######## sump_tx ########
==> sump_tx/power_grid.png <==
Pins as bars on the die edge. Tap cells in gray.
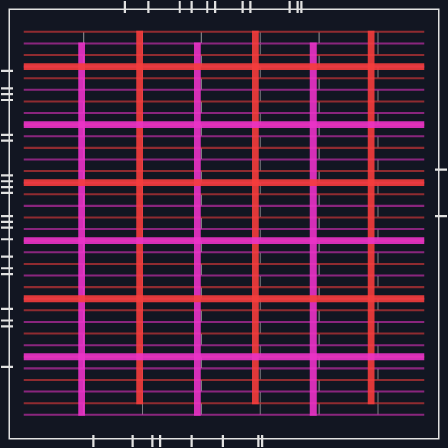

===== config.mk =====
export PLATFORM = sky130hd
export DESIGN_NAME = sump_tx
export DESIGN_NICKNAME = d
export VERILOG_FILES = /design/src/rtl/sump_tx.sv
export SDC_FILE = /design/constraint.sdc
export NUM_CORES = 1
export LEC_CHECK = 0
export ABC_CLOCK_PERIOD_IN_PS = 3400
export CELL_PAD_IN_SITES_DETAIL_PLACEMENT = 0
export CELL_PAD_IN_SITES_GLOBAL_PLACEMENT = 2
export CORE_MARGIN = 3
export CORE_UTILIZATION = 33
export DETAILED_ROUTE_END_ITERATION = 7
export GPL_ROUTABILITY_DRIVEN = 0
export GPL_TIMING_DRIVEN = 0
export PLACE_DENSITY_LB_ADDON = 0.3
export REMOVE_ABC_BUFFERS = 1
export SLEW_MARGIN = 10
export SYNTH_ARGS = -nofsm -noshare
export SYNTH_HDL_FRONTEND = slang
export SYNTH_SLANG_ARGS = --single-unit

===== constraint.sdc =====
create_clock -name clk_i -period 3.4 [get_ports clk_i]
set_clock_uncertainty 0.1 [all_clocks]
set_input_delay 0.68 -clock clk_i [delete_from_list [all_inputs] [get_ports clk_i]]
set_output_delay 0.68 -clock clk_i [all_outputs]
set_load 0.02 [all_outputs]

===== src/rtl/sump_tx.sv =====
// sump_tx: serializes captured sample words onto an 8N1 UART line, LSB byte first, skipping masked-off bytes.
//   clk_i  : system clock, rising edge
//   rst_i  : synchronous active-high reset
//   data_i : sample word, captured on accept
//   mask_i : byte enables, bit n sends data_i[8n+7:8n]
//   stb_i  : word valid; accepted when stb_i && rdy_o
//   rdy_o  : high only while idle
//   busy_o : frame in progress (!rdy_o)
//   tx_o   : registered serial line, idles high
module sump_tx #(
    parameter int CLK_PER_BIT = 868,
    parameter int WIDTH = 32
) (
    input  logic               clk_i,
    input  logic               rst_i,
    input  logic [WIDTH-1:0]   data_i,
    input  logic [WIDTH/8-1:0] mask_i,
    input  logic               stb_i,
    output logic               rdy_o,
    output logic               busy_o,
    output logic               tx_o
);
    localparam int NB = WIDTH / 8;
    localparam int BW = NB > 1 ? $clog2(NB) : 1;
    localparam int CW = $clog2(CLK_PER_BIT);
    typedef enum logic [1:0] {IDLE, START, DATA, STOP} state_t;
    state_t             state, state_n;
    logic [CW-1:0]      cnt, cnt_n;
    logic [2:0]         bit_idx, bit_n;
    logic [BW-1:0]      byte_idx, byte_n;
    logic [NB-1:0]      mask_r, mask_n, rem;
    logic [NB-1:0][7:0] data_r, data_n;
    logic               tick, acc, tx_n;
    function automatic logic [BW-1:0] lowest(input logic [NB-1:0] m);
        lowest = '0;
        for (int i = NB - 1; i >= 0; i--)
            if (m[i]) lowest = BW'(i);
    endfunction
    assign rdy_o  = state == IDLE;
    assign busy_o = !rdy_o;
    always_comb begin
        tick    = cnt == CW'(CLK_PER_BIT - 1);
        acc     = stb_i && rdy_o;
        // bytes still pending once the current one finishes
        rem     = mask_r & ~(NB'(1) << byte_idx);
        state_n = state;
        cnt_n   = (state == IDLE || tick) ? '0 : cnt + 1'b1;
        bit_n   = state == DATA ? bit_idx + 3'(tick) : 3'd0;
        byte_n  = byte_idx;
        mask_n  = mask_r;
        data_n  = data_r;
        case (state)
            IDLE: if (acc) begin
                data_n  = data_i;
                mask_n  = mask_i;
                byte_n  = lowest(mask_i);
                state_n = |mask_i ? START : IDLE;
            end
            START: if (tick) state_n = DATA;
            DATA:  if (tick && bit_idx == 3'd7) state_n = STOP;
            STOP:  if (tick) begin
                mask_n  = rem;
                byte_n  = lowest(rem);
                state_n = |rem ? START : IDLE;
            end
        endcase
        // line level follows the state being entered so tx_o can come straight from a flop
        tx_n = state_n == START ? 1'b0 : state_n == DATA ? data_n[byte_n][bit_n] : 1'b1;
    end
    always_ff @(posedge clk_i) begin
        if (rst_i) begin
            state    <= IDLE;
            cnt      <= '0;
            bit_idx  <= '0;
            byte_idx <= '0;
            mask_r   <= '0;
            data_r   <= '0;
            tx_o     <= 1'b1;
        end else begin
            state    <= state_n;
            cnt      <= cnt_n;
            bit_idx  <= bit_n;
            byte_idx <= byte_n;
            mask_r   <= mask_n;
            data_r   <= data_n;
            tx_o     <= tx_n;
        end
    end
endmodule


######## lcd_hd44780_ctrl_flat ########
## src/rtl/lcd_hd44780_if.sv

```systemverilog
// Request/LCD-pin bundle for the HD44780 controller: the requester drives the
// byte handshake, the controller drives the LCD pins, status and debug state.
interface lcd_hd44780_if #(
    parameter int BUS_WIDTH = 4
);
    logic                 in_valid;
    logic                 in_ready;
    logic                 in_rs;
    logic [7:0]           in_byte;
    logic                 init_done;
    logic                 lcd_rs;
    logic                 lcd_rw;
    logic                 lcd_e;
    logic [BUS_WIDTH-1:0] lcd_data;
    logic [2:0]           dbg_state;

    // Handshake: a byte moves on the rising edge where in_valid & in_ready are
    // both high; the requester holds in_valid/in_rs/in_byte stable until then.
    modport master (
        output in_valid, in_rs, in_byte,
        input  in_ready, init_done, lcd_rs, lcd_rw, lcd_e, lcd_data, dbg_state
    );

    modport slave (
        input  in_valid, in_rs, in_byte,
        output in_ready, init_done, lcd_rs, lcd_rw, lcd_e, lcd_data, dbg_state
    );
endinterface

```

## src/rtl/lcd_hd44780_ctrl.sv

```systemverilog
// HD44780 character-LCD controller: autonomous power-on init, then byte writes
// over valid/ready, with E-strobe and busy-wait timing counted in system clocks.
module lcd_hd44780_ctrl #(
    parameter int BUS_WIDTH    = 4,
    parameter int PWRUP_CYC    = 600000,
    parameter int E_HIGH_CYC   = 20,
    parameter int CMD_WAIT_CYC = 1600,
    parameter int CLR_WAIT_CYC = 65600
) (
    input logic          clk,
    input logic          rst,
    lcd_hd44780_if.slave lcd_if
);
    localparam int MAX_A     = (PWRUP_CYC > CLR_WAIT_CYC) ? PWRUP_CYC : CLR_WAIT_CYC;
    localparam int MAX_B     = (CMD_WAIT_CYC > E_HIGH_CYC) ? CMD_WAIT_CYC : E_HIGH_CYC;
    localparam int MAXP      = (MAX_A > MAX_B) ? MAX_A : MAX_B;
    localparam int CW        = $clog2(MAXP + 1);
    localparam int STEP_LAST = (BUS_WIDTH == 4) ? 7 : 6;

    if (BUS_WIDTH != 4 && BUS_WIDTH != 8) begin : g_bad_width
        $error("lcd_hd44780_ctrl: BUS_WIDTH must be 4 or 8");
    end

    // Init writes reuse the transfer states; the init phase is init_done_q == 0.
    typedef enum logic [2:0] {
        S_PWRUP, S_IDLE, S_SETUP, S_EHI, S_ELO, S_WAIT
    } state_t;

    state_t               state_q, state_d;
    logic [CW-1:0]        cnt_q, cnt_d;
    logic [7:0]           byte_q, byte_d;
    logic                 rs_q, rs_d;
    logic                 wake_q, wake_d;
    logic                 single_q, single_d;
    logic                 nib_q, nib_d;
    logic [2:0]           step_q, step_d;
    logic                 init_done_q, init_done_d;
    logic                 in_ready_q, in_ready_d;
    logic                 lcd_e_q, lcd_e_d;
    logic                 lcd_rs_q, lcd_rs_d;
    logic [BUS_WIDTH-1:0] lcd_data_q, lcd_data_d;

    logic                 ld;
    logic [7:0]           ld_byte;
    logic                 ld_rs, ld_wake, ld_single;
    logic [2:0]           step_nxt;

    function automatic logic [7:0] step_byte(input logic [2:0] s);
        logic [7:0] b;
        if (BUS_WIDTH == 4) begin
            case (s)
                3'd0, 3'd1, 3'd2: b = 8'h30;
                3'd3:             b = 8'h20;
                3'd4:             b = 8'h28;
                3'd5:             b = 8'h0C;
                3'd6:             b = 8'h01;
                default:          b = 8'h06;
            endcase
        end else begin
            case (s)
                3'd0, 3'd1, 3'd2: b = 8'h30;
                3'd3:             b = 8'h38;
                3'd4:             b = 8'h0C;
                3'd5:             b = 8'h01;
                default:          b = 8'h06;
            endcase
        end
        return b;
    endfunction

    function automatic logic [CW-1:0] wait_load(input logic wake, input logic rs,
                                                input logic [7:0] b);
        if (wake || (!rs && (b == 8'h01 || b == 8'h02 || b == 8'h03)))
            return CW'(CLR_WAIT_CYC - 1);
        return CW'(CMD_WAIT_CYC - 1);
    endfunction

    assign step_nxt = step_q + 3'd1;

    always_comb begin
        state_d     = state_q;
        cnt_d       = cnt_q;
        byte_d      = byte_q;
        rs_d        = rs_q;
        wake_d      = wake_q;
        single_d    = single_q;
        nib_d       = nib_q;
        step_d      = step_q;
        init_done_d = init_done_q;
        in_ready_d  = in_ready_q;
        lcd_e_d     = lcd_e_q;
        lcd_rs_d    = lcd_rs_q;
        lcd_data_d  = lcd_data_q;
        ld          = 1'b0;
        ld_byte     = 8'h00;
        ld_rs       = 1'b0;
        ld_wake     = 1'b0;
        ld_single   = 1'b0;

        case (state_q)
            S_PWRUP: begin
                if (cnt_q == '0) begin
                    ld        = 1'b1;
                    ld_byte   = step_byte(3'd0);
                    ld_wake   = 1'b1;
                    ld_single = 1'b1;
                    step_d    = 3'd0;
                end else begin
                    cnt_d = cnt_q - CW'(1);
                end
            end
            S_IDLE: begin
                if (lcd_if.in_valid && in_ready_q) begin
                    ld         = 1'b1;
                    ld_byte    = lcd_if.in_byte;
                    ld_rs      = lcd_if.in_rs;
                    in_ready_d = 1'b0;
                end
            end
            S_SETUP: begin
                if (cnt_q == '0) begin
                    state_d = S_EHI;
                    cnt_d   = CW'(E_HIGH_CYC - 1);
                    lcd_e_d = 1'b1;
                end else begin
                    cnt_d = cnt_q - CW'(1);
                end
            end
            S_EHI: begin
                if (cnt_q == '0) begin
                    state_d = S_ELO;
                    cnt_d   = CW'(E_HIGH_CYC - 1);
                    lcd_e_d = 1'b0;
                end else begin
                    cnt_d = cnt_q - CW'(1);
                end
            end
            S_ELO: begin
                if (cnt_q == '0) begin
                    if (BUS_WIDTH == 4 && !single_q && !nib_q) begin
                        nib_d      = 1'b1;
                        lcd_data_d = byte_q[BUS_WIDTH-1:0];
                        state_d    = S_SETUP;
                        cnt_d      = CW'(1);
                    end else begin
                        state_d = S_WAIT;
                        cnt_d   = wait_load(wake_q, rs_q, byte_q);
                    end
                end else begin
                    cnt_d = cnt_q - CW'(1);
                end
            end
            S_WAIT: begin
                if (cnt_q != '0) begin
                    cnt_d = cnt_q - CW'(1);
                end else if (init_done_q || step_q == 3'(STEP_LAST)) begin
                    state_d     = S_IDLE;
                    init_done_d = 1'b1;
                    in_ready_d  = 1'b1;
                end else begin
                    // Single-nibble writes (wake-ups and the 0x2 mode switch) are steps 0..3.
                    step_d    = step_nxt;
                    ld        = 1'b1;
                    ld_byte   = step_byte(step_nxt);
                    ld_wake   = (step_nxt < 3'd3);
                    ld_single = (BUS_WIDTH == 4) && (step_nxt <= 3'd3);
                end
            end
            default: state_d = S_PWRUP;
        endcase

        if (ld) begin
            byte_d     = ld_byte;
            rs_d       = ld_rs;
            wake_d     = ld_wake;
            single_d   = ld_single;
            nib_d      = 1'b0;
            lcd_rs_d   = ld_rs;
            lcd_data_d = ld_byte[7 -: BUS_WIDTH];
            state_d    = S_SETUP;
            cnt_d      = CW'(1);
        end
    end

    always_ff @(posedge clk or posedge rst) begin
        if (rst) begin
            state_q     <= S_PWRUP;
            cnt_q       <= CW'(PWRUP_CYC - 1);
            byte_q      <= 8'h00;
            rs_q        <= 1'b0;
            wake_q      <= 1'b0;
            single_q    <= 1'b0;
            nib_q       <= 1'b0;
            step_q      <= 3'd0;
            init_done_q <= 1'b0;
            in_ready_q  <= 1'b0;
            lcd_e_q     <= 1'b0;
            lcd_rs_q    <= 1'b0;
            lcd_data_q  <= '0;
        end else begin
            state_q     <= state_d;
            cnt_q       <= cnt_d;
            byte_q      <= byte_d;
            rs_q        <= rs_d;
            wake_q      <= wake_d;
            single_q    <= single_d;
            nib_q       <= nib_d;
            step_q      <= step_d;
            init_done_q <= init_done_d;
            in_ready_q  <= in_ready_d;
            lcd_e_q     <= lcd_e_d;
            lcd_rs_q    <= lcd_rs_d;
            lcd_data_q  <= lcd_data_d;
        end
    end

    assign lcd_if.in_ready  = in_ready_q;
    assign lcd_if.init_done = init_done_q;
    assign lcd_if.lcd_rs    = lcd_rs_q;
    assign lcd_if.lcd_rw    = 1'b0;
    assign lcd_if.lcd_e     = lcd_e_q;
    assign lcd_if.lcd_data  = lcd_data_q;
    assign lcd_if.dbg_state = state_q;
endmodule

```

## src/flat_wrapper.sv

```systemverilog
// flat-port wrapper written by rule: the top's interface ports become plain ports
module lcd_hd44780_ctrl_flat 
#(
    parameter int BUS_WIDTH    = 4,
    parameter int PWRUP_CYC    = 600000,
    parameter int E_HIGH_CYC   = 20,
    parameter int CMD_WAIT_CYC = 1600,
    parameter int CLR_WAIT_CYC = 65600
)
  (clk, rst, lcd_if_in_valid, lcd_if_in_rs, lcd_if_in_byte, lcd_if_in_ready, lcd_if_init_done, lcd_if_lcd_rs, lcd_if_lcd_rw, lcd_if_lcd_e, lcd_if_lcd_data, lcd_if_dbg_state);
  lcd_hd44780_if #(.BUS_WIDTH(BUS_WIDTH)) lcd_if_i ();
  input logic clk;
  input logic rst;
  input wire logic [$bits(lcd_if_i.in_valid)-1:0] lcd_if_in_valid;
  input wire logic [$bits(lcd_if_i.in_rs)-1:0] lcd_if_in_rs;
  input wire logic [$bits(lcd_if_i.in_byte)-1:0] lcd_if_in_byte;
  output wire logic [$bits(lcd_if_i.in_ready)-1:0] lcd_if_in_ready;
  output wire logic [$bits(lcd_if_i.init_done)-1:0] lcd_if_init_done;
  output wire logic [$bits(lcd_if_i.lcd_rs)-1:0] lcd_if_lcd_rs;
  output wire logic [$bits(lcd_if_i.lcd_rw)-1:0] lcd_if_lcd_rw;
  output wire logic [$bits(lcd_if_i.lcd_e)-1:0] lcd_if_lcd_e;
  output wire logic [$bits(lcd_if_i.lcd_data)-1:0] lcd_if_lcd_data;
  output wire logic [$bits(lcd_if_i.dbg_state)-1:0] lcd_if_dbg_state;
  assign lcd_if_i.in_valid = lcd_if_in_valid;
  assign lcd_if_i.in_rs = lcd_if_in_rs;
  assign lcd_if_i.in_byte = lcd_if_in_byte;
  assign lcd_if_in_ready = lcd_if_i.in_ready;
  assign lcd_if_init_done = lcd_if_i.init_done;
  assign lcd_if_lcd_rs = lcd_if_i.lcd_rs;
  assign lcd_if_lcd_rw = lcd_if_i.lcd_rw;
  assign lcd_if_lcd_e = lcd_if_i.lcd_e;
  assign lcd_if_lcd_data = lcd_if_i.lcd_data;
  assign lcd_if_dbg_state = lcd_if_i.dbg_state;
  lcd_hd44780_ctrl #(.BUS_WIDTH(BUS_WIDTH), .PWRUP_CYC(PWRUP_CYC), .E_HIGH_CYC(E_HIGH_CYC), .CMD_WAIT_CYC(CMD_WAIT_CYC), .CLR_WAIT_CYC(CLR_WAIT_CYC)) u_core (.clk(clk), .rst(rst), .lcd_if(lcd_if_i));
endmodule
```

## config.mk

```make
export PLATFORM = sky130hd
export DESIGN_NAME = lcd_hd44780_ctrl_flat
export DESIGN_NICKNAME = d
export VERILOG_FILES = /design/src/rtl/lcd_hd44780_if.sv /design/src/rtl/lcd_hd44780_ctrl.sv /design/src/flat_wrapper.sv
export SDC_FILE = /design/constraint.sdc
export NUM_CORES = 1
export LEC_CHECK = 0
export CORE_MARGIN = 2
export CORE_UTILIZATION = 35
export CTS_CLUSTER_DIAMETER = 30
export DETAILED_ROUTE_END_ITERATION = 10
export PLACE_DENSITY_LB_ADDON = 0.08
export SETUP_SLACK_MARGIN = 0.5
export SLEW_MARGIN = 40
export SYNTH_ARGS = -nofsm -noshare
export SYNTH_HDL_FRONTEND = slang
export SYNTH_SLANG_ARGS = --single-unit
```

## constraint.sdc

```tcl
create_clock -name clk -period 7.3 [get_ports clk]
set_input_delay 1.095 -clock clk [delete_from_list [all_inputs] [get_ports clk]]
set_output_delay 1.095 -clock clk [all_outputs]
set_load 0.01 [all_outputs]
```

######## dmem_ctrl ########
==> config.mk <==
export PLATFORM = sky130hd
export DESIGN_NAME = dmem_ctrl
export DESIGN_NICKNAME = d
export VERILOG_FILES = /design/src/rtl/dmem_ctrl.sv
export SDC_FILE = /design/constraint.sdc
export NUM_CORES = 1
export LEC_CHECK = 0
export CAP_MARGIN = 10
export CORE_ASPECT_RATIO = 1.5
export CORE_UTILIZATION = 45
export DETAILED_ROUTE_END_ITERATION = 6
export DONT_BUFFER_PORTS = 1
export GPL_TIMING_DRIVEN = 0
export PLACE_DENSITY = 0.59
export SYNTH_ARGS = -nofsm -noshare
export SYNTH_HDL_FRONTEND = slang
export SYNTH_SLANG_ARGS = --single-unit
==> constraint.sdc <==
create_clock -name clk -period 5 [get_ports clk]
set_input_delay 0.5 -clock clk [delete_from_list [all_inputs] [get_ports clk]]
set_output_delay 0.5 -clock clk [all_outputs]
set_load 0.05 [all_outputs]
==> src/rtl/dmem_ctrl.sv <==
// Load/store sequencer between the CPU memory stage and a word-wide data RAM
// with asynchronous read and synchronous write. Byte and halfword stores are
// performed as read-modify-write. Loads are sign- or zero-extended. Misaligned
// requests are rejected and their address is recorded.
module dmem_ctrl #(
  parameter int unsigned DEPTH = 20
) (
  input  logic             clk,
  input  logic             rst,
  input  logic             req_i,
  input  logic             we_i,
  input  logic [1:0]       size_i,
  input  logic             sext_i,
  input  logic [DEPTH+1:0] addr_i,
  input  logic [31:0]      wdata_i,
  output logic             ready_o,
  output logic             ack_o,
  output logic             err_o,
  output logic [31:0]      rdata_o,
  output logic [DEPTH+1:0] err_addr_o,
  output logic             ram_ena_o,
  output logic             ram_wena_o,
  output logic [DEPTH-1:0] ram_addr_o,
  output logic [31:0]      ram_wdata_o,
  input  logic [31:0]      ram_rdata_i
);

  typedef enum logic [1:0] {
    S_IDLE,
    S_LOAD,
    S_MERGE,
    S_WRITE
  } state_e;

  state_e           state_q;
  logic [DEPTH+1:0] addr_q;
  logic [1:0]       size_q;
  logic             sext_q;
  logic [31:0]      wdata_q;
  logic [31:0]      merge_q;
  logic             ack_q;
  logic             err_q;
  logic [31:0]      rdata_q;
  logic [DEPTH+1:0] err_addr_q;

  logic             misaligned;
  logic [31:0]      rdata_d;
  logic [31:0]      merge_d;
  logic [7:0]       lane_b;
  logic [15:0]      lane_h;

  assign ready_o     = (state_q == S_IDLE);
  assign ack_o       = ack_q;
  assign err_o       = err_q;
  assign rdata_o     = rdata_q;
  assign err_addr_o  = err_addr_q;
  assign ram_ena_o   = (state_q != S_IDLE);
  assign ram_wena_o  = (state_q == S_WRITE);
  assign ram_addr_o  = addr_q[DEPTH+1:2];
  assign ram_wdata_o = (size_q == 2'b10) ? wdata_q : merge_q;

  // Alignment check on the incoming request.
  always_comb begin
    misaligned = 1'b0;
    case (size_i)
      2'b00:   misaligned = 1'b0;
      2'b01:   misaligned = addr_i[0];
      2'b10:   misaligned = (addr_i[1:0] != 2'b00);
      default: misaligned = 1'b1;
    endcase
  end

  // Select the addressed lane of the RAM word and extend it for the load result.
  always_comb begin
    lane_b  = ram_rdata_i[{addr_q[1:0], 3'b000} +: 8];
    lane_h  = ram_rdata_i[{addr_q[1], 4'b0000} +: 16];
    rdata_d = ram_rdata_i;
    case (size_q)
      2'b00:   rdata_d = sext_q ? {{24{lane_b[7]}}, lane_b} : {24'b0, lane_b};
      2'b01:   rdata_d = sext_q ? {{16{lane_h[15]}}, lane_h} : {16'b0, lane_h};
      default: rdata_d = ram_rdata_i;
    endcase
  end

  // Current RAM word with the target lane replaced by the store data.
  always_comb begin
    merge_d = ram_rdata_i;
    if (size_q == 2'b00) begin
      merge_d[{addr_q[1:0], 3'b000} +: 8] = wdata_q[7:0];
    end else begin
      merge_d[{addr_q[1], 4'b0000} +: 16] = wdata_q[15:0];
    end
  end

  // Sequencer state, latched request and registered handshake outputs.
  always_ff @(posedge clk or posedge rst) begin
    if (rst) begin
      state_q    <= S_IDLE;
      addr_q     <= '0;
      size_q     <= '0;
      sext_q     <= 1'b0;
      wdata_q    <= '0;
      merge_q    <= '0;
      ack_q      <= 1'b0;
      err_q      <= 1'b0;
      rdata_q    <= '0;
      err_addr_q <= '0;
    end else begin
      ack_q <= 1'b0;
      err_q <= 1'b0;
      case (state_q)
        S_IDLE: begin
          if (req_i) begin
            addr_q  <= addr_i;
            size_q  <= size_i;
            sext_q  <= sext_i;
            wdata_q <= wdata_i;
            if (misaligned) begin
              ack_q      <= 1'b1;
              err_q      <= 1'b1;
              err_addr_q <= addr_i;
            end else if (!we_i) begin
              state_q <= S_LOAD;
            end else if (size_i == 2'b10) begin
              state_q <= S_WRITE;
            end else begin
              state_q <= S_MERGE;
            end
          end
        end
        S_LOAD: begin
          rdata_q <= rdata_d;
          ack_q   <= 1'b1;
          state_q <= S_IDLE;
        end
        S_MERGE: begin
          merge_q <= merge_d;
          state_q <= S_WRITE;
        end
        S_WRITE: begin
          ack_q   <= 1'b1;
          state_q <= S_IDLE;
        end
        default: state_q <= S_IDLE;
      endcase
    end
  end

endmodule

==> lcd_hd44780_ctrl_flat/congestion.png <==
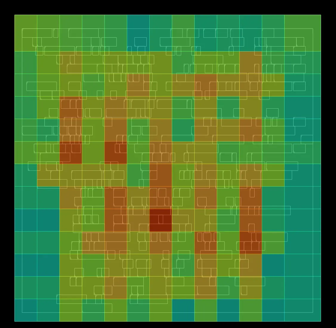
met1 Use GR: 27.2%
wire length per cell: 17.3 um
GR Layer Usage met3: 2.73%

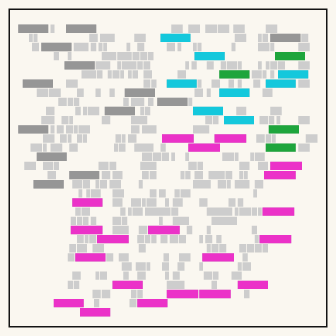
(lcd_hd44780_ctrl_flat/flops_by_reg.png)
color	signal	sequential cells
green	u_core.lcd_if.lcd_data	4
magenta	u_core.cnt_q	20
cyan	u_core.byte_q	8
not colored	13
flop share of the area: 35.7%
final design utilization: 41.2%

==> metrics.csv, lcd_hd44780_ctrl_flat <==
metric;value;unit
run status;complete, no violations;
Clock Network Area Fraction;2.93;%
antenna cells;0;
chip height;94.0;um
Critical Path End Type;output pin;
Fin Setup TNS;0;ns
FP Core Util;36.5;%
Pre-Repair DR Iteration Count;4;
top cell category;combinational gates;
post-synthesis cell type count;67;
adder share;3.53;%
worst reg2reg setup slack;4.53;ns
vias in the first global route;2344;
area share of the largest cell type after synthesis;28.3;%
cell area after synthesis;2830;sq um
number of enable flip-flop cells;0;
Seq share, synth;40.3;%
cells on worst reg2reg path;7;
met3 routed WL;189;um
port bufs;22;
slowest cell on the critical path;dfrtp_1;
inverter count;12;
register area;1140;sq um
clock buffer depth;2;
fmax;361;MHz
slowest cell delay on critical path;0.71;ns
GR peak layer;met2;
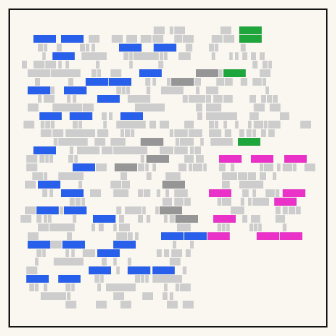
(sump_tx/flops_by_reg.png)
color	signal	sequential cells
magenta	cnt	10
blue	data_r	32
green	mask_r	4

## Picture notes: sump_tx/power_grid.png
color	net
red	VDD
magenta	VSS
met1 rails	34
signal pins	42
met5 straps	6
rows	33

==> metrics.csv, sump_tx <==
metric;value;unit
run status;complete, no violations;
top cell category;combinational gates;
fin cells;473;
Fin. Hold Viols;0;
synth top area cells;dfxtp_1, nand2_1, mux4_1;
Biggest register;data_r;
hold path depth;2;
antenna violations before repair;0;
number of warnings the tools reported;29;
clk latency late pin;0.31;ns
Hold-fix buffers, CTS;0;
area share of the largest cell type after synthesis;36.8;%
CTS resizes;0;
Met2 Routed Length;2.98;mm
Final ANT Viol Nets;0;
CP top delay family;AND-OR/OR-AND gates;
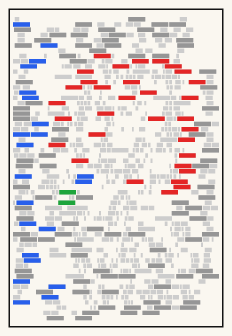
(dmem_ctrl/flops_by_reg.png)
color	signal	sequential cells
red	merge_q	32
blue	addr_q	22
green	state_q	2

==> metrics.csv, dmem_ctrl <==
metric;value;unit
final net count;819;
number of warnings the tools reported;30;
largest net degree at the start of global routing;82;
met2 Use GR;47.0;%
final worst setup slack;1.83;ns
row cnt;58;
FP Core Util;46.5;%
Initial DRC Count;396;
antenna cells;0;
Top Ports;204;
Mean Syn Cell Area;11.2;sq um
top cell category;combinational gates;
Die X;110;um
Post-Synth XOR/XNOR Area;0;%
registers;147;
run status;complete, no violations;
total number of vias;5907;
top cells by count;dfrtp_1, mux2_2, nor2_1;
DRC viols;0;

==> layout pictures side by side <==
Placement by cell class.
Bar = 20 um.
image #1
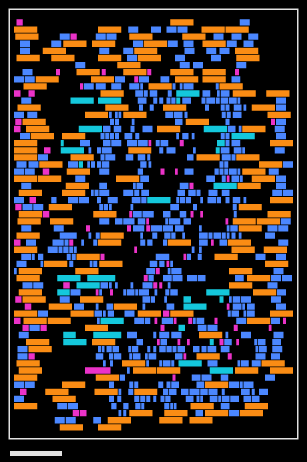
image #2
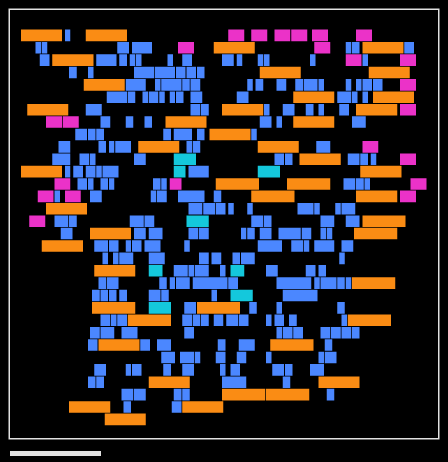
image #3
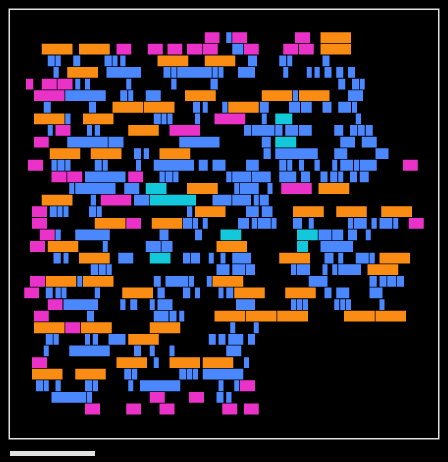
sump_tx: image #3
lcd_hd44780_ctrl_flat: image #2
dmem_ctrl: image #1


######## mem_dma_flat ########
==> mem_dma_flat/congestion.png <==
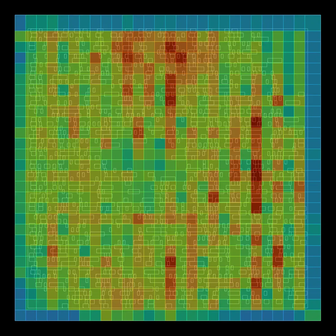

<file path="config.mk">
export PLATFORM = sky130hd
export DESIGN_NAME = mem_dma_flat
export DESIGN_NICKNAME = d
export VERILOG_FILES = /design/src/rtl/mem_dma_if.sv /design/src/rtl/mem_dma.sv /design/src/flat_wrapper.sv
export SDC_FILE = /design/constraint.sdc
export NUM_CORES = 1
export LEC_CHECK = 0
export ABC_AREA = 1
export CELL_PAD_IN_SITES_DETAIL_PLACEMENT = 2
export CELL_PAD_IN_SITES_GLOBAL_PLACEMENT = 2
export CORE_MARGIN = 8
export CORE_UTILIZATION = 21
export DETAILED_ROUTE_END_ITERATION = 8
export PLACE_DENSITY_LB_ADDON = 0.1
export SYNTH_ARGS = -nofsm -noshare
export SYNTH_HDL_FRONTEND = slang
export SYNTH_SLANG_ARGS = --single-unit
</file>
<file path="constraint.sdc">
create_clock -name i_clk -period 4.6 [get_ports i_clk]
set_input_delay 1.15 -clock i_clk [delete_from_list [all_inputs] [get_ports i_clk]]
set_output_delay 1.15 -clock i_clk [all_outputs]
set_load 0.1 [all_outputs]
</file>
<file path="src/rtl/mem_dma_if.sv">
// Control, status and memory-port bundle for mem_dma.
// The slave modport is the DMA engine; master is its controller/memory.
interface mem_dma_if #(
    parameter int ADDR_W = 13,
    parameter int DATA_W = 64
);
    logic              i_start;
    logic              i_mode;
    logic [ADDR_W-1:0] i_src;
    logic [ADDR_W-1:0] i_dst;
    logic [ADDR_W:0]   i_len;
    logic [DATA_W-1:0] i_fill;
    logic              o_busy;
    logic              o_done;
    logic [ADDR_W:0]   o_count;
    logic [1:0]        o_mem_op;
    logic [ADDR_W-1:0] o_mem_addr;
    logic [DATA_W-1:0] o_mem_data;
    logic [DATA_W-1:0] i_mem_data;

    modport slave (
        input  i_start, i_mode, i_src, i_dst, i_len, i_fill, i_mem_data,
        output o_busy, o_done, o_count, o_mem_op, o_mem_addr, o_mem_data
    );

    modport master (
        output i_start, i_mode, i_src, i_dst, i_len, i_fill, i_mem_data,
        input  o_busy, o_done, o_count, o_mem_op, o_mem_addr, o_mem_data
    );
endinterface

</file>
<file path="src/rtl/mem_dma.sv">
// Single-port memory DMA: word copy (read-k then write-k) or pattern fill.
// Memory-port outputs are decoded from the state, so reset silences them at once.
module mem_dma #(
    parameter int ADDR_W = 13,
    parameter int DATA_W = 64
) (
    input  logic     i_clk,
    input  logic     i_rst,
    mem_dma_if.slave bus
);
    localparam logic [1:0] ST_IDLE = 2'd0;
    localparam logic [1:0] ST_RD   = 2'd1;
    localparam logic [1:0] ST_WR   = 2'd2;
    localparam logic [1:0] ST_DONE = 2'd3;

    localparam logic [1:0] OP_NONE  = 2'd0;
    localparam logic [1:0] OP_READ  = 2'd1;
    localparam logic [1:0] OP_WRITE = 2'd2;

    logic [1:0]        state_q, state_d;
    logic              mode_q,  mode_d;
    logic [ADDR_W-1:0] src_q,   src_d;
    logic [ADDR_W-1:0] dst_q,   dst_d;
    logic [ADDR_W:0]   len_q,   len_d;
    logic [DATA_W-1:0] fill_q,  fill_d;
    logic [ADDR_W:0]   count_q, count_d;

    logic [ADDR_W:0]   count_inc;
    logic [ADDR_W-1:0] word_idx;

    assign count_inc = count_q + (ADDR_W+1)'(1);
    // Inside RD/WR count < len <= 2^ADDR_W, so the low bits are the full index.
    assign word_idx  = count_q[ADDR_W-1:0];

    // NOTE: every variable gets a default at the top of always_comb, so no path can infer a latch.
    always_comb begin
        state_d = state_q;
        mode_d  = mode_q;
        src_d   = src_q;
        dst_d   = dst_q;
        len_d   = len_q;
        fill_d  = fill_q;
        count_d = count_q;
        case (state_q)
            ST_IDLE: begin
                if (bus.i_start) begin
                    mode_d  = bus.i_mode;
                    src_d   = bus.i_src;
                    dst_d   = bus.i_dst;
                    len_d   = bus.i_len;
                    fill_d  = bus.i_fill;
                    count_d = '0;
                    if (bus.i_len == '0) begin
                        state_d = ST_DONE;
                    end else if (bus.i_mode) begin
                        state_d = ST_WR;
                    end else begin
                        state_d = ST_RD;
                    end
                end
            end
            ST_RD: begin
                state_d = ST_WR;
            end
            ST_WR: begin
                count_d = count_inc;
                if (count_inc == len_q) begin
                    state_d = ST_DONE;
                end else if (mode_q) begin
                    state_d = ST_WR;
                end else begin
                    state_d = ST_RD;
                end
            end
            ST_DONE: begin
                state_d = ST_IDLE;
            end
            default: begin
                state_d = ST_IDLE;
            end
        endcase
    end

    always_comb begin
        bus.o_busy     = 1'b0;
        bus.o_done     = 1'b0;
        bus.o_mem_op   = OP_NONE;
        bus.o_mem_addr = '0;
        bus.o_mem_data = '0;
        case (state_q)
            ST_RD: begin
                bus.o_busy     = 1'b1;
                bus.o_mem_op   = OP_READ;
                bus.o_mem_addr = src_q + word_idx;
            end
            ST_WR: begin
                bus.o_busy     = 1'b1;
                bus.o_mem_op   = OP_WRITE;
                bus.o_mem_addr = dst_q + word_idx;
                // Copy data is the read issued in the preceding RD cycle.
                bus.o_mem_data = mode_q ? fill_q : bus.i_mem_data;
            end
            ST_DONE: begin
                bus.o_done = 1'b1;
            end
            default: begin
                bus.o_busy = 1'b0;
            end
        endcase
    end

    assign bus.o_count = count_q;

    // NOTE: state registers use non-blocking assignments so all flops update together at the edge.
    always_ff @(posedge i_clk or posedge i_rst) begin
        if (i_rst) begin
            state_q <= ST_IDLE;
            mode_q  <= 1'b0;
            src_q   <= '0;
            dst_q   <= '0;
            len_q   <= '0;
            fill_q  <= '0;
            count_q <= '0;
        end else begin
            state_q <= state_d;
            mode_q  <= mode_d;
            src_q   <= src_d;
            dst_q   <= dst_d;
            len_q   <= len_d;
            fill_q  <= fill_d;
            count_q <= count_d;
        end
    end
endmodule

</file>
<file path="src/flat_wrapper.sv">
// flat-port wrapper written by rule: the top's interface ports become plain ports
module mem_dma_flat 
#(
    parameter int ADDR_W = 13,
    parameter int DATA_W = 64
)
  (i_clk, i_rst, bus_i_start, bus_i_mode, bus_i_src, bus_i_dst, bus_i_len, bus_i_fill, bus_i_mem_data, bus_o_busy, bus_o_done, bus_o_count, bus_o_mem_op, bus_o_mem_addr, bus_o_mem_data);
  mem_dma_if #(.ADDR_W(ADDR_W), .DATA_W(DATA_W)) bus_i ();
  input  logic i_clk;
  input  logic i_rst;
  input wire logic [$bits(bus_i.i_start)-1:0] bus_i_start;
  input wire logic [$bits(bus_i.i_mode)-1:0] bus_i_mode;
  input wire logic [$bits(bus_i.i_src)-1:0] bus_i_src;
  input wire logic [$bits(bus_i.i_dst)-1:0] bus_i_dst;
  input wire logic [$bits(bus_i.i_len)-1:0] bus_i_len;
  input wire logic [$bits(bus_i.i_fill)-1:0] bus_i_fill;
  input wire logic [$bits(bus_i.i_mem_data)-1:0] bus_i_mem_data;
  output wire logic [$bits(bus_i.o_busy)-1:0] bus_o_busy;
  output wire logic [$bits(bus_i.o_done)-1:0] bus_o_done;
  output wire logic [$bits(bus_i.o_count)-1:0] bus_o_count;
  output wire logic [$bits(bus_i.o_mem_op)-1:0] bus_o_mem_op;
  output wire logic [$bits(bus_i.o_mem_addr)-1:0] bus_o_mem_addr;
  output wire logic [$bits(bus_i.o_mem_data)-1:0] bus_o_mem_data;
  assign bus_i.i_start = bus_i_start;
  assign bus_i.i_mode = bus_i_mode;
  assign bus_i.i_src = bus_i_src;
  assign bus_i.i_dst = bus_i_dst;
  assign bus_i.i_len = bus_i_len;
  assign bus_i.i_fill = bus_i_fill;
  assign bus_i.i_mem_data = bus_i_mem_data;
  assign bus_o_busy = bus_i.o_busy;
  assign bus_o_done = bus_i.o_done;
  assign bus_o_count = bus_i.o_count;
  assign bus_o_mem_op = bus_i.o_mem_op;
  assign bus_o_mem_addr = bus_i.o_mem_addr;
  assign bus_o_mem_data = bus_i.o_mem_data;
  mem_dma #(.ADDR_W(ADDR_W), .DATA_W(DATA_W)) u_core (.i_clk(i_clk), .i_rst(i_rst), .bus(bus_i));
endmodule
</file>
######## block_mem_responder ########
**config.mk**
```make
export PLATFORM = sky130hd
export DESIGN_NAME = block_mem_responder
export DESIGN_NICKNAME = d
export VERILOG_FILES = /design/src/rtl/mem_if_pkg.sv /design/src/rtl/mem_rd_pipe.sv /design/src/rtl/block_mem_responder.sv
export SDC_FILE = /design/constraint.sdc
export NUM_CORES = 1
export LEC_CHECK = 0
export ABC_AREA = 1
export CORE_UTILIZATION = 25
export CTS_CLUSTER_DIAMETER = 150
export CTS_CLUSTER_SIZE = 20
export DETAILED_ROUTE_END_ITERATION = 12
export HOLD_SLACK_MARGIN = 0.02
export PLACE_DENSITY = 0.41
export REMOVE_ABC_BUFFERS = 1
export SETUP_SLACK_MARGIN = 0.02
export SYNTH_ARGS = -nofsm -noshare
export SYNTH_HDL_FRONTEND = slang
export SYNTH_SLANG_ARGS = --single-unit
export TNS_END_PERCENT = 20
```
**constraint.sdc**
```tcl
create_clock -name clk -period 3.5 [get_ports clk]
set_input_delay 0.7 -clock clk [delete_from_list [all_inputs] [get_ports clk]]
set_output_delay 0.7 -clock clk [all_outputs]
set_load 0.02 [all_outputs]
```
**src/rtl/mem_if_pkg.sv**
```systemverilog
// mem_if_pkg: shared defaults, FSM state type and write-mode constants for block_mem_responder
package mem_if_pkg;
  localparam int DEF_ADDR_W = 4;
  localparam int DEF_DATA_W = 4;
  localparam int WM_READ_FIRST = 0;
  localparam int WM_WRITE_FIRST = 1;
  typedef enum logic {ST_INIT, ST_READY} state_t;
endpackage

```
**src/rtl/mem_rd_pipe.sv**
```systemverilog
// mem_rd_pipe: READ_LATENCY-deep {valid,data} shift register driving douta/dout_valid
//  in: clk, rst_n (async active-low clear), in_valid, in_data
//  out: douta (holds between valid strobes), dout_valid
module mem_rd_pipe #(
  parameter int DATA_W = 4,
  parameter int READ_LATENCY = 1
) (
  input  logic              clk,
  input  logic              rst_n,
  input  logic              in_valid,
  input  logic [DATA_W-1:0] in_data,
  output logic [DATA_W-1:0] douta,
  output logic              dout_valid
);
  logic [READ_LATENCY-1:0] v;
  logic [DATA_W-1:0] d [READ_LATENCY];
  // data stages only load behind a valid entry, so the last stage holds douta between strobes
  always_ff @(posedge clk or negedge rst_n)
    if (!rst_n) begin
      v <= '0;
      for (int i = 0; i < READ_LATENCY; i++) d[i] <= '0;
    end else begin
      v[0] <= in_valid;
      if (in_valid) d[0] <= in_data;
      for (int i = 1; i < READ_LATENCY; i++) begin
        v[i] <= v[i-1];
        if (v[i-1]) d[i] <= d[i-1];
      end
    end
  assign douta = d[READ_LATENCY-1];
  assign dout_valid = v[READ_LATENCY-1];
endmodule

```
**src/rtl/block_mem_responder.sv**
```systemverilog
// block_mem_responder: single-port synchronous memory with init sweep and fixed-latency read return
//  in: clk, rst_n (async active-low), ena, wea, addra, dina
//  out: douta, dout_valid (one pulse per served request), init_busy (sweep in progress)
module block_mem_responder
  import mem_if_pkg::*;
#(
  parameter int ADDR_W = DEF_ADDR_W,
  parameter int DATA_W = DEF_DATA_W,
  parameter int READ_LATENCY = 1,
  parameter int WRITE_MODE = WM_READ_FIRST,
  parameter logic [DATA_W-1:0] INIT_VAL = '0
) (
  input  logic              clk,
  input  logic              rst_n,
  input  logic              ena,
  input  logic              wea,
  input  logic [ADDR_W-1:0] addra,
  input  logic [DATA_W-1:0] dina,
  output logic [DATA_W-1:0] douta,
  output logic              dout_valid,
  output logic              init_busy
);
  logic [DATA_W-1:0] mem [2**ADDR_W];
  state_t state;
  logic [ADDR_W-1:0] ptr;
  logic req;
  logic [DATA_W-1:0] rd_data;
  assign req = state == ST_READY && ena;
  assign rd_data = (wea && WRITE_MODE == WM_WRITE_FIRST) ? dina : mem[addra];
  always_ff @(posedge clk or negedge rst_n)
    if (!rst_n) begin
      state <= ST_INIT;
      ptr <= '0;
      init_busy <= 1'b1;
    end else if (state == ST_INIT) begin
      ptr <= ptr + 1'b1;
      if (ptr == '1) begin
        state <= ST_READY;
        init_busy <= 1'b0;
      end
    end
  // array has no reset; the sweep overwrites every location after each reset
  always_ff @(posedge clk)
    if (state == ST_INIT) mem[ptr] <= INIT_VAL;
    else if (req && wea) mem[addra] <= dina;
  mem_rd_pipe #(.DATA_W(DATA_W), .READ_LATENCY(READ_LATENCY)) u_pipe (
    .clk(clk),
    .rst_n(rst_n),
    .in_valid(req),
    .in_data(rd_data),
    .douta(douta),
    .dout_valid(dout_valid)
  );
endmodule

```
######## interrupt_sequencer ########
<file path="config.mk">
export PLATFORM = sky130hd
export DESIGN_NAME = interrupt_sequencer
export DESIGN_NICKNAME = d
export VERILOG_FILES = /design/src/rtl/interrupt_pkg.sv /design/src/rtl/interrupt_sequencer.sv
export SDC_FILE = /design/constraint.sdc
export NUM_CORES = 1
export LEC_CHECK = 0
export CORE_ASPECT_RATIO = 1.1
export CORE_MARGIN = 2
export CORE_UTILIZATION = 36
export DETAILED_ROUTE_END_ITERATION = 8
export PLACE_DENSITY_LB_ADDON = 0.05
export SLEW_MARGIN = 20
export SYNTH_ARGS = -nofsm -noshare
export SYNTH_HDL_FRONTEND = slang
export SYNTH_SLANG_ARGS = --single-unit
</file>
<file path="constraint.sdc">
create_clock -name clk -period 2.6 [get_ports clk]
set_clock_uncertainty 0.15 [all_clocks]
set_input_delay 0.39 -clock clk [delete_from_list [all_inputs] [get_ports clk]]
set_output_delay 0.39 -clock clk [all_outputs]
set_load 0.02 [all_outputs]
</file>
<file path="src/rtl/interrupt_pkg.sv">
// Shared definitions for the interrupt controller and the interrupt entry sequencer.
package interrupt_pkg;

    localparam logic [11:0] IRQ_NONE = 12'o7777;
    localparam int DEFAULT_INTERRUPT_LINES = 24;

    typedef enum logic [1:0] {
        IDLE,
        DISMISS,
        SAVE,
        JUMP
    } seq_state_t;

endpackage

</file>
<file path="src/rtl/interrupt_sequencer.sv">
// Interrupt entry sequencer: accepts a pending interrupt at an instruction boundary,
// dismisses it in the controller, pushes the return PC and issues the vector jump.
module interrupt_sequencer
    import interrupt_pkg::*;
#(
    parameter int          INTERRUPT_LINES = DEFAULT_INTERRUPT_LINES,
    parameter logic [11:0] VECTOR_BASE     = 12'o0100,
    parameter int          VECTOR_STRIDE   = 2,
    parameter logic [11:0] SOFT_VECTOR     = 12'o0070
) (
    input  logic        clk,
    input  logic        rst,
    input  logic [11:0] next_interrupt,
    input  logic        insn_boundary,
    input  logic [11:0] pc,
    input  logic        ien_set,
    input  logic        ien_clr,
    input  logic        iret,
    input  logic        cpu_cmd_valid,
    input  logic        cpu_create,
    input  logic        cpu_dismiss,
    input  logic [11:0] cpu_cmd_data,
    output logic        cpu_cmd_ready,
    output logic        take,
    output logic        cpu_hold,
    output logic        save_we,
    output logic [11:0] save_data,
    output logic        vector_valid,
    output logic [11:0] vector_addr,
    output logic [11:0] cause,
    output logic        ien,
    output logic        ctl_dismiss,
    output logic        ctl_create,
    output logic [11:0] ctl_data,
    output seq_state_t  dbg_state
);

    localparam logic [11:0] LINES  = 12'(INTERRUPT_LINES);
    localparam logic [11:0] STRIDE = 12'(VECTOR_STRIDE);

    seq_state_t  state;
    logic        ien_block;
    logic        dismiss_q;
    logic [11:0] pc_q;

    // ien_block suppresses acceptance for exactly one cycle after re-enable,
    // so the instruction following ien_set/iret always executes.
    assign take = (state == IDLE) & insn_boundary & ien & (next_interrupt != IRQ_NONE)
                  & ~ien_clr & ~ien_block;

    assign cpu_cmd_ready = (state == IDLE);
    assign save_data     = pc_q;
    assign dbg_state     = state;
    assign vector_addr   = (cause < LINES) ? (VECTOR_BASE + cause * STRIDE) : SOFT_VECTOR;

    always_ff @(posedge clk) begin
        if (!rst) begin
            state        <= IDLE;
            ien          <= 1'b0;
            ien_block    <= 1'b0;
            cause        <= IRQ_NONE;
            pc_q         <= 12'd0;
            cpu_hold     <= 1'b0;
            save_we      <= 1'b0;
            vector_valid <= 1'b0;
            dismiss_q    <= 1'b0;
        end else begin
            // Priority on the enable flag: clear, then entry, then set/iret.
            ien_block <= 1'b0;
            if (ien_clr) begin
                ien <= 1'b0;
            end else if (take) begin
                ien <= 1'b0;
            end else if (ien_set || iret) begin
                ien       <= 1'b1;
                ien_block <= 1'b1;
            end

            cpu_hold     <= 1'b0;
            save_we      <= 1'b0;
            vector_valid <= 1'b0;
            dismiss_q    <= 1'b0;
            case (state)
                IDLE: begin
                    if (take) begin
                        cause     <= next_interrupt;
                        pc_q      <= pc;
                        state     <= DISMISS;
                        cpu_hold  <= 1'b1;
                        dismiss_q <= 1'b1;
                    end
                end
                DISMISS: begin
                    state    <= SAVE;
                    cpu_hold <= 1'b1;
                    save_we  <= 1'b1;
                end
                SAVE: begin
                    state        <= JUMP;
                    cpu_hold     <= 1'b1;
                    vector_valid <= 1'b1;
                end
                JUMP: begin
                    state <= IDLE;
                end
                default: begin
                    state <= IDLE;
                end
            endcase
        end
    end

    // The CPU owns the controller bus in IDLE; otherwise the sequencer does.
    always_comb begin
        ctl_dismiss = 1'b0;
        ctl_create  = 1'b0;
        ctl_data    = 12'd0;
        if (state == IDLE) begin
            ctl_dismiss = cpu_cmd_valid & cpu_dismiss;
            ctl_create  = cpu_cmd_valid & cpu_create;
            ctl_data    = cpu_cmd_valid ? cpu_cmd_data : 12'd0;
        end else begin
            ctl_dismiss = dismiss_q;
            ctl_data    = cause;
        end
    end

endmodule

</file>
######## rover_drive_ctrl ########
--- src/rtl/rover_drive_ctrl.sv ---
`default_nettype none
// ============================================================================
// Module : rover_drive_ctrl
// Brief  : Dual H-bridge sequencer: debounced line following, obstacle back-off
//          and PWM enables with dead time. Optional macro: ROVER_SOFT_START_EN.
// Rev    : 1.0
// ============================================================================
module rover_drive_ctrl #(
    parameter int PWM_BITS      = 8,
    parameter int DUTY_FWD      = 200,
    parameter int DUTY_TURN     = 150,
    parameter int DEBOUNCE      = 16,
    parameter int BRAKE_CYCLES  = 1000,
    parameter int REV_CYCLES    = 5000,
    parameter int SEARCH_CYCLES = 20000,
    parameter int DEAD_CYCLES   = 4
) (
    input  logic       clk,
    input  logic       rst,
    input  logic       run,
    input  logic [2:0] induct,
    input  logic       proxim,
    output logic [3:0] motor_in,
    output logic [1:0] motor_en,
    output logic [2:0] state,
    output logic       fault
);
    typedef enum logic [2:0] {
        S_IDLE   = 3'd0,
        S_FWD    = 3'd1,
        S_TURN_L = 3'd2,
        S_TURN_R = 3'd3,
        S_SEARCH = 3'd4,
        S_BRAKE  = 3'd5,
        S_REV    = 3'd6,
        S_FAULT  = 3'd7
    } state_t;

    localparam int c_dwell_big = (REV_CYCLES > BRAKE_CYCLES) ? REV_CYCLES : BRAKE_CYCLES;
    localparam int c_dwell_max = (SEARCH_CYCLES > c_dwell_big) ? SEARCH_CYCLES : c_dwell_big;
    localparam int c_dwell_w   = $clog2(c_dwell_max + 1);
    localparam int c_db_w      = $clog2(DEBOUNCE + 1);
    localparam int c_dead_w    = $clog2(DEAD_CYCLES + 1);

    localparam logic [c_dwell_w-1:0] c_brake_last  = c_dwell_w'(BRAKE_CYCLES - 1);
    localparam logic [c_dwell_w-1:0] c_rev_last    = c_dwell_w'(REV_CYCLES - 1);
    localparam logic [c_dwell_w-1:0] c_search_last = c_dwell_w'(SEARCH_CYCLES - 1);
    localparam logic [c_db_w-1:0]    c_db_full     = c_db_w'(DEBOUNCE);
    localparam logic [c_db_w-1:0]    c_db_last     = c_db_w'(DEBOUNCE - 1);
    localparam logic [c_dead_w-1:0]  c_dead_load   = c_dead_w'(DEAD_CYCLES - 1);
    localparam logic [PWM_BITS-1:0]  c_duty_fwd    = PWM_BITS'(DUTY_FWD);
    localparam logic [PWM_BITS-1:0]  c_duty_turn   = PWM_BITS'(DUTY_TURN);

    state_t                r_state, w_next;
    logic [2:0]            r_ind_s1, r_ind_s2, r_db_cand, r_code;
    logic [c_db_w-1:0]     r_db_cnt;
    logic                  r_prox_s1, r_prox_s2;
    logic                  r_last_right;
    logic [c_dwell_w-1:0]  r_dwell;
    logic [c_dead_w-1:0]   r_dead;
    logic [PWM_BITS-1:0]   r_pwm, w_pwm_next, w_target, w_duty;
    logic [3:0]            w_dir;

    function automatic state_t line_state(input logic [2:0] code);
        state_t s;
        case (code)
            3'b010, 3'b111, 3'b101: s = S_FWD;
            3'b100, 3'b110:         s = S_TURN_L;
            3'b001, 3'b011:         s = S_TURN_R;
            default:                s = S_SEARCH;
        endcase
        return s;
    endfunction

    // The candidate count is the number of consecutive identical synchronised samples.
    always_ff @(posedge clk) begin
        if (rst) begin
            r_ind_s1  <= 3'b000;
            r_ind_s2  <= 3'b000;
            r_prox_s1 <= 1'b0;
            r_prox_s2 <= 1'b0;
            r_db_cand <= 3'b000;
            r_db_cnt  <= '0;
            r_code    <= 3'b000;
        end else begin
            r_ind_s1  <= induct;
            r_ind_s2  <= r_ind_s1;
            r_prox_s1 <= proxim;
            r_prox_s2 <= r_prox_s1;
            if (r_ind_s2 != r_db_cand) begin
                r_db_cand <= r_ind_s2;
                r_db_cnt  <= c_db_w'(1);
            end else if (r_db_cnt != c_db_full) begin
                r_db_cnt <= r_db_cnt + 1'b1;
                if (r_db_cnt == c_db_last) begin
                    r_code <= r_db_cand;
                end
            end
        end
    end

    always_comb begin
        w_next = r_state;
        if (!run) begin
            w_next = S_IDLE;
        end else if (r_state == S_FAULT) begin
            w_next = S_FAULT;
        end else if (r_prox_s2 && (r_state != S_BRAKE) && (r_state != S_REV)) begin
            w_next = S_BRAKE;
        end else begin
            case (r_state)
                S_BRAKE: if (r_dwell == c_brake_last) w_next = S_REV;
                S_REV:   if (r_dwell == c_rev_last)
                             w_next = r_prox_s2 ? S_BRAKE : line_state(r_code);
                S_SEARCH: begin
                    if (r_code != 3'b000)             w_next = line_state(r_code);
                    else if (r_dwell == c_search_last) w_next = S_FAULT;
                end
                default: w_next = line_state(r_code);
            endcase
        end
    end

    always_comb begin
        w_dir    = 4'b0000;
        w_target = '0;
        case (w_next)
            S_FWD:    begin w_dir = 4'b0101; w_target = c_duty_fwd;  end
            S_REV:    begin w_dir = 4'b1010; w_target = c_duty_fwd;  end
            S_TURN_L: begin w_dir = 4'b0110; w_target = c_duty_turn; end
            S_TURN_R: begin w_dir = 4'b1001; w_target = c_duty_turn; end
            S_SEARCH: begin w_dir = r_last_right ? 4'b1001 : 4'b0110; w_target = c_duty_turn; end
            default:  begin w_dir = 4'b0000; w_target = '0;          end
        endcase
    end

    assign w_pwm_next = run ? (r_pwm + 1'b1) : '0;

`ifdef ROVER_SOFT_START_EN
    logic [PWM_BITS-1:0] r_ramp, r_ramp_div, w_ramp_next, w_ramp_div_next;

    // Ramp restarts on every state change; only FORWARD/REVERSE are limited by it.
    always_comb begin
        w_ramp_next     = '0;
        w_ramp_div_next = '0;
        if (run && (w_next == r_state)) begin
            w_ramp_div_next = r_ramp_div + 1'b1;
            w_ramp_next     = ((r_ramp_div == '1) && (r_ramp != '1)) ? (r_ramp + 1'b1) : r_ramp;
        end
        w_duty = w_target;
        if (((w_next == S_FWD) || (w_next == S_REV)) && (w_ramp_next < w_target)) begin
            w_duty = w_ramp_next;
        end
    end

    always_ff @(posedge clk) begin
        if (rst) begin
            r_ramp     <= '0;
            r_ramp_div <= '0;
        end else begin
            r_ramp     <= w_ramp_next;
            r_ramp_div <= w_ramp_div_next;
        end
    end
`else
    always_comb begin
        w_duty = w_target;
    end
`endif

    always_ff @(posedge clk) begin
        if (rst) begin
            r_state      <= S_IDLE;
            motor_in     <= 4'b0000;
            motor_en     <= 2'b00;
            fault        <= 1'b0;
            r_dwell      <= '0;
            r_dead       <= '0;
            r_pwm        <= '0;
            r_last_right <= 1'b0;
        end else begin
            r_state  <= w_next;
            fault    <= (w_next == S_FAULT);
            motor_in <= w_dir;
            r_pwm    <= w_pwm_next;
            if (w_next == S_TURN_L)      r_last_right <= 1'b0;
            else if (w_next == S_TURN_R) r_last_right <= 1'b1;

            if (!run || (w_next != r_state)) begin
                r_dwell <= '0;
            end else if ((r_state == S_BRAKE) || (r_state == S_REV) || (r_state == S_SEARCH)) begin
                r_dwell <= r_dwell + 1'b1;
            end

            // Enables are held off for the whole dead window, starting with the change cycle.
            if (!run) begin
                r_dead   <= '0;
                motor_en <= 2'b00;
            end else if (w_dir != motor_in) begin
                r_dead   <= c_dead_load;
                motor_en <= 2'b00;
            end else if (r_dead != '0) begin
                r_dead   <= r_dead - 1'b1;
                motor_en <= 2'b00;
            end else begin
                motor_en <= {2{w_pwm_next < w_duty}};
            end
        end
    end

    assign state = r_state;

endmodule
`default_nettype wire

--- config.mk ---
export PLATFORM = sky130hd
export DESIGN_NAME = rover_drive_ctrl
export DESIGN_NICKNAME = d
export VERILOG_FILES = /design/src/rtl/rover_drive_ctrl.sv
export SDC_FILE = /design/constraint.sdc
export NUM_CORES = 1
export LEC_CHECK = 0
export CORE_MARGIN = 4
export CORE_UTILIZATION = 50
export CTS_BUF_LIST = sky130_fd_sc_hd__clkbuf_8
export DETAILED_ROUTE_END_ITERATION = 10
export PLACE_DENSITY = 0.78
export SYNTH_ARGS = -nofsm -noshare
export SYNTH_HDL_FRONTEND = slang
export SYNTH_SLANG_ARGS = --single-unit
--- constraint.sdc ---
create_clock -name clk -period 7.2 [get_ports clk]
set_input_delay 0.72 -clock clk [delete_from_list [all_inputs] [get_ports clk]]
set_output_delay 0.72 -clock clk [all_outputs]
set_load 0.005 [all_outputs]
==> block_mem_responder/clk_routes.png <==
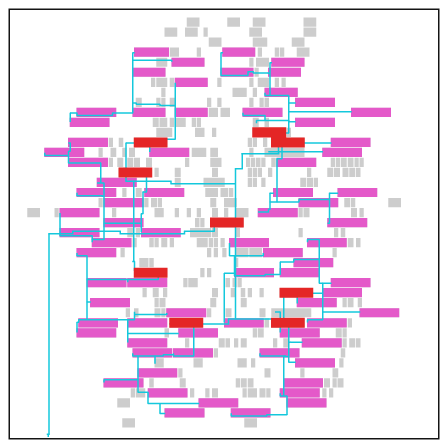
[cyan] clock wires | length: 990 um
[magenta] flip-flops | count: 75
[red] clock drivers | count: 9
routed clock nets	10

==> metrics.csv, block_mem_responder <==
metric;value;unit
run status;complete, no violations;
largest area contributor in the netlist;edfxtp_1;
clock share of power;46.1;%
cell area after synthesis;3260;sq um
final design utilization;31.3;%
Post-synth ARST share;14.7;%
Met2 Routed Length;3.71;mm
Synth Register Bits;75;
Max Cap Viol;0;
clock tree from TritonCTS;yes;
most used logic cell in the final layout;nand2_1;
Synth Flop Type;edfxtp_1;
met2 Use GR;20.7;%
period utilization;70.2;%
HP Class;flop to flop;
post-synthesis cell type count;26;
Basic Gates by Area;25.2;%
Slew @ Worst Pin;0.633;ns
Top Ports;18;
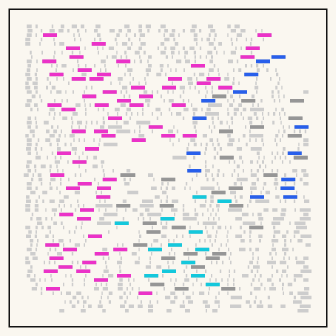
(mem_dma_flat/flops_by_reg.png)
color	signal	sequential cells
magenta	u_core.fill_q	64
cyan	u_core.dst_q	13
blue	u_core.len_q	14
not colored	30
register area: 3030 sq um
Sequential Power: 1840 uW
final design utilization: 33.1%
flop share of the area: 28.4%

About mem_dma_flat/congestion.png:
met1 Use GR: 19.4%
GR peak layer: met2

==> metrics.csv, mem_dma_flat <==
metric;value;unit
run status;complete, no violations;
registers;121;
buffers outside the clock class;280;
largest net degree at the start of global routing;83;
Synth Register Bits;121;
Comb group;5320;uW
CP startpoint kind;flop;
comb. cell area;3580;sq um
Slew @ Worst Pin;1.05;ns
inverter count;45;
GR Layer Usage met3;5.30;%
Rel. slew slack;29.9;%
Initial DRC Count;290;
ys cells;990;
RSZ-0062 raised after global routing;false;
comb area leader;simple AND/OR/NAND/NOR gates;
Clock Network Area Fraction;5.45;%
Total Power;8500;uW
Clock group;1350;uW
Layout clock buffers;17;
synth top area cells;dfrtp_1, nand2_1, nor2_1;
chip height;196;um
hold path start;u_core.fill_q[30];
Cells after Synth;990;
Peak VDD IR;0.000511;V
slowest cell delay on critical path;0.41;ns
top cell category;combinational gates;
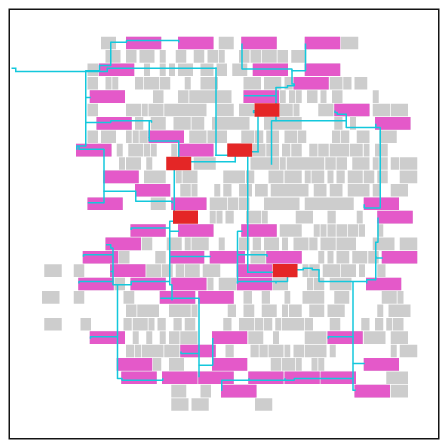
(rover_drive_ctrl/clk_routes.png)
[magenta] flip-flops | count: 55
[red] clock drivers | count: 5
[cyan] clock wires | length: 623 um
flops lie	widely spread

==> metrics.csv, rover_drive_ctrl <==
metric;value;unit
run status;complete, no violations;
RSZ-0062 raised after global routing;false;
Comb pwr share;8.8;%
inverter count;10;
Tap Count;75;
Non-clock buffering overhead;5.23;%
comb area leader;simple AND/OR/NAND/NOR gates;
H-tree level count;2;
Sw Share;25.7;%
Layout Area Growth over Synthesis;7.47;%
first-pass GRT wire length;10.1;mm
registers;55;
post-synth area from yosys stat;3120;sq um
Peak VDD IR;0.0000760;V
core area;5990;sq um
flop share of the area;32.9;%
CTS buffer count;5;
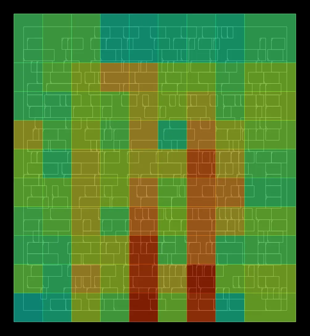
(interrupt_sequencer/congestion.png)
met1 Use GR: 23.0%
GR peak layer: met2
final design utilization: 63.9%

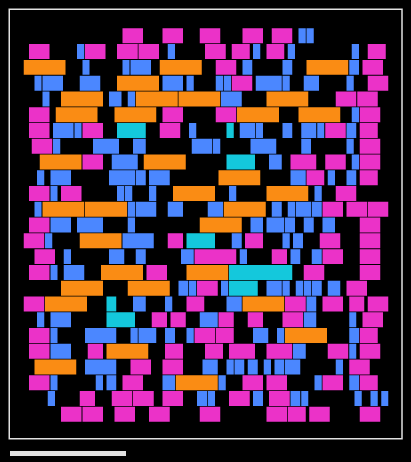
(interrupt_sequencer/placement_by_type.png)
Bar = 20 um.
color	class	cells	share of their area
orange	sequential cells	32	24%
blue	combinational and other logic	149	32%
magenta	remaining buffers and delay cells	108	40%
cyan	clock drivers and dummy loads	8	4.0%
flop share of the area: 23.4%
core area: 4290 sq um
Final Cell Area: 2740 sq um
row cnt: 25

==> metrics.csv, interrupt_sequencer <==
metric;value;unit
slowest cell delay on critical path;0.49;ns
DRC viols;0;
number of enable flip-flop cells;0;
Top Layer Used;met4;
registers;32;
ao+oa area frac;11.1;%
Root Buffer;clkbuf_8;
cell area after synthesis;1600;sq um
run status;complete, no violations;
fin cells;351;
leakage;0.00123;uW
Fin. Hold Viols;0;
clock share of power;28.1;%
Layout Area Growth over Synthesis;71.5;%
CP startpoint kind;input port;
Seq pwr share;33.0;%
fmax;413;MHz
dpl ws;-0.0405;ns

######## fc1_ofm_handoff_flat ########
==> fc1_ofm_handoff_flat/placement_by_type.png <==
Bar = 100 um.
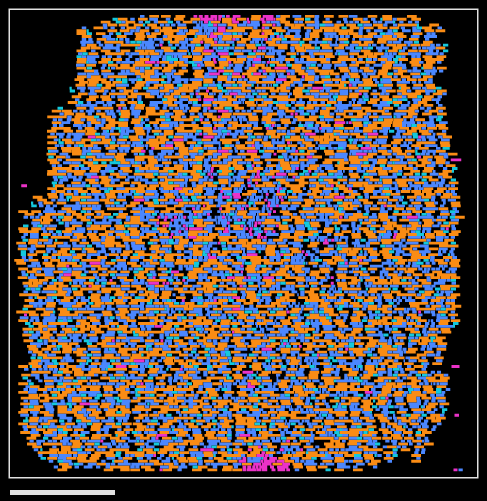

===== src/rtl/fc1_ofm_handoff_if.sv =====
// FC1 -> FC2 handoff bus: FC1 write stream, FC2 start/idle handshake, FC2 read port and status.
// The master drives the stream and FC2 side inputs; the slave is the handoff buffer.
interface fc1_ofm_handoff_if #(
   parameter int DATA_WIDTH = 32,
   parameter int SEL_BITS   = 7
);
   logic                  in_valid;
   logic [DATA_WIDTH-1:0] in_data;
   logic                  in_ready;
   logic                  end_from_next;
   logic                  start_to_next;
   logic [SEL_BITS-1:0]   sel_ifm;
   logic [DATA_WIDTH-1:0] ifm_data_out;
   logic [SEL_BITS-1:0]   fill_count;
   logic                  frame_done;

   modport master (
      output in_valid, in_data, end_from_next, sel_ifm,
      input  in_ready, start_to_next, ifm_data_out, fill_count, frame_done
   );

   modport slave (
      input  in_valid, in_data, end_from_next, sel_ifm,
      output in_ready, start_to_next, ifm_data_out, fill_count, frame_done
   );
endinterface


===== src/rtl/fc1_ofm_handoff.sv =====
// Collects OFM_DEPTH FC1 results, launches FC2 with a start pulse two cycles after the last word and holds the buffer until FC2 is idle again.
// Reads are combinational; in_ready is high only while filling, so the stream stalls from the last word until frame_done.
module fc1_ofm_handoff #(
   parameter int DATA_WIDTH = 32,
   parameter int OFM_DEPTH  = 84,
   parameter int SEL_BITS   = $clog2(OFM_DEPTH)
) (
   input logic               clk,
   input logic               reset,
   fc1_ofm_handoff_if.slave  bus
);
   typedef enum logic [2:0] {
      FILL,
      WAIT_NEXT,
      LAUNCH,
      BUSY,
      RELEASE
   } state_t;

   localparam logic [SEL_BITS-1:0] LAST_IDX = SEL_BITS'(OFM_DEPTH - 1);

   state_t                state_q, state_d;
   logic [SEL_BITS-1:0]   fill_count_q, fill_count_d;
   logic [DATA_WIDTH-1:0] mem_q [OFM_DEPTH];
   logic                  wr_en;

   always_comb begin
      state_d           = state_q;
      fill_count_d      = fill_count_q;
      wr_en             = 1'b0;
      bus.in_ready      = 1'b0;
      bus.start_to_next = 1'b0;
      bus.frame_done    = 1'b0;
      case (state_q)
         FILL: begin
            bus.in_ready = 1'b1;
            if (bus.in_valid) begin
               wr_en = 1'b1;
               // The count parks on the last index so FC2 sees a full frame as OFM_DEPTH-1.
               if (fill_count_q == LAST_IDX) state_d = WAIT_NEXT;
               else                          fill_count_d = fill_count_q + SEL_BITS'(1);
            end
         end
         WAIT_NEXT: begin
            if (bus.end_from_next) state_d = LAUNCH;
         end
         LAUNCH: begin
            bus.start_to_next = 1'b1;
            state_d           = BUSY;
         end
         BUSY: begin
            if (!bus.end_from_next) state_d = RELEASE;
         end
         RELEASE: begin
            if (bus.end_from_next) begin
               bus.frame_done = 1'b1;
               fill_count_d   = '0;
               state_d        = FILL;
            end
         end
         default: state_d = FILL;
      endcase
   end

   always_ff @(posedge clk or posedge reset) begin
      if (reset) begin
         state_q      <= FILL;
         fill_count_q <= '0;
      end else begin
         state_q      <= state_d;
         fill_count_q <= fill_count_d;
      end
   end

   // Writes happen only in FILL, which keeps the buffer frozen for FC2's whole read window.
   always_ff @(posedge clk or posedge reset) begin
      if (reset) begin
         for (int i = 0; i < OFM_DEPTH; i++) mem_q[i] <= '0;
      end else if (wr_en) begin
         mem_q[fill_count_q] <= bus.in_data;
      end
   end

   always_comb begin
      bus.ifm_data_out = '0;
      if (bus.sel_ifm <= LAST_IDX) bus.ifm_data_out = mem_q[bus.sel_ifm];
   end

   assign bus.fill_count = fill_count_q;
endmodule


===== src/flat_wrapper.sv =====
// flat-port wrapper written by rule: the top's interface ports become plain ports
module fc1_ofm_handoff_flat 
#(
   parameter int DATA_WIDTH = 32,
   parameter int OFM_DEPTH  = 84,
   parameter int SEL_BITS   = $clog2(OFM_DEPTH)
)
  (clk, reset, bus_in_valid, bus_in_data, bus_end_from_next, bus_sel_ifm, bus_in_ready, bus_start_to_next, bus_ifm_data_out, bus_fill_count, bus_frame_done);
  fc1_ofm_handoff_if #(.DATA_WIDTH(DATA_WIDTH), .SEL_BITS(SEL_BITS)) bus_i ();
  input logic clk;
  input logic reset;
  input wire logic [$bits(bus_i.in_valid)-1:0] bus_in_valid;
  input wire logic [$bits(bus_i.in_data)-1:0] bus_in_data;
  input wire logic [$bits(bus_i.end_from_next)-1:0] bus_end_from_next;
  input wire logic [$bits(bus_i.sel_ifm)-1:0] bus_sel_ifm;
  output wire logic [$bits(bus_i.in_ready)-1:0] bus_in_ready;
  output wire logic [$bits(bus_i.start_to_next)-1:0] bus_start_to_next;
  output wire logic [$bits(bus_i.ifm_data_out)-1:0] bus_ifm_data_out;
  output wire logic [$bits(bus_i.fill_count)-1:0] bus_fill_count;
  output wire logic [$bits(bus_i.frame_done)-1:0] bus_frame_done;
  assign bus_i.in_valid = bus_in_valid;
  assign bus_i.in_data = bus_in_data;
  assign bus_i.end_from_next = bus_end_from_next;
  assign bus_i.sel_ifm = bus_sel_ifm;
  assign bus_in_ready = bus_i.in_ready;
  assign bus_start_to_next = bus_i.start_to_next;
  assign bus_ifm_data_out = bus_i.ifm_data_out;
  assign bus_fill_count = bus_i.fill_count;
  assign bus_frame_done = bus_i.frame_done;
  fc1_ofm_handoff #(.DATA_WIDTH(DATA_WIDTH), .OFM_DEPTH(OFM_DEPTH), .SEL_BITS(SEL_BITS)) u_core (.clk(clk), .reset(reset), .bus(bus_i));
endmodule

===== config.mk =====
export PLATFORM = sky130hd
export DESIGN_NAME = fc1_ofm_handoff_flat
export DESIGN_NICKNAME = d
export VERILOG_FILES = /design/src/rtl/fc1_ofm_handoff_if.sv /design/src/rtl/fc1_ofm_handoff.sv /design/src/flat_wrapper.sv
export SDC_FILE = /design/constraint.sdc
export NUM_CORES = 2
export LEC_CHECK = 0
export CAP_MARGIN = 30
export CORE_MARGIN = 3
export CORE_UTILIZATION = 64
export CTS_BUF_LIST = sky130_fd_sc_hd__clkbuf_8
export DETAILED_ROUTE_END_ITERATION = 12
export MAX_ROUTING_LAYER = met4
export PLACE_DENSITY = 0.81
export SLEW_MARGIN = 20
export SYNTH_ARGS = -nofsm -noshare
export SYNTH_HDL_FRONTEND = slang
export SYNTH_SLANG_ARGS = --single-unit
export TNS_END_PERCENT = 20

===== constraint.sdc =====
create_clock -name clk -period 263.3 [get_ports clk]
set_input_delay 52.66 -clock clk [delete_from_list [all_inputs] [get_ports clk]]
set_output_delay 52.66 -clock clk [all_outputs]
set_load 0.01 [all_outputs]

######## lsu_mem_master ########
[src/rtl/lsu_mem_master.sv]
// lsu_mem_master: load/store initiator in front of the combinational data
// memory DM. Each request is taken over a valid/ready handshake and checked
// for natural alignment. The block then issues dword-granular accesses to DM.
// Loads pick out the addressed lane and sign- or zero-extend it. Sub-dword
// stores are done as read-modify-write, because DM only writes whole dwords.
module lsu_mem_master (
    input  logic        clk,
    input  logic        rst_n,
    input  logic        req_valid,
    output logic        req_ready,
    input  logic        req_write,
    input  logic [1:0]  req_size,
    input  logic        req_unsigned,
    input  logic [63:0] req_addr,
    input  logic [63:0] req_wdata,
    output logic        resp_valid,
    output logic        resp_err,
    output logic [63:0] resp_rdata,
    output logic [63:0] mem_Address,
    output logic [63:0] mem_WriteData,
    output logic        mem_MemWrite,
    output logic        mem_MemRead,
    input  logic [63:0] mem_ReadData
);

    typedef enum logic [1:0] {
        S_IDLE,
        S_READ,
        S_WRITE,
        S_RESP
    } state_t;

    state_t      r_state;
    state_t      w_nextState;

    logic        r_write;
    logic [1:0]  r_size;
    logic        r_unsigned;
    logic [2:0]  r_off;
    logic [63:0] r_wdata;

    logic [63:0] r_memAddr;
    logic [63:0] r_memWdata;
    logic        r_respErr;
    logic [63:0] r_respRdata;

    logic        w_accept;
    logic        w_misaligned;
    logic        w_dwordStore;
    logic [5:0]  w_shiftAmt;
    logic [63:0] w_laneMask;
    logic [63:0] w_mergeMask;
    logic [63:0] w_merged;
    logic [63:0] w_lane;
    logic [63:0] w_extracted;

    assign w_accept     = req_valid && (r_state == S_IDLE);
    assign w_dwordStore = req_write && (req_size == 2'b11);

    // Natural alignment: the byte offset must be a multiple of the access size
    always_comb begin
        w_misaligned = 1'b0;
        case (req_size)
            2'b00:   w_misaligned = 1'b0;
            2'b01:   w_misaligned = req_addr[0];
            2'b10:   w_misaligned = |req_addr[1:0];
            default: w_misaligned = |req_addr[2:0];
        endcase
    end

    // State register; a low rst_n abandons any access in flight
    always_ff @(posedge clk) begin
        if (!rst_n) begin
            r_state <= S_IDLE;
        end else begin
            r_state <= w_nextState;
        end
    end

    // Next-state logic: misaligned requests skip memory; dword stores skip the read
    always_comb begin
        w_nextState = r_state;
        case (r_state)
            S_IDLE: begin
                if (w_accept) begin
                    if (w_misaligned) begin
                        w_nextState = S_RESP;
                    end else if (w_dwordStore) begin
                        w_nextState = S_WRITE;
                    end else begin
                        w_nextState = S_READ;
                    end
                end
            end
            S_READ:  w_nextState = r_write ? S_WRITE : S_RESP;
            S_WRITE: w_nextState = S_RESP;
            S_RESP:  w_nextState = S_IDLE;
            default: w_nextState = S_IDLE;
        endcase
    end

    // Byte-lane helpers: merge store data into the fetched dword, or pull a load lane out of it
    always_comb begin
        w_shiftAmt = {r_off, 3'b000};
        w_laneMask = 64'hFFFF_FFFF_FFFF_FFFF;
        case (r_size)
            2'b00:   w_laneMask = 64'h0000_0000_0000_00FF;
            2'b01:   w_laneMask = 64'h0000_0000_0000_FFFF;
            2'b10:   w_laneMask = 64'h0000_0000_FFFF_FFFF;
            default: w_laneMask = 64'hFFFF_FFFF_FFFF_FFFF;
        endcase
        w_mergeMask = w_laneMask << w_shiftAmt;
        w_merged    = (mem_ReadData & ~w_mergeMask) | ((r_wdata << w_shiftAmt) & w_mergeMask);
        w_lane      = mem_ReadData >> w_shiftAmt;
        w_extracted = w_lane;
        case (r_size)
            2'b00:   w_extracted = r_unsigned ? {56'd0, w_lane[7:0]}
                                              : {{56{w_lane[7]}}, w_lane[7:0]};
            2'b01:   w_extracted = r_unsigned ? {48'd0, w_lane[15:0]}
                                              : {{48{w_lane[15]}}, w_lane[15:0]};
            2'b10:   w_extracted = r_unsigned ? {32'd0, w_lane[31:0]}
                                              : {{32{w_lane[31]}}, w_lane[31:0]};
            default: w_extracted = w_lane;
        endcase
    end

    // Request latch, memory address/data registers and response registers
    always_ff @(posedge clk) begin
        if (!rst_n) begin
            r_write     <= 1'b0;
            r_size      <= 2'b00;
            r_unsigned  <= 1'b0;
            r_off       <= 3'd0;
            r_wdata     <= 64'd0;
            r_memAddr   <= 64'd0;
            r_memWdata  <= 64'd0;
            r_respErr   <= 1'b0;
            r_respRdata <= 64'd0;
        end else begin
            case (r_state)
                S_IDLE: begin
                    if (w_accept) begin
                        r_write     <= req_write;
                        r_size      <= req_size;
                        r_unsigned  <= req_unsigned;
                        r_off       <= req_addr[2:0];
                        r_wdata     <= req_wdata;
                        r_respErr   <= w_misaligned;
                        r_respRdata <= 64'd0;
                        if (!w_misaligned) begin
                            r_memAddr <= {req_addr[63:3], 3'b000};
                        end
                        if (!w_misaligned && w_dwordStore) begin
                            r_memWdata <= req_wdata;
                        end
                    end
                end
                S_READ: begin
                    if (r_write) begin
                        r_memWdata <= w_merged;
                    end else begin
                        r_respRdata <= w_extracted;
                    end
                end
                S_WRITE: begin
                    r_respRdata <= 64'd0;
                end
                S_RESP: begin
                    r_respErr   <= 1'b0;
                    r_respRdata <= 64'd0;
                end
                default: begin
                    r_respErr <= 1'b0;
                end
            endcase
        end
    end

    assign req_ready     = (r_state == S_IDLE);
    assign mem_MemRead   = (r_state == S_READ);
    assign mem_MemWrite  = (r_state == S_WRITE);
    assign mem_Address   = r_memAddr;
    assign mem_WriteData = r_memWdata;
    assign resp_valid    = (r_state == S_RESP);
    assign resp_err      = r_respErr;
    assign resp_rdata    = r_respRdata;

endmodule

[config.mk]
export PLATFORM = sky130hd
export DESIGN_NAME = lsu_mem_master
export DESIGN_NICKNAME = d
export VERILOG_FILES = /design/src/rtl/lsu_mem_master.sv
export SDC_FILE = /design/constraint.sdc
export NUM_CORES = 1
export LEC_CHECK = 0
export CELL_PAD_IN_SITES_DETAIL_PLACEMENT = 1
export CELL_PAD_IN_SITES_GLOBAL_PLACEMENT = 2
export CORE_AREA = 2 2 254 193
export CTS_BUF_LIST = sky130_fd_sc_hd__clkbuf_16
export DETAILED_ROUTE_END_ITERATION = 16
export DIE_AREA = 0 0 256 195
export HOLD_SLACK_MARGIN = 0.03
export PLACE_DENSITY_LB_ADDON = 0.15
export REMOVE_ABC_BUFFERS = 1
export SKIP_CTS_REPAIR_TIMING = 1
export SYNTH_ARGS = -nofsm -noshare
export SYNTH_HDL_FRONTEND = slang
export SYNTH_SLANG_ARGS = --single-unit
[constraint.sdc]
create_clock -name clk -period 3.95 [get_ports clk]
set_input_delay 0.79 -clock clk [delete_from_list [all_inputs] [get_ports clk]]
set_output_delay 0.79 -clock clk [all_outputs]
set_load 0.03 [all_outputs]
######## sbox6_inverse_search ########
[src/rtl/sbox6_inverse_search.sv]
// ---------------------------------------------------------------------------
// sbox6_inverse_search
//
// Sequential inverse lookup for DES S-box 6. Given a 2-bit row and a 4-bit
// S-box output value, it scans the 16 columns of that row, one per clock,
// through a single sbox6 instance. It reports the 6-bit S-box input that
// produces the value.
//
// Parameters:
//   EARLY_EXIT   1 = stop at the first matching column,
//                0 = always scan all 16 columns (constant 16-cycle latency)
//
// Ports:
//   clk          system clock, rising edge
//   rst_n        asynchronous active-low reset
//   in_valid     request valid
//   in_ready     request can be accepted (high only in IDLE)
//   in_row       target row {sbox_in[5], sbox_in[0]}
//   in_value     target S-box output value
//   out_valid    result valid, held until out_ready
//   out_ready    consumer accepts the result
//   out_sbox_in  recovered input {row[1], col[3:0], row[0]}, 0 if not found
//   out_found    a matching column was found
//   busy         high in SEARCH or DONE
// ---------------------------------------------------------------------------

// sbox6: combinational DES S-box 6 (6-bit input, 4-bit output).
// Ports: sbox_in = {row[1], col[3:0], row[0]}, sbox_out = table entry.
module sbox6 (
    input  logic [5:0] sbox_in,
    output logic [3:0] sbox_out
);
    // Each row is packed with column 0 in the most significant nibble.
    localparam logic [63:0] ROW0 = 64'hC1AF_9268_0D34_E75B;
    localparam logic [63:0] ROW1 = 64'hAF42_7C95_61DE_0B38;
    localparam logic [63:0] ROW2 = 64'h9EF5_28C3_704A_1DB6;
    localparam logic [63:0] ROW3 = 64'h432C_95FA_BE17_608D;

    logic [1:0]  row_s;
    logic [3:0]  col_s;
    logic [63:0] row_bits_s;
    logic [5:0]  lsb_s;

    assign row_s = {sbox_in[5], sbox_in[0]};
    assign col_s = sbox_in[4:1];
    // Bit offset of the selected nibble: column 0 sits at bits [63:60].
    assign lsb_s = 6'd60 - {col_s, 2'b00};

    // Row selection and nibble extraction
    always_comb begin
        row_bits_s = 64'd0;
        case (row_s)
            2'd0:    row_bits_s = ROW0;
            2'd1:    row_bits_s = ROW1;
            2'd2:    row_bits_s = ROW2;
            2'd3:    row_bits_s = ROW3;
            default: row_bits_s = 64'd0;
        endcase
        sbox_out = row_bits_s[lsb_s +: 4];
    end
endmodule

module sbox6_inverse_search #(
    parameter int unsigned EARLY_EXIT = 1
) (
    input  logic       clk,
    input  logic       rst_n,
    input  logic       in_valid,
    output logic       in_ready,
    input  logic [1:0] in_row,
    input  logic [3:0] in_value,
    output logic       out_valid,
    input  logic       out_ready,
    output logic [5:0] out_sbox_in,
    output logic       out_found,
    output logic       busy
);
    typedef enum logic [1:0] {
        ST_IDLE   = 2'd0,
        ST_SEARCH = 2'd1,
        ST_DONE   = 2'd2
    } state_t;

    state_t      state_r;
    logic [3:0]  col_r;
    logic [1:0]  row_r;
    logic [3:0]  value_r;
    logic        in_ready_r;
    logic        out_valid_r;
    logic [5:0]  out_sbox_in_r;
    logic        out_found_r;
    logic        busy_r;

    logic [5:0]  cand_s;
    logic [3:0]  sbox_out_s;
    logic        match_s;
    logic        last_col_s;

    // Candidate input for the column under test this cycle.
    assign cand_s     = {row_r[1], col_r, row_r[0]};
    assign match_s    = (sbox_out_s == value_r);
    assign last_col_s = (col_r == 4'd15);

    sbox6 u_sbox6 (
        .sbox_in  (cand_s),
        .sbox_out (sbox_out_s)
    );

    assign in_ready    = in_ready_r;
    assign out_valid   = out_valid_r;
    assign out_sbox_in = out_sbox_in_r;
    assign out_found   = out_found_r;
    assign busy        = busy_r;

    // Search controller: request capture, column scan and result handshake
    always_ff @(posedge clk or negedge rst_n) begin
        if (!rst_n) begin
            state_r       <= ST_IDLE;
            col_r         <= 4'd0;
            row_r         <= 2'd0;
            value_r       <= 4'd0;
            in_ready_r    <= 1'b1;
            out_valid_r   <= 1'b0;
            out_sbox_in_r <= 6'd0;
            out_found_r   <= 1'b0;
            busy_r        <= 1'b0;
        end else begin
            case (state_r)
                ST_IDLE: begin
                    if (in_valid) begin
                        row_r         <= in_row;
                        value_r       <= in_value;
                        col_r         <= 4'd0;
                        out_sbox_in_r <= 6'd0;
                        out_found_r   <= 1'b0;
                        in_ready_r    <= 1'b0;
                        busy_r        <= 1'b1;
                        state_r       <= ST_SEARCH;
                    end else begin
                        in_ready_r    <= 1'b1;
                    end
                end

                ST_SEARCH: begin
                    if (EARLY_EXIT != 0) begin
                        if (match_s) begin
                            out_sbox_in_r <= cand_s;
                            out_found_r   <= 1'b1;
                            out_valid_r   <= 1'b1;
                            state_r       <= ST_DONE;
                        end else if (last_col_s) begin
                            out_sbox_in_r <= 6'd0;
                            out_found_r   <= 1'b0;
                            out_valid_r   <= 1'b1;
                            state_r       <= ST_DONE;
                        end else begin
                            col_r         <= col_r + 4'd1;
                        end
                    end else begin
                        // Keep the first match; later matches cannot occur
                        // in a permutation row but are ignored regardless.
                        if (match_s && !out_found_r) begin
                            out_sbox_in_r <= cand_s;
                            out_found_r   <= 1'b1;
                        end
                        if (last_col_s) begin
                            out_valid_r   <= 1'b1;
                            state_r       <= ST_DONE;
                        end else begin
                            col_r         <= col_r + 4'd1;
                        end
                    end
                end

                ST_DONE: begin
                    // in_ready rises only after the result is consumed, so a
                    // new request can never be taken in the consuming cycle.
                    if (out_ready) begin
                        out_valid_r <= 1'b0;
                        busy_r      <= 1'b0;
                        in_ready_r  <= 1'b1;
                        state_r     <= ST_IDLE;
                    end else begin
                        out_valid_r <= 1'b1;
                    end
                end

                default: begin
                    state_r       <= ST_IDLE;
                    col_r         <= 4'd0;
                    in_ready_r    <= 1'b1;
                    out_valid_r   <= 1'b0;
                    out_sbox_in_r <= 6'd0;
                    out_found_r   <= 1'b0;
                    busy_r        <= 1'b0;
                end
            endcase
        end
    end
endmodule

[config.mk]
export PLATFORM = sky130hd
export DESIGN_NAME = sbox6_inverse_search
export DESIGN_NICKNAME = d
export VERILOG_FILES = /design/src/rtl/sbox6_inverse_search.sv
export SDC_FILE = /design/constraint.sdc
export NUM_CORES = 1
export LEC_CHECK = 0
export ABC_AREA = 0
export CORE_ASPECT_RATIO = 1.2
export CORE_MARGIN = 10
export CORE_UTILIZATION = 50
export CTS_BUF_LIST = sky130_fd_sc_hd__clkbuf_4
export CTS_CLUSTER_DIAMETER = 150
export DETAILED_ROUTE_END_ITERATION = 12
export PLACE_DENSITY = 0.83
export SETUP_SLACK_MARGIN = 0.4
export SLEW_MARGIN = 25
export SYNTH_ARGS = -nofsm -noshare
export SYNTH_HDL_FRONTEND = slang
export SYNTH_SLANG_ARGS = --single-unit
[constraint.sdc]
create_clock -name clk -period 3.35 [get_ports clk]
set_input_delay 0.67 -clock clk [delete_from_list [all_inputs] [get_ports clk]]
set_output_delay 0.67 -clock clk [all_outputs]
set_load 0.02 [all_outputs]
######## ckt_flat ########
[src/rtl/ckt_pkg.sv]
// Shared constants and the reference evaluation of the ckt logic cone.
package ckt_pkg;

  localparam int          SIG_W_DEF = 16;
  localparam logic [15:0] POLY_DEF  = 16'h1021;
  localparam int          RESP_W    = 4;

  // Returns the response word {n1,n2,n3,w} for one test vector.
  function automatic logic [RESP_W-1:0] ckt_eval(input logic a, input logic b,
                                                 input logic c, input logic d,
                                                 input logic e, input logic f);
    logic n1, n2, n3, n4, wn;
    n1 = a & b;
    n2 = c & d;
    n3 = e | f;
    n4 = n1 | n2;
    wn = n4 ^ n3;
    return {n1, n2, n3, wn};
  endfunction

endpackage

[src/rtl/ckt_if.sv]
// Vector/response bundle between a tester and the ckt circuit-under-test.
interface ckt_if
  import ckt_pkg::*;
#(
  parameter int SIG_W = SIG_W_DEF
);
  logic             in_valid;
  logic             a, b, c, d, e, f;
  logic             sig_clr;
  logic             w;
  logic             w_valid;
  logic [SIG_W-1:0] sig;

  modport master (
    output in_valid, a, b, c, d, e, f, sig_clr,
    input  w, w_valid, sig
  );

  modport slave (
    input  in_valid, a, b, c, d, e, f, sig_clr,
    output w, w_valid, sig
  );
endinterface

[src/rtl/ckt_misr.sv]
// Multiple-input signature register compacting the 4-bit response word.
module ckt_misr
  import ckt_pkg::*;
#(
  parameter int               SIG_W = SIG_W_DEF,
  parameter logic [SIG_W-1:0] POLY  = SIG_W'(POLY_DEF)
) (
  input  logic              clk,
  input  logic              rst_n,
  input  logic              en,
  input  logic              clr,
  input  logic [RESP_W-1:0] din,
  output logic [SIG_W-1:0]  sig
);

  logic [SIG_W-1:0] r_sig;
  logic [SIG_W-1:0] w_sig_next;

  function automatic logic [SIG_W-1:0] misr_step(input logic [SIG_W-1:0] cur,
                                                 input logic [RESP_W-1:0] resp);
    return {cur[SIG_W-2:0], 1'b0} ^ (cur[SIG_W-1] ? POLY : {SIG_W{1'b0}})
           ^ SIG_W'(resp);
  endfunction

  // Clear wins over a same-cycle update, so that vector is dropped.
  always_comb begin
    w_sig_next = r_sig;
    if (clr) begin
      w_sig_next = {SIG_W{1'b0}};
    end else if (en) begin
      w_sig_next = misr_step(r_sig, din);
    end else begin
      w_sig_next = r_sig;
    end
  end

  always_ff @(posedge clk or negedge rst_n) begin
    if (!rst_n) begin
      r_sig <= {SIG_W{1'b0}};
    end else begin
      r_sig <= w_sig_next;
    end
  end

  assign sig = r_sig;

endmodule

[src/rtl/ckt.sv]
// Two-stage circuit-under-test: registered inputs, a named-net logic cone and
// registered outputs feeding the response compactor.
module ckt
  import ckt_pkg::*;
#(
  parameter int               SIG_W = SIG_W_DEF,
  parameter logic [SIG_W-1:0] POLY  = SIG_W'(POLY_DEF)
) (
  input  logic  clk,
  input  logic  rst_n,
  ckt_if.slave  bus
);

  logic              r_a, r_b, r_c, r_d, r_e, r_f, r_v1;
  logic              r_w, r_w_valid;
  logic [RESP_W-1:0] r_resp;

  // Each cone net is kept separate so faults can be forced on it individually.
  logic              w_n1, w_n2, w_n3, w_n4, w_wn;
  logic [RESP_W-1:0] w_resp;

  always_ff @(posedge clk or negedge rst_n) begin
    if (!rst_n) begin
      r_a  <= 1'b0;
      r_b  <= 1'b0;
      r_c  <= 1'b0;
      r_d  <= 1'b0;
      r_e  <= 1'b0;
      r_f  <= 1'b0;
      r_v1 <= 1'b0;
    end else begin
      r_a  <= bus.a;
      r_b  <= bus.b;
      r_c  <= bus.c;
      r_d  <= bus.d;
      r_e  <= bus.e;
      r_f  <= bus.f;
      r_v1 <= bus.in_valid;
    end
  end

  assign w_n1   = r_a & r_b;
  assign w_n2   = r_c & r_d;
  assign w_n3   = r_e | r_f;
  assign w_n4   = w_n1 | w_n2;
  assign w_wn   = w_n4 ^ w_n3;
  assign w_resp = {w_n1, w_n2, w_n3, w_wn};

  // Result and response word only advance on a valid sample; valid always tracks.
  always_ff @(posedge clk or negedge rst_n) begin
    if (!rst_n) begin
      r_w       <= 1'b0;
      r_w_valid <= 1'b0;
      r_resp    <= {RESP_W{1'b0}};
    end else begin
      r_w_valid <= r_v1;
      if (r_v1) begin
        r_w    <= w_wn;
        r_resp <= w_resp;
      end else begin
        r_w    <= r_w;
        r_resp <= r_resp;
      end
    end
  end

  ckt_misr #(
    .SIG_W (SIG_W),
    .POLY  (POLY)
  ) u_misr (
    .clk   (clk),
    .rst_n (rst_n),
    .en    (r_w_valid),
    .clr   (bus.sig_clr),
    .din   (r_resp),
    .sig   (bus.sig)
  );

  assign bus.w       = r_w;
  assign bus.w_valid = r_w_valid;

endmodule

[src/flat_wrapper.sv]
// flat-port wrapper written by rule: the top's interface ports become plain ports
module ckt_flat import ckt_pkg::*;
#(
  parameter int               SIG_W = SIG_W_DEF,
  parameter logic [SIG_W-1:0] POLY  = SIG_W'(POLY_DEF)
)
  (clk, rst_n, bus_in_valid, bus_a, bus_b, bus_c, bus_d, bus_e, bus_f, bus_sig_clr, bus_w, bus_w_valid, bus_sig);
  ckt_if #(.SIG_W(SIG_W)) bus_i ();
  input  logic clk;
  input  logic rst_n;
  input wire logic [$bits(bus_i.in_valid)-1:0] bus_in_valid;
  input wire logic [$bits(bus_i.a)-1:0] bus_a;
  input wire logic [$bits(bus_i.b)-1:0] bus_b;
  input wire logic [$bits(bus_i.c)-1:0] bus_c;
  input wire logic [$bits(bus_i.d)-1:0] bus_d;
  input wire logic [$bits(bus_i.e)-1:0] bus_e;
  input wire logic [$bits(bus_i.f)-1:0] bus_f;
  input wire logic [$bits(bus_i.sig_clr)-1:0] bus_sig_clr;
  output wire logic [$bits(bus_i.w)-1:0] bus_w;
  output wire logic [$bits(bus_i.w_valid)-1:0] bus_w_valid;
  output wire logic [$bits(bus_i.sig)-1:0] bus_sig;
  assign bus_i.in_valid = bus_in_valid;
  assign bus_i.a = bus_a;
  assign bus_i.b = bus_b;
  assign bus_i.c = bus_c;
  assign bus_i.d = bus_d;
  assign bus_i.e = bus_e;
  assign bus_i.f = bus_f;
  assign bus_i.sig_clr = bus_sig_clr;
  assign bus_w = bus_i.w;
  assign bus_w_valid = bus_i.w_valid;
  assign bus_sig = bus_i.sig;
  ckt #(.SIG_W(SIG_W), .POLY(POLY)) u_core (.clk(clk), .rst_n(rst_n), .bus(bus_i));
endmodule
[config.mk]
export PLATFORM = sky130hd
export DESIGN_NAME = ckt_flat
export DESIGN_NICKNAME = d
export VERILOG_FILES = /design/src/rtl/ckt_pkg.sv /design/src/rtl/ckt_if.sv /design/src/rtl/ckt_misr.sv /design/src/rtl/ckt.sv /design/src/flat_wrapper.sv
export SDC_FILE = /design/constraint.sdc
export NUM_CORES = 1
export LEC_CHECK = 0
export ABC_AREA = 1
export CORE_MARGIN = 5
export CORE_UTILIZATION = 44
export CTS_BUF_LIST = sky130_fd_sc_hd__clkbuf_4 sky130_fd_sc_hd__clkbuf_8
export CTS_CLUSTER_SIZE = 20
export DETAILED_ROUTE_END_ITERATION = 6
export PLACE_DENSITY = 0.82
export SLEW_MARGIN = 20
export SYNTH_ARGS = -nofsm -noshare
export SYNTH_HDL_FRONTEND = slang
export SYNTH_SLANG_ARGS = --single-unit
[constraint.sdc]
create_clock -name clk -period 0.8 [get_ports clk]
set_input_delay 0.12 -clock clk [delete_from_list [all_inputs] [get_ports clk]]
set_output_delay 0.12 -clock clk [all_outputs]
set_load 0.01 [all_outputs]
==> lsu_mem_master/placement_by_type.png <==
Bar = 100 um.
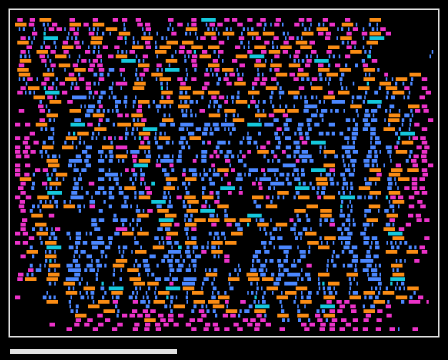
color	class	cells	share of their area
cyan	clock drivers and dummy loads	55	4.8%
orange	sequential cells	263	28%
magenta	remaining buffers and delay cells	442	23%
blue	combinational and other logic	1281	44%

==> metrics.csv, lsu_mem_master <==
metric;value;unit
run status;complete, no violations;
CTS buffer count;30;
total number of vias;14416;
NetSw;5770;uW
period utilization;76.7;%
largest net degree at the start of global routing;97;
Total Power;12800;uW
clock buffer depth;3;
DRT met1 WL;30.3;mm
registers;263;
top cell category;combinational gates;
grt ovf;0;
leakage;0.00655;uW
FP Core Util;29.9;%
flop share of the area;27.1;%
logic share of the area;41.6;%
Layout clock buffers;31;
Slew @ Worst Pin;1.12;ns
met2 Use GR;40.2;%
Clock Network Area Fraction;4.57;%
Root Buffer;clkbuf_16;
buffers outside the clock class;442;
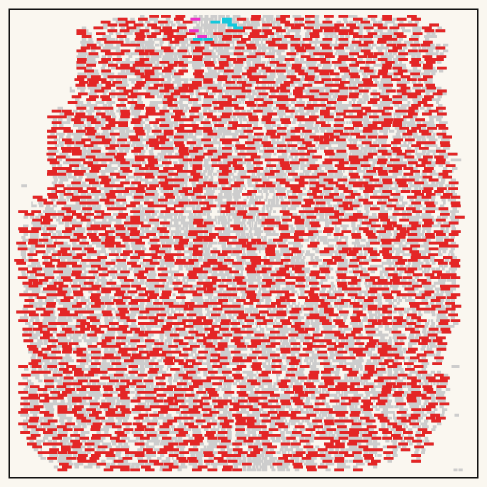
(fc1_ofm_handoff_flat/flops_by_reg.png)
color	signal	sequential cells
cyan	u_core.bus.fill_count	7
red	u_core.mem_q	2688
magenta	u_core.state_q	3
flop share of the area: 50.4%
final design utilization: 71.0%
register area: 67500 sq um

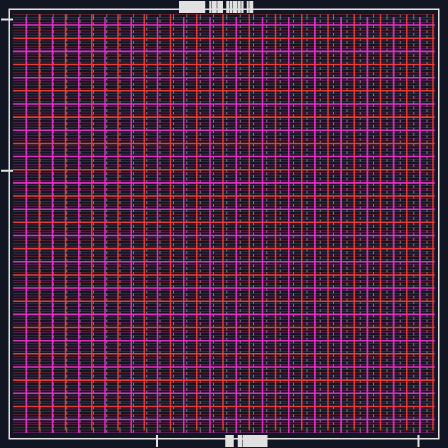
(fc1_ofm_handoff_flat/power_grid.png)
Pins as bars on the die edge. Tap cells in gray.
color	net
magenta	VSS
red	VDD
met5 straps	31
met4 straps	32
Peak VDD IR: 0.00000447 V
chip height: 443 um
Die X: 443 um

Notes on fc1_ofm_handoff_flat/placement_by_type.png above:
color	class	cells	share of their area
orange	sequential cells	2698	52%
blue	combinational and other logic	4287	39%
magenta	remaining buffers and delay cells	318	2.8%
cyan	clock drivers and dummy loads	744	6.3%
row cnt: 159
Final Cell Area: 134000 sq um
core area: 189000 sq um

==> metrics.csv, fc1_ofm_handoff_flat <==
metric;value;unit
pwr/cell area;6.88;nW/um^2
met2 Use GR;51.5;%
Post-synth ARST share;100;%
buffers outside the clock class;318;
Worst setup endpoint;bus_ifm_data_out[9];
Max Cap Viol;0;
cells on worst reg2reg path;6;
clk latency late pin;1.14;ns
final worst setup slack;151.26;ns
HP Class;flop to flop;
CTS resizes;0;
Pre-Repair DR Iteration Count;6;
most common cell in the synthesized netlist;dfrtp_1;
run status;complete, no violations;
CP arrival;59.38;ns
met1 Use GR;46.4;%
Syn Nets;7826;
top cell category;sequential cells;
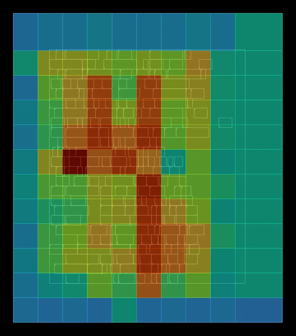
(sbox6_inverse_search/congestion.png)
GR peak layer: met2
All-Layer GR Usage: 13.3%
GR Layer Usage met3: 2.63%
final design utilization: 59.6%

==> metrics.csv, sbox6_inverse_search <==
metric;value;unit
Hold-fix buffers, CTS;0;
comb area leader;AND-OR/OR-AND gates;
number of enable flip-flop cells;0;
CP startpoint;row_r[0];
largest net degree at the start of global routing;23;
largest power group;combinational logic;
worst reg2reg setup slack;0.51;ns
chip height;86.3;um
synth top area cells;dfrtp_1, ha_1, mux2_2;
Comb group;1570;uW
Mean Syn Cell Area;9.03;sq um
run status;complete, no violations;
antenna cells;0;
area share of the largest cell type after synthesis;28.7;%
registers;22;
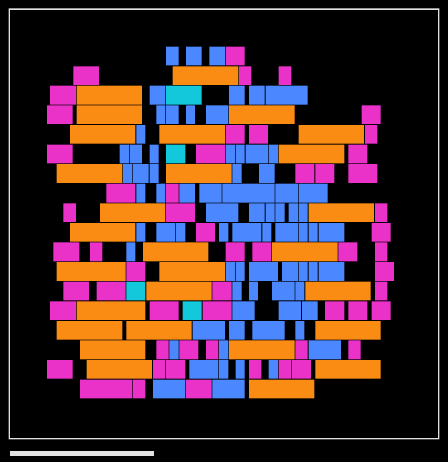
(ckt_flat/placement_by_type.png)
Bar = 20 um.
color	class	cells	share of their area
blue	combinational and other logic	75	29%
cyan	clock drivers and dummy loads	4	2.2%
magenta	remaining buffers and delay cells	55	26%
orange	sequential cells	28	43%
row cnt: 18
flop share of the area: 41.6%
core area: 2410 sq um

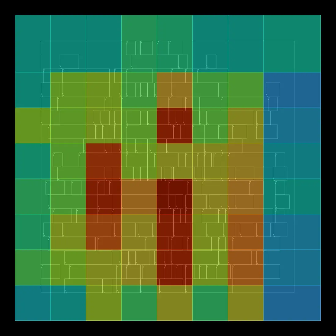
(ckt_flat/congestion.png)
GR Layer Usage met3: 2.83%
GR peak layer: met2
wire length per cell: 13.7 um
met1 Use GR: 18.1%

==> metrics.csv, ckt_flat <==
metric;value;unit
final worst setup slack;-0.242;ns
CTS resizes;92;
Peak VDD IR;0.00143;V
post-synth area from yosys stat;1070;sq um
final setup fails;36;
Basic Gates by Area;17.1;%
Top cells excl fill/tap;dfrtp_1, nand2_1, buf_4, buf_2, inv_1;
crit-path cells;buf_6 -> buf_6 -> nand2_8 -> inv_8 -> nand2_2 -> nand2_1;
clk latency late pin;0.32;ns
top cells by count;nand2_1, dfrtp_1, inv_1;
DRT met1 WL;1.01;mm
clock tree from TritonCTS;yes;
Comb pwr share;15.9;%
run status;complete, but fails checks;
failing checks;negative setup slack;
Mean Syn Cell Area;10.6;sq um
Synth Flop Type;dfrtp_1;
clock slew seen by the registers of the worst setup and hold paths;0.14;ns
port bufs;27;
CP arrival;1.27;ns

######## fetch_unit_flat ########
==> fetch_unit_flat/power_grid.png <==
Pins as bars on the die edge. Tap cells in gray.
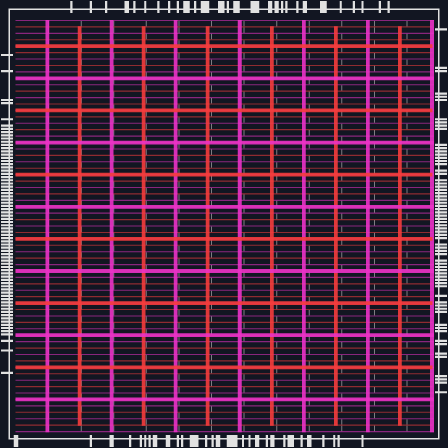

[src/rtl/fetch_unit_if.sv]
// Decode-side handshake bundle for fetch_unit: head-of-queue block, its PC and the valid/ready pair.
interface fetch_unit_if #(
    parameter int BLK_W = 64
);
    logic             out_valid;
    logic             out_ready;
    logic [BLK_W-1:0] out_instr_blk;
    logic [31:0]      out_pc;

    modport master (
        output out_valid,
        output out_instr_blk,
        output out_pc,
        input  out_ready
    );

    modport slave (
        input  out_valid,
        input  out_instr_blk,
        input  out_pc,
        output out_ready
    );
endinterface

[src/rtl/fetch_unit.sv]
// Fetch stage: PC register feeding instruction memory, a small {pc, block} FIFO toward decode, redirect flush.
// Optional macro FETCH_PERF_CNT_EN adds o_stall_cycles, counting cycles blocked by a full queue.
module fetch_unit #(
    parameter int          CORE_WIDTH  = 2,
    parameter int          QUEUE_DEPTH = 4,
    parameter logic [31:0] RESET_PC    = 32'h0000_0000
) (
    input  logic                            clk,
    input  logic                            rst_n,
    output logic [31:0]                     o_pc_addr,
    input  logic [CORE_WIDTH*32-1:0]        i_instruction_blk,
    input  logic                            i_fetch_halt,
    input  logic                            i_redirect_valid,
    input  logic [31:0]                     i_redirect_pc,
    fetch_unit_if.master                    dec,
    output logic [$clog2(QUEUE_DEPTH):0]    o_queue_count
`ifdef FETCH_PERF_CNT_EN
    ,
    output logic [31:0]                     o_stall_cycles
`endif
);

    localparam int                BLK_W   = CORE_WIDTH * 32;
    localparam int                PTR_W   = $clog2(QUEUE_DEPTH);
    localparam int                CNT_W   = PTR_W + 1;
    localparam logic [31:0]       PC_STEP = 32'(4 * CORE_WIDTH);
    localparam logic [CNT_W-1:0]  DEPTH_C = CNT_W'(QUEUE_DEPTH);

    logic [31:0]      r_pc;
    logic [PTR_W-1:0] r_rd_ptr;
    logic [PTR_W-1:0] r_wr_ptr;
    logic [CNT_W-1:0] r_count;
    logic [BLK_W-1:0] r_blk_mem [QUEUE_DEPTH];
    logic [31:0]      r_pc_mem  [QUEUE_DEPTH];

    logic             w_full;
    logic             w_deq;
    logic             w_enq;
    logic [31:0]      w_redirect_pc;

    // Handshake decode; a full queue still accepts when the head leaves in the same cycle.
    always_comb begin
        w_full        = (r_count == DEPTH_C);
        w_deq         = (r_count != {CNT_W{1'b0}}) & dec.out_ready & ~i_redirect_valid;
        w_enq         = ~i_redirect_valid & ~i_fetch_halt & (~w_full | w_deq);
        w_redirect_pc = i_redirect_pc & 32'hFFFF_FFFC;
    end

    // Head entry drives decode directly; redirect masks valid in the same cycle.
    always_comb begin
        dec.out_valid     = (r_count != {CNT_W{1'b0}}) & ~i_redirect_valid;
        dec.out_instr_blk = r_blk_mem[r_rd_ptr];
        dec.out_pc        = r_pc_mem[r_rd_ptr];
        o_pc_addr         = r_pc;
        o_queue_count     = r_count;
    end

    // PC, pointers and occupancy; redirect flushes and reloads ahead of any enqueue/dequeue.
    always_ff @(posedge clk or negedge rst_n) begin
        if (!rst_n) begin
            r_pc     <= RESET_PC;
            r_rd_ptr <= {PTR_W{1'b0}};
            r_wr_ptr <= {PTR_W{1'b0}};
            r_count  <= {CNT_W{1'b0}};
        end else if (i_redirect_valid) begin
            r_pc     <= w_redirect_pc;
            r_rd_ptr <= {PTR_W{1'b0}};
            r_wr_ptr <= {PTR_W{1'b0}};
            r_count  <= {CNT_W{1'b0}};
        end else begin
            if (w_enq) begin
                r_pc     <= r_pc + PC_STEP;
                r_wr_ptr <= r_wr_ptr + PTR_W'(1);
            end
            if (w_deq) begin
                r_rd_ptr <= r_rd_ptr + PTR_W'(1);
            end
            case ({w_enq, w_deq})
                2'b10:   r_count <= r_count + CNT_W'(1);
                2'b01:   r_count <= r_count - CNT_W'(1);
                default: r_count <= r_count;
            endcase
        end
    end

    // Queue storage; cleared on reset so the idle head reads as zero.
    always_ff @(posedge clk or negedge rst_n) begin
        if (!rst_n) begin
            for (int i = 0; i < QUEUE_DEPTH; i++) begin
                r_blk_mem[i] <= {BLK_W{1'b0}};
                r_pc_mem[i]  <= 32'h0000_0000;
            end
        end else if (w_enq) begin
            r_blk_mem[r_wr_ptr] <= i_instruction_blk;
            r_pc_mem[r_wr_ptr]  <= r_pc;
        end
    end

`ifdef FETCH_PERF_CNT_EN
    logic [31:0] r_stall_cycles;
    logic        w_stall;

    // A stall is a cycle where fetch wanted to enqueue but the queue was full and not draining.
    always_comb begin
        w_stall        = w_full & ~w_deq & ~i_redirect_valid & ~i_fetch_halt;
        o_stall_cycles = r_stall_cycles;
    end

    // Saturating stall counter, cleared only by reset.
    always_ff @(posedge clk or negedge rst_n) begin
        if (!rst_n) begin
            r_stall_cycles <= 32'h0000_0000;
        end else if (w_stall && (r_stall_cycles != 32'hFFFF_FFFF)) begin
            r_stall_cycles <= r_stall_cycles + 32'h0000_0001;
        end
    end
`endif

endmodule

[src/flat_wrapper.sv]
// flat-port wrapper written by rule: the top's interface ports become plain ports
module fetch_unit_flat 
#(
    parameter int          CORE_WIDTH  = 2,
    parameter int          QUEUE_DEPTH = 4,
    parameter logic [31:0] RESET_PC    = 32'h0000_0000
)
  (clk, rst_n, o_pc_addr, i_instruction_blk, i_fetch_halt, i_redirect_valid, i_redirect_pc, o_queue_count, dec_out_valid, dec_out_instr_blk, dec_out_pc, dec_out_ready);
  fetch_unit_if #(.BLK_W(64)) dec_i ();
  input  logic clk;
  input  logic rst_n;
  output logic [31:0] o_pc_addr;
  input  logic [CORE_WIDTH*32-1:0] i_instruction_blk;
  input  logic i_fetch_halt;
  input  logic i_redirect_valid;
  input  logic [31:0] i_redirect_pc;
  output logic [$clog2(QUEUE_DEPTH):0] o_queue_count;
  output wire logic [$bits(dec_i.out_valid)-1:0] dec_out_valid;
  output wire logic [$bits(dec_i.out_instr_blk)-1:0] dec_out_instr_blk;
  output wire logic [$bits(dec_i.out_pc)-1:0] dec_out_pc;
  input wire logic [$bits(dec_i.out_ready)-1:0] dec_out_ready;
  assign dec_out_valid = dec_i.out_valid;
  assign dec_out_instr_blk = dec_i.out_instr_blk;
  assign dec_out_pc = dec_i.out_pc;
  assign dec_i.out_ready = dec_out_ready;
  fetch_unit #(.CORE_WIDTH(CORE_WIDTH), .QUEUE_DEPTH(QUEUE_DEPTH), .RESET_PC(RESET_PC)) u_core (.clk(clk), .rst_n(rst_n), .o_pc_addr(o_pc_addr), .i_instruction_blk(i_instruction_blk), .i_fetch_halt(i_fetch_halt), .i_redirect_valid(i_redirect_valid), .i_redirect_pc(i_redirect_pc), .dec(dec_i), .o_queue_count(o_queue_count));
endmodule
[config.mk]
export PLATFORM = sky130hd
export DESIGN_NAME = fetch_unit_flat
export DESIGN_NICKNAME = d
export VERILOG_FILES = /design/src/rtl/fetch_unit_if.sv /design/src/rtl/fetch_unit.sv /design/src/flat_wrapper.sv
export SDC_FILE = /design/constraint.sdc
export NUM_CORES = 1
export LEC_CHECK = 0
export ABC_AREA = 1
export CAP_MARGIN = 20
export CORE_MARGIN = 2
export CORE_UTILIZATION = 60
export CTS_CLUSTER_DIAMETER = 150
export DETAILED_ROUTE_END_ITERATION = 12
export PLACE_DENSITY = 0.85
export REMOVE_ABC_BUFFERS = 1
export SETUP_SLACK_MARGIN = 0.05
export SLEW_MARGIN = 20
export SYNTH_ARGS = -nofsm -noshare
export SYNTH_HDL_FRONTEND = slang
export SYNTH_SLANG_ARGS = --single-unit
export TNS_END_PERCENT = 100
[constraint.sdc]
create_clock -name clk -period 3.15 [get_ports clk]
set_clock_uncertainty 0.2 [all_clocks]
set_input_delay 0.4725 -clock clk [delete_from_list [all_inputs] [get_ports clk]]
set_output_delay 0.4725 -clock clk [all_outputs]
set_load 0.01 [all_outputs]
######## config_loader ########
`src/rtl/config_loader.sv`:
```
// Assembles a word-serial bitstream into the core's config vector and holds the core in reset until it is complete (optional checksum: CONFIG_LOADER_CHECKSUM_EN).
// Latency: each word appears on config_out one cycle after its transfer; done/core_nreset rise the cycle after the final transfer.
// Backpressure: word_ready is high only while loading (or awaiting the checksum); gaps in word_valid simply stall the load.
module config_loader #(
    parameter int CONFIG_WIDTH = 1602,
    parameter int WORD_WIDTH   = 32
) (
    input  logic                    clock,
    input  logic                    nreset,
    input  logic                    start,
    input  logic [WORD_WIDTH-1:0]   word_in,
    input  logic                    word_valid,
    output logic                    word_ready,
    output logic [CONFIG_WIDTH-1:0] config_out,
    output logic                    core_nreset,
    output logic                    busy,
    output logic                    done,
    output logic                    error
);

    localparam int NWORDS  = (CONFIG_WIDTH + WORD_WIDTH - 1) / WORD_WIDTH;
    localparam int CNT_W   = (NWORDS > 1) ? $clog2(NWORDS) : 1;
    localparam int LAST_LO = (NWORDS - 1) * WORD_WIDTH;
    localparam int LAST_W  = CONFIG_WIDTH - LAST_LO;
    localparam logic [CNT_W-1:0] LAST_IDX = CNT_W'(NWORDS - 1);

`ifdef CONFIG_LOADER_CHECKSUM_EN
    typedef enum logic [2:0] {S_IDLE, S_LOAD, S_DONE, S_CHECK, S_ERROR} state_t;
`else
    typedef enum logic [1:0] {S_IDLE, S_LOAD, S_DONE} state_t;
`endif

    state_t            state_q, state_d;
    logic [CNT_W-1:0]  count_q;
    logic              enter_load;
    logic              clear_cfg;
    logic              xfer;
    logic              load_xfer;

    assign xfer      = word_valid & word_ready;
    assign load_xfer = xfer && (state_q == S_LOAD);

`ifdef CONFIG_LOADER_CHECKSUM_EN
    logic [WORD_WIDTH-1:0] sum_q;
    logic [WORD_WIDTH-1:0] sum_chk;
    assign sum_chk = sum_q + word_in;
`endif

    always_ff @(posedge clock or negedge nreset) begin
        if (!nreset) state_q <= S_IDLE;
        else         state_q <= state_d;
    end

    always_comb begin
        state_d    = state_q;
        enter_load = 1'b0;
        clear_cfg  = 1'b0;
        case (state_q)
            S_LOAD: begin
                if (xfer && count_q == LAST_IDX) begin
`ifdef CONFIG_LOADER_CHECKSUM_EN
                    state_d = S_CHECK;
`else
                    state_d = S_DONE;
`endif
                end
            end
`ifdef CONFIG_LOADER_CHECKSUM_EN
            S_CHECK: begin
                if (xfer) begin
                    if (sum_chk == '0) begin
                        state_d = S_DONE;
                    end else begin
                        state_d   = S_ERROR;
                        clear_cfg = 1'b1;
                    end
                end
            end
`endif
            default: begin
                // IDLE, DONE and ERROR all restart a load on start
                if (start) begin
                    state_d    = S_LOAD;
                    enter_load = 1'b1;
                    clear_cfg  = 1'b1;
                end
            end
        endcase
    end

    // Status outputs are registered images of the next state
    always_ff @(posedge clock or negedge nreset) begin
        if (!nreset) begin
            word_ready  <= 1'b0;
            busy        <= 1'b0;
            done        <= 1'b0;
            core_nreset <= 1'b0;
        end else begin
`ifdef CONFIG_LOADER_CHECKSUM_EN
            word_ready  <= (state_d == S_LOAD) || (state_d == S_CHECK);
            busy        <= (state_d == S_LOAD) || (state_d == S_CHECK);
`else
            word_ready  <= (state_d == S_LOAD);
            busy        <= (state_d == S_LOAD);
`endif
            done        <= (state_d == S_DONE);
            core_nreset <= (state_d == S_DONE);
        end
    end

`ifdef CONFIG_LOADER_CHECKSUM_EN
    always_ff @(posedge clock or negedge nreset) begin
        if (!nreset) begin
            error <= 1'b0;
            sum_q <= '0;
        end else begin
            error <= (state_d == S_ERROR);
            if (enter_load)     sum_q <= '0;
            else if (load_xfer) sum_q <= sum_chk;
        end
    end
`else
    assign error = 1'b0;
`endif

    always_ff @(posedge clock or negedge nreset) begin
        if (!nreset) begin
            count_q <= '0;
        end else if (enter_load) begin
            count_q <= '0;
        end else if (load_xfer) begin
            count_q <= count_q + CNT_W'(1);
        end
    end

    // The last word is written separately because its top bits fall off the vector
    always_ff @(posedge clock or negedge nreset) begin
        if (!nreset) begin
            config_out <= '0;
        end else if (clear_cfg) begin
            config_out <= '0;
        end else if (load_xfer) begin
            for (int w = 0; w < NWORDS - 1; w++) begin
                if (count_q == CNT_W'(w)) config_out[w*WORD_WIDTH +: WORD_WIDTH] <= word_in;
            end
            if (count_q == LAST_IDX) config_out[CONFIG_WIDTH-1:LAST_LO] <= word_in[LAST_W-1:0];
        end
    end

endmodule

```
`config.mk`:
```
export PLATFORM = sky130hd
export DESIGN_NAME = config_loader
export DESIGN_NICKNAME = d
export VERILOG_FILES = /design/src/rtl/config_loader.sv
export SDC_FILE = /design/constraint.sdc
export NUM_CORES = 2
export LEC_CHECK = 0
export ABC_CLOCK_PERIOD_IN_PS = 2400
export CAP_MARGIN = 5
export CORE_AREA = 2 2 640 642
export CTS_CLUSTER_SIZE = 24
export DETAILED_ROUTE_END_ITERATION = 6
export DIE_AREA = 0 0 642 644
export HOLD_SLACK_MARGIN = 0.1
export PLACE_DENSITY = 0.39
export SETUP_SLACK_MARGIN = 0.05
export SYNTH_ARGS = -nofsm -noshare
export SYNTH_HDL_FRONTEND = slang
export SYNTH_SLANG_ARGS = --single-unit
```
`constraint.sdc`:
```
create_clock -name clock -period 2.4 [get_ports clock]
set_input_delay 0.6 -clock clock [delete_from_list [all_inputs] [get_ports clock]]
set_output_delay 0.6 -clock clock [all_outputs]
set_load 0.1 [all_outputs]
```

==> notes/layouts.md <==
Pictures saved along the way, in no particular order.

Routing congestion.
panel A
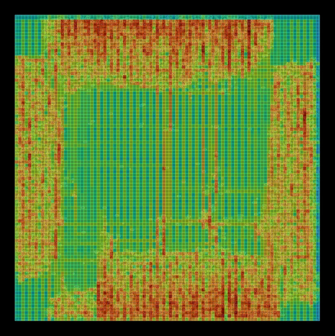
panel B
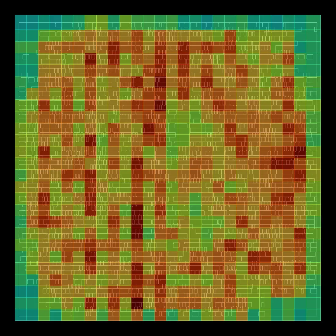
Panel A comes from config_loader.
Panel B comes from fetch_unit_flat.

==> fetch_unit_flat/placement_by_type.png <==
Bar = 50 um.
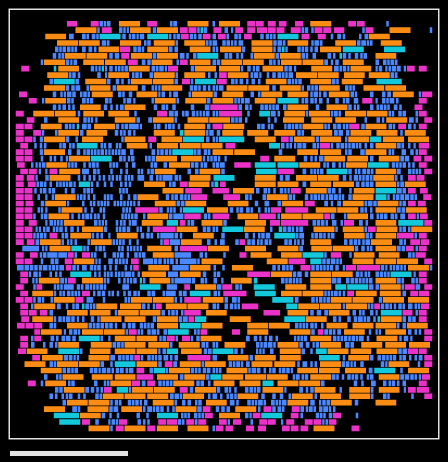
color	class	cells	share of their area
blue	combinational and other logic	1691	34%
cyan	clock drivers and dummy loads	79	6.8%
magenta	remaining buffers and delay cells	271	14%
orange	sequential cells	413	46%
final design utilization: 75.2%
flop share of the area: 44.7%
Final Cell Area: 23100 sq um
core area: 30700 sq um

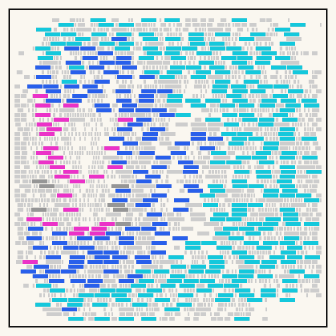
(fetch_unit_flat/flops_by_reg.png)
color	signal	sequential cells
blue	u_core.r_pc_mem	120
cyan	u_core.r_blk_mem	256
magenta	u_core.o_pc_addr	30
register area: 10300 sq um
Sequential Power: 8850 uW

About fetch_unit_flat/power_grid.png:
color	net
red	VDD
magenta	VSS
met1 rails	65
rows	64
Die X: 181 um
Peak VDD IR: 0.000406 V
chip height: 181 um

==> metrics.csv, fetch_unit_flat <==
metric;value;unit
DP Area;21200;sq um
Pre-Repair DR Iteration Count;5;
clock share of power;24.8;%
GR Layer Usage met3;5.79;%
worst reg2reg setup slack;0.94;ns
Clock Network Area Fraction;6.64;%
Total Power;21600;uW
comb. cell area;7140;sq um
Cells after Synth;2256;
CP startpoint;u_core.r_rd_ptr[0];
Sw Share;33.9;%
Crit Path Class;flop to output pin;
most used logic cell in the final layout;nand2_1;
vias in the first global route;16359;
Layout Area Growth over Synthesis;22.6;%
GR peak layer;met2;
CP dominant cell by count;buf_16;
Worst setup endpoint;dec_out_instr_blk[12];
run status;complete, no violations;
Seq pwr share;41.0;%
first-pass GRT wire length;83.3;mm
CTS resizes;17;
hold path start;u_core.r_pc_mem[57];
Post-synth ARST share;100;%
Warnings, synthesis;0;
Total Wirelength;51.6;mm
final hold slack;0.278;ns
Top Layer Used;met4;
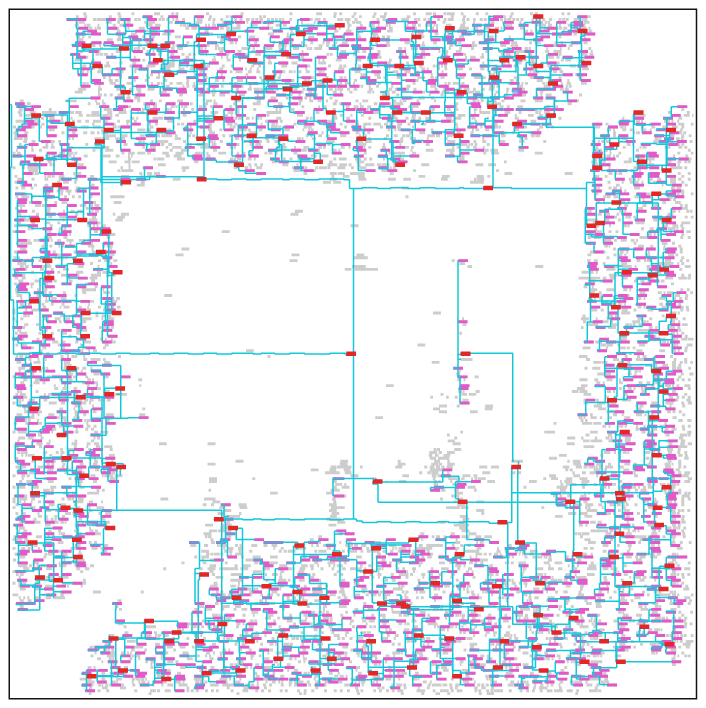
(config_loader/clk_routes.png)
[red] clock drivers | count: 203
[cyan] clock wires | length: 27.8 mm
[magenta] flip-flops | count: 1612
flops lie	widely spread
routed clock nets	204
clock share of power: 19.8%
Clock group: 32500 uW

==> metrics.csv, config_loader <==
metric;value;unit
Synth Flop Type;dfrtp_1;
run status;complete, no violations;
Critical Path End Type;output pin;
Sw Share;57.0;%
clk latency late pin;0.92;ns
DRT met1 WL;165;mm
worst reg2reg setup slack;0.16;ns
Cells after Synth;5669;
slowest cell on the critical path;dfrtp_4;
adder share;0.0716;%
total number of vias;55390;
CP Max Fanout;2;
inverter count;36;
Tap Count;5451;
register area;40300;sq um
slowest cell delay on critical path;0.57;ns
Seq share, synth;57.7;%

######## name_decoder ########
File: src/rtl/name_decoder.sv
// Name decoder: assembles a token from a stream of ASCII characters,
// matches it against five vendor names and reports id, length and the
// timestamp of the token's first character through a valid/ready port.
module name_decoder #(
  parameter int MAXLEN = 6,
  parameter int TS_W   = 8
) (
  input  logic            clk,
  input  logic            rst_n,
  input  logic            in_valid,
  input  logic [7:0]      in_char,
  output logic            in_ready,
  output logic            out_valid,
  input  logic            out_ready,
  output logic [2:0]      out_id,
  output logic [2:0]      out_len,
  output logic [TS_W-1:0] out_ts
);

  typedef enum logic [1:0] {IDLE, COLLECT, DISCARD, EMIT} state_t;

  // out_len is 3 bits wide, so a token longer than 7 characters cannot be reported.
  localparam logic [2:0] LEN_MAX = 3'(MAXLEN);

  // Names stored with character 0 in the least significant byte.
  localparam logic [55:0] NAME_INTEL  = {16'h0, "L", "E", "T", "N", "I"};
  localparam logic [55:0] NAME_AMD    = {32'h0, "D", "M", "A"};
  localparam logic [55:0] NAME_APPLE  = {16'h0, "E", "L", "P", "P", "A"};
  localparam logic [55:0] NAME_LENOVO = {8'h0, "O", "V", "O", "N", "E", "L"};
  localparam logic [55:0] NAME_HP     = {40'h0, "P", "H"};

  state_t          r_state;
  logic [7:0]      r_buf [MAXLEN];
  logic [2:0]      r_len;
  logic [TS_W-1:0] r_ts;
  logic [TS_W-1:0] r_tokTs;
  logic            r_inReady;
  logic            r_outValid;
  logic [2:0]      r_outId;
  logic [2:0]      r_outLen;
  logic [TS_W-1:0] r_outTs;

  logic            w_accept;
  logic            w_isDelim;
  logic [7:0]      w_upper;
  logic [55:0]     w_word;
  logic [2:0]      w_matchId;

  assign w_accept  = in_valid && r_inReady;
  assign w_isDelim = (in_char == 8'h20) || (in_char == 8'h0A);
  assign w_upper   = ((in_char >= 8'h61) && (in_char <= 8'h7A)) ? (in_char - 8'h20) : in_char;

  assign in_ready  = r_inReady;
  assign out_valid = r_outValid;
  assign out_id    = r_outId;
  assign out_len   = r_outLen;
  assign out_ts    = r_outTs;

  // Exact match: same length and the first nlen characters equal; bytes
  // beyond the current length may hold stale data and are masked off.
  function automatic logic matchName(input logic [55:0] word, input logic [2:0] len,
                                     input logic [55:0] name, input logic [2:0] nlen);
    logic [55:0] mask;
    mask = '0;
    for (int i = 0; i < 7; i++) begin
      if (i < int'(nlen)) mask[8*i +: 8] = 8'hFF;
    end
    return (len == nlen) && ((word & mask) == name);
  endfunction

  // Flatten the character buffer into one word for comparison.
  always_comb begin
    w_word = '0;
    for (int i = 0; i < MAXLEN; i++) w_word[8*i +: 8] = r_buf[i];
  end

  // Look up the buffered token among the known names; 0 when nothing matches.
  always_comb begin
    w_matchId = 3'd0;
    if (matchName(w_word, r_len, NAME_INTEL, 3'd5))       w_matchId = 3'd1;
    else if (matchName(w_word, r_len, NAME_AMD, 3'd3))    w_matchId = 3'd2;
    else if (matchName(w_word, r_len, NAME_APPLE, 3'd5))  w_matchId = 3'd3;
    else if (matchName(w_word, r_len, NAME_LENOVO, 3'd6)) w_matchId = 3'd4;
    else if (matchName(w_word, r_len, NAME_HP, 3'd2))     w_matchId = 3'd5;
  end

  // Free-running timestamp, wraps silently.
  always_ff @(posedge clk or negedge rst_n) begin
    if (!rst_n) r_ts <= '0;
    else        r_ts <= r_ts + 1'b1;
  end

  // Token FSM with registered handshake and result outputs.
  always_ff @(posedge clk or negedge rst_n) begin
    if (!rst_n) begin
      r_state    <= IDLE;
      r_len      <= '0;
      r_tokTs    <= '0;
      r_inReady  <= 1'b1;
      r_outValid <= 1'b0;
      r_outId    <= '0;
      r_outLen   <= '0;
      r_outTs    <= '0;
      for (int i = 0; i < MAXLEN; i++) r_buf[i] <= '0;
    end else begin
      case (r_state)
        IDLE: begin
          if (w_accept && !w_isDelim) begin
            r_buf[0] <= w_upper;
            r_len    <= 3'd1;
            r_tokTs  <= r_ts;
            r_state  <= COLLECT;
          end
        end
        COLLECT: begin
          if (w_accept) begin
            if (w_isDelim) begin
              r_outId    <= w_matchId;
              r_outLen   <= r_len;
              r_outTs    <= r_tokTs;
              r_outValid <= 1'b1;
              r_inReady  <= 1'b0;
              r_state    <= EMIT;
            end else if (r_len < LEN_MAX) begin
              r_buf[r_len] <= w_upper;
              r_len        <= r_len + 3'd1;
            end else begin
              r_state <= DISCARD;
            end
          end
        end
        DISCARD: begin
          if (w_accept && w_isDelim) begin
            r_outId    <= 3'd7;
            r_outLen   <= LEN_MAX;
            r_outTs    <= r_tokTs;
            r_outValid <= 1'b1;
            r_inReady  <= 1'b0;
            r_state    <= EMIT;
          end
        end
        EMIT: begin
          if (out_ready) begin
            r_outValid <= 1'b0;
            r_inReady  <= 1'b1;
            r_len      <= '0;
            r_state    <= IDLE;
          end
        end
        default: r_state <= IDLE;
      endcase
    end
  end

endmodule

File: config.mk
export PLATFORM = sky130hd
export DESIGN_NAME = name_decoder
export DESIGN_NICKNAME = d
export VERILOG_FILES = /design/src/rtl/name_decoder.sv
export SDC_FILE = /design/constraint.sdc
export NUM_CORES = 1
export LEC_CHECK = 0
export ABC_AREA = 1
export CAP_MARGIN = 20
export CORE_UTILIZATION = 40
export CTS_CLUSTER_SIZE = 40
export DETAILED_ROUTE_END_ITERATION = 16
export PLACE_DENSITY = 0.65
export SLEW_MARGIN = 15
export SYNTH_ARGS = -nofsm -noshare
export SYNTH_HDL_FRONTEND = slang
export SYNTH_SLANG_ARGS = --single-unit
export TNS_END_PERCENT = 10
File: constraint.sdc
create_clock -name clk -period 3.8 [get_ports clk]
set_clock_uncertainty 0.15 [all_clocks]
set_input_delay 0.38 -clock clk [delete_from_list [all_inputs] [get_ports clk]]
set_output_delay 0.38 -clock clk [all_outputs]
set_load 0.02 [all_outputs]
==> metrics.csv <==
metric;value;unit
run status;complete, no violations;
pwr/cell area;322;nW/um^2
antenna violations before repair;0;
clk latency late pin;0.36;ns
most used logic cell in the final layout;nand2_1;
Post-Synth XOR/XNOR Area;1.17;%
top cell category;sequential cells;
Rel. slew slack;48.5;%
Worst setup endpoint;r_buf[26];
Non-clock buffering overhead;5.68;%
Logic Gate Count;403;
post-synth area from yosys stat;4500;sq um
CTS resizes;0;
antenna cells;0;
Slew @ Worst Pin;0.773;ns
vias in the first global route;3461;
slowest cell delay on critical path;0.43;ns
placed cell count;733;
Peak VDD IR;0.000195;V
Comb group;62.8;uW
CP Max Fanout;21;
Top Layer Used;met4;
All-Layer GR Usage;19.1;%
slowest cell on the critical path;dfrtp_1;
final net count;629;
final setup fails;0;
clock share of power;40.9;%
Top cells excl fill/tap;nand2_1, dfrtp_1, inv_1, nor2_1, o21ai_1;
Seq share, synth;47.3;%
CP top delay family;simple AND/OR/NAND/NOR gates;
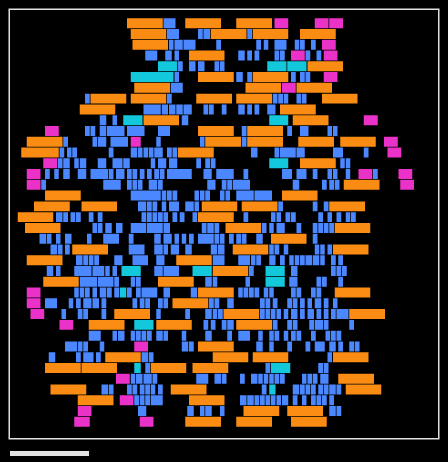
(name_decoder/placement_by_type.png)
Bar = 20 um.
color	class	cells	share of their area
magenta	remaining buffers and delay cells	29	5.9%
orange	sequential cells	85	43%
cyan	clock drivers and dummy loads	16	4.3%
blue	combinational and other logic	480	47%

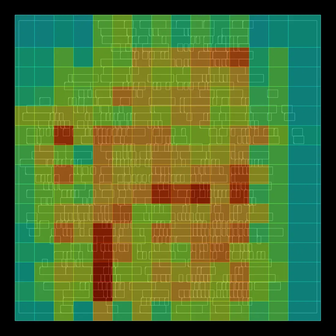
(name_decoder/congestion.png)
met1 Use GR: 27.5%
wire length per cell: 13.3 um
final design utilization: 46.7%
met2 Use GR: 28.3%
GR peak layer: met2



## Gallery

Where the registers sit.
shot_01.png
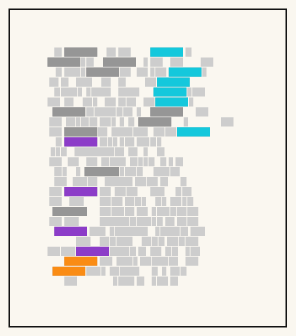
shot_02.png
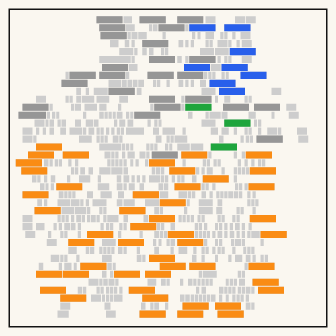
shot_03.png
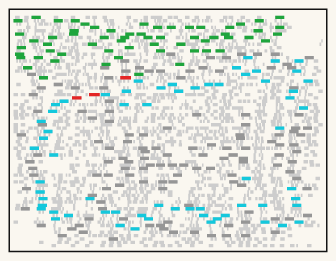
shot_04.png
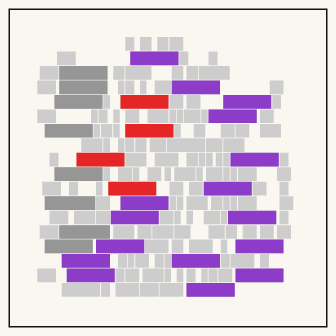
shot_05.png
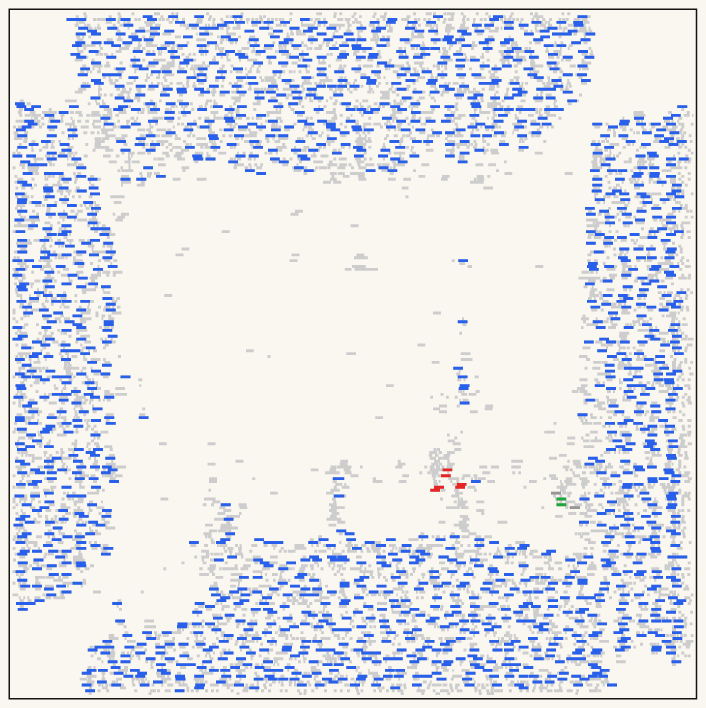
shot_06.png
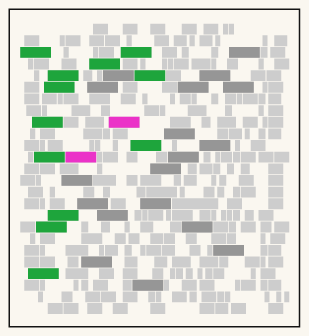
config_loader is shot_05.png.
lsu_mem_master is shot_03.png.
ckt_flat is shot_04.png.
name_decoder is shot_02.png.
interrupt_sequencer is shot_06.png.
sbox6_inverse_search is shot_01.png.
- fewest sequential cells: shot_01.png
- most sequential cells: shot_05.png


==> screenshots <==
Clock distribution.
Plate I
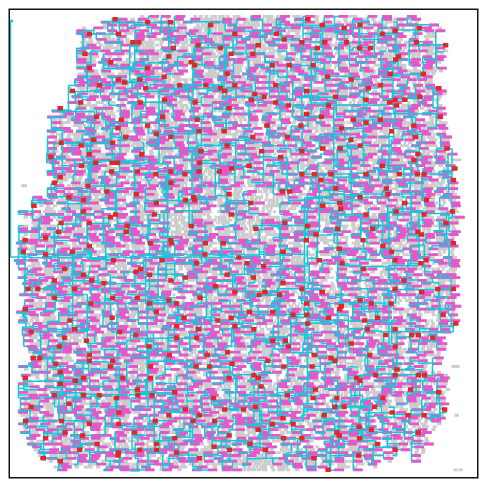
Plate II
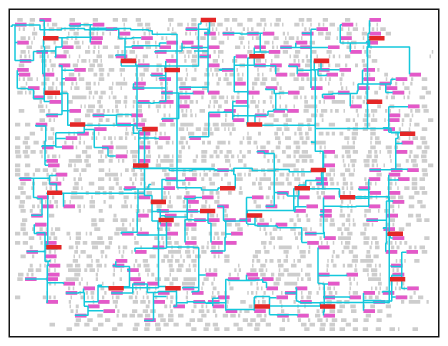
Plate III
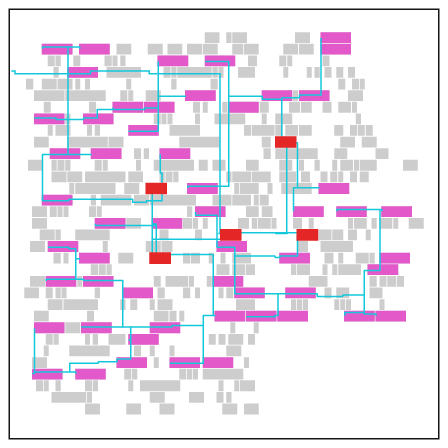
Plate IV
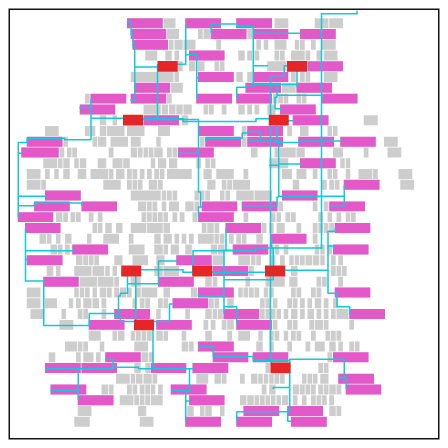
Plate V
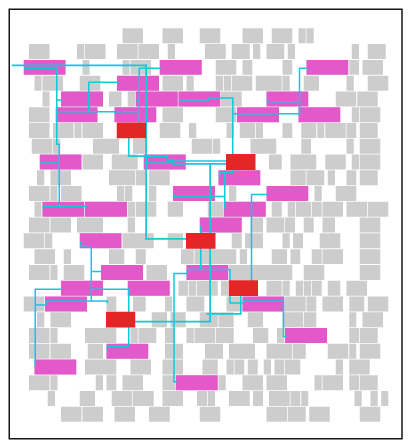
Plate VI
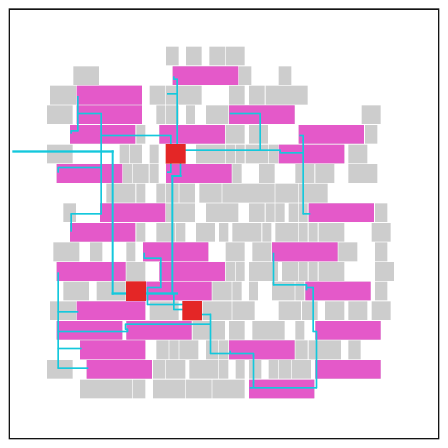
- most sequential cells: Plate I
| picture | from |
|---|---|
| Plate I | fc1_ofm_handoff_flat |
| Plate IV | name_decoder |
| Plate II | lsu_mem_master |
| Plate VI | ckt_flat |
| Plate III | sump_tx |
| Plate V | interrupt_sequencer |

Power is estimated from default activity; no workload was simulated.
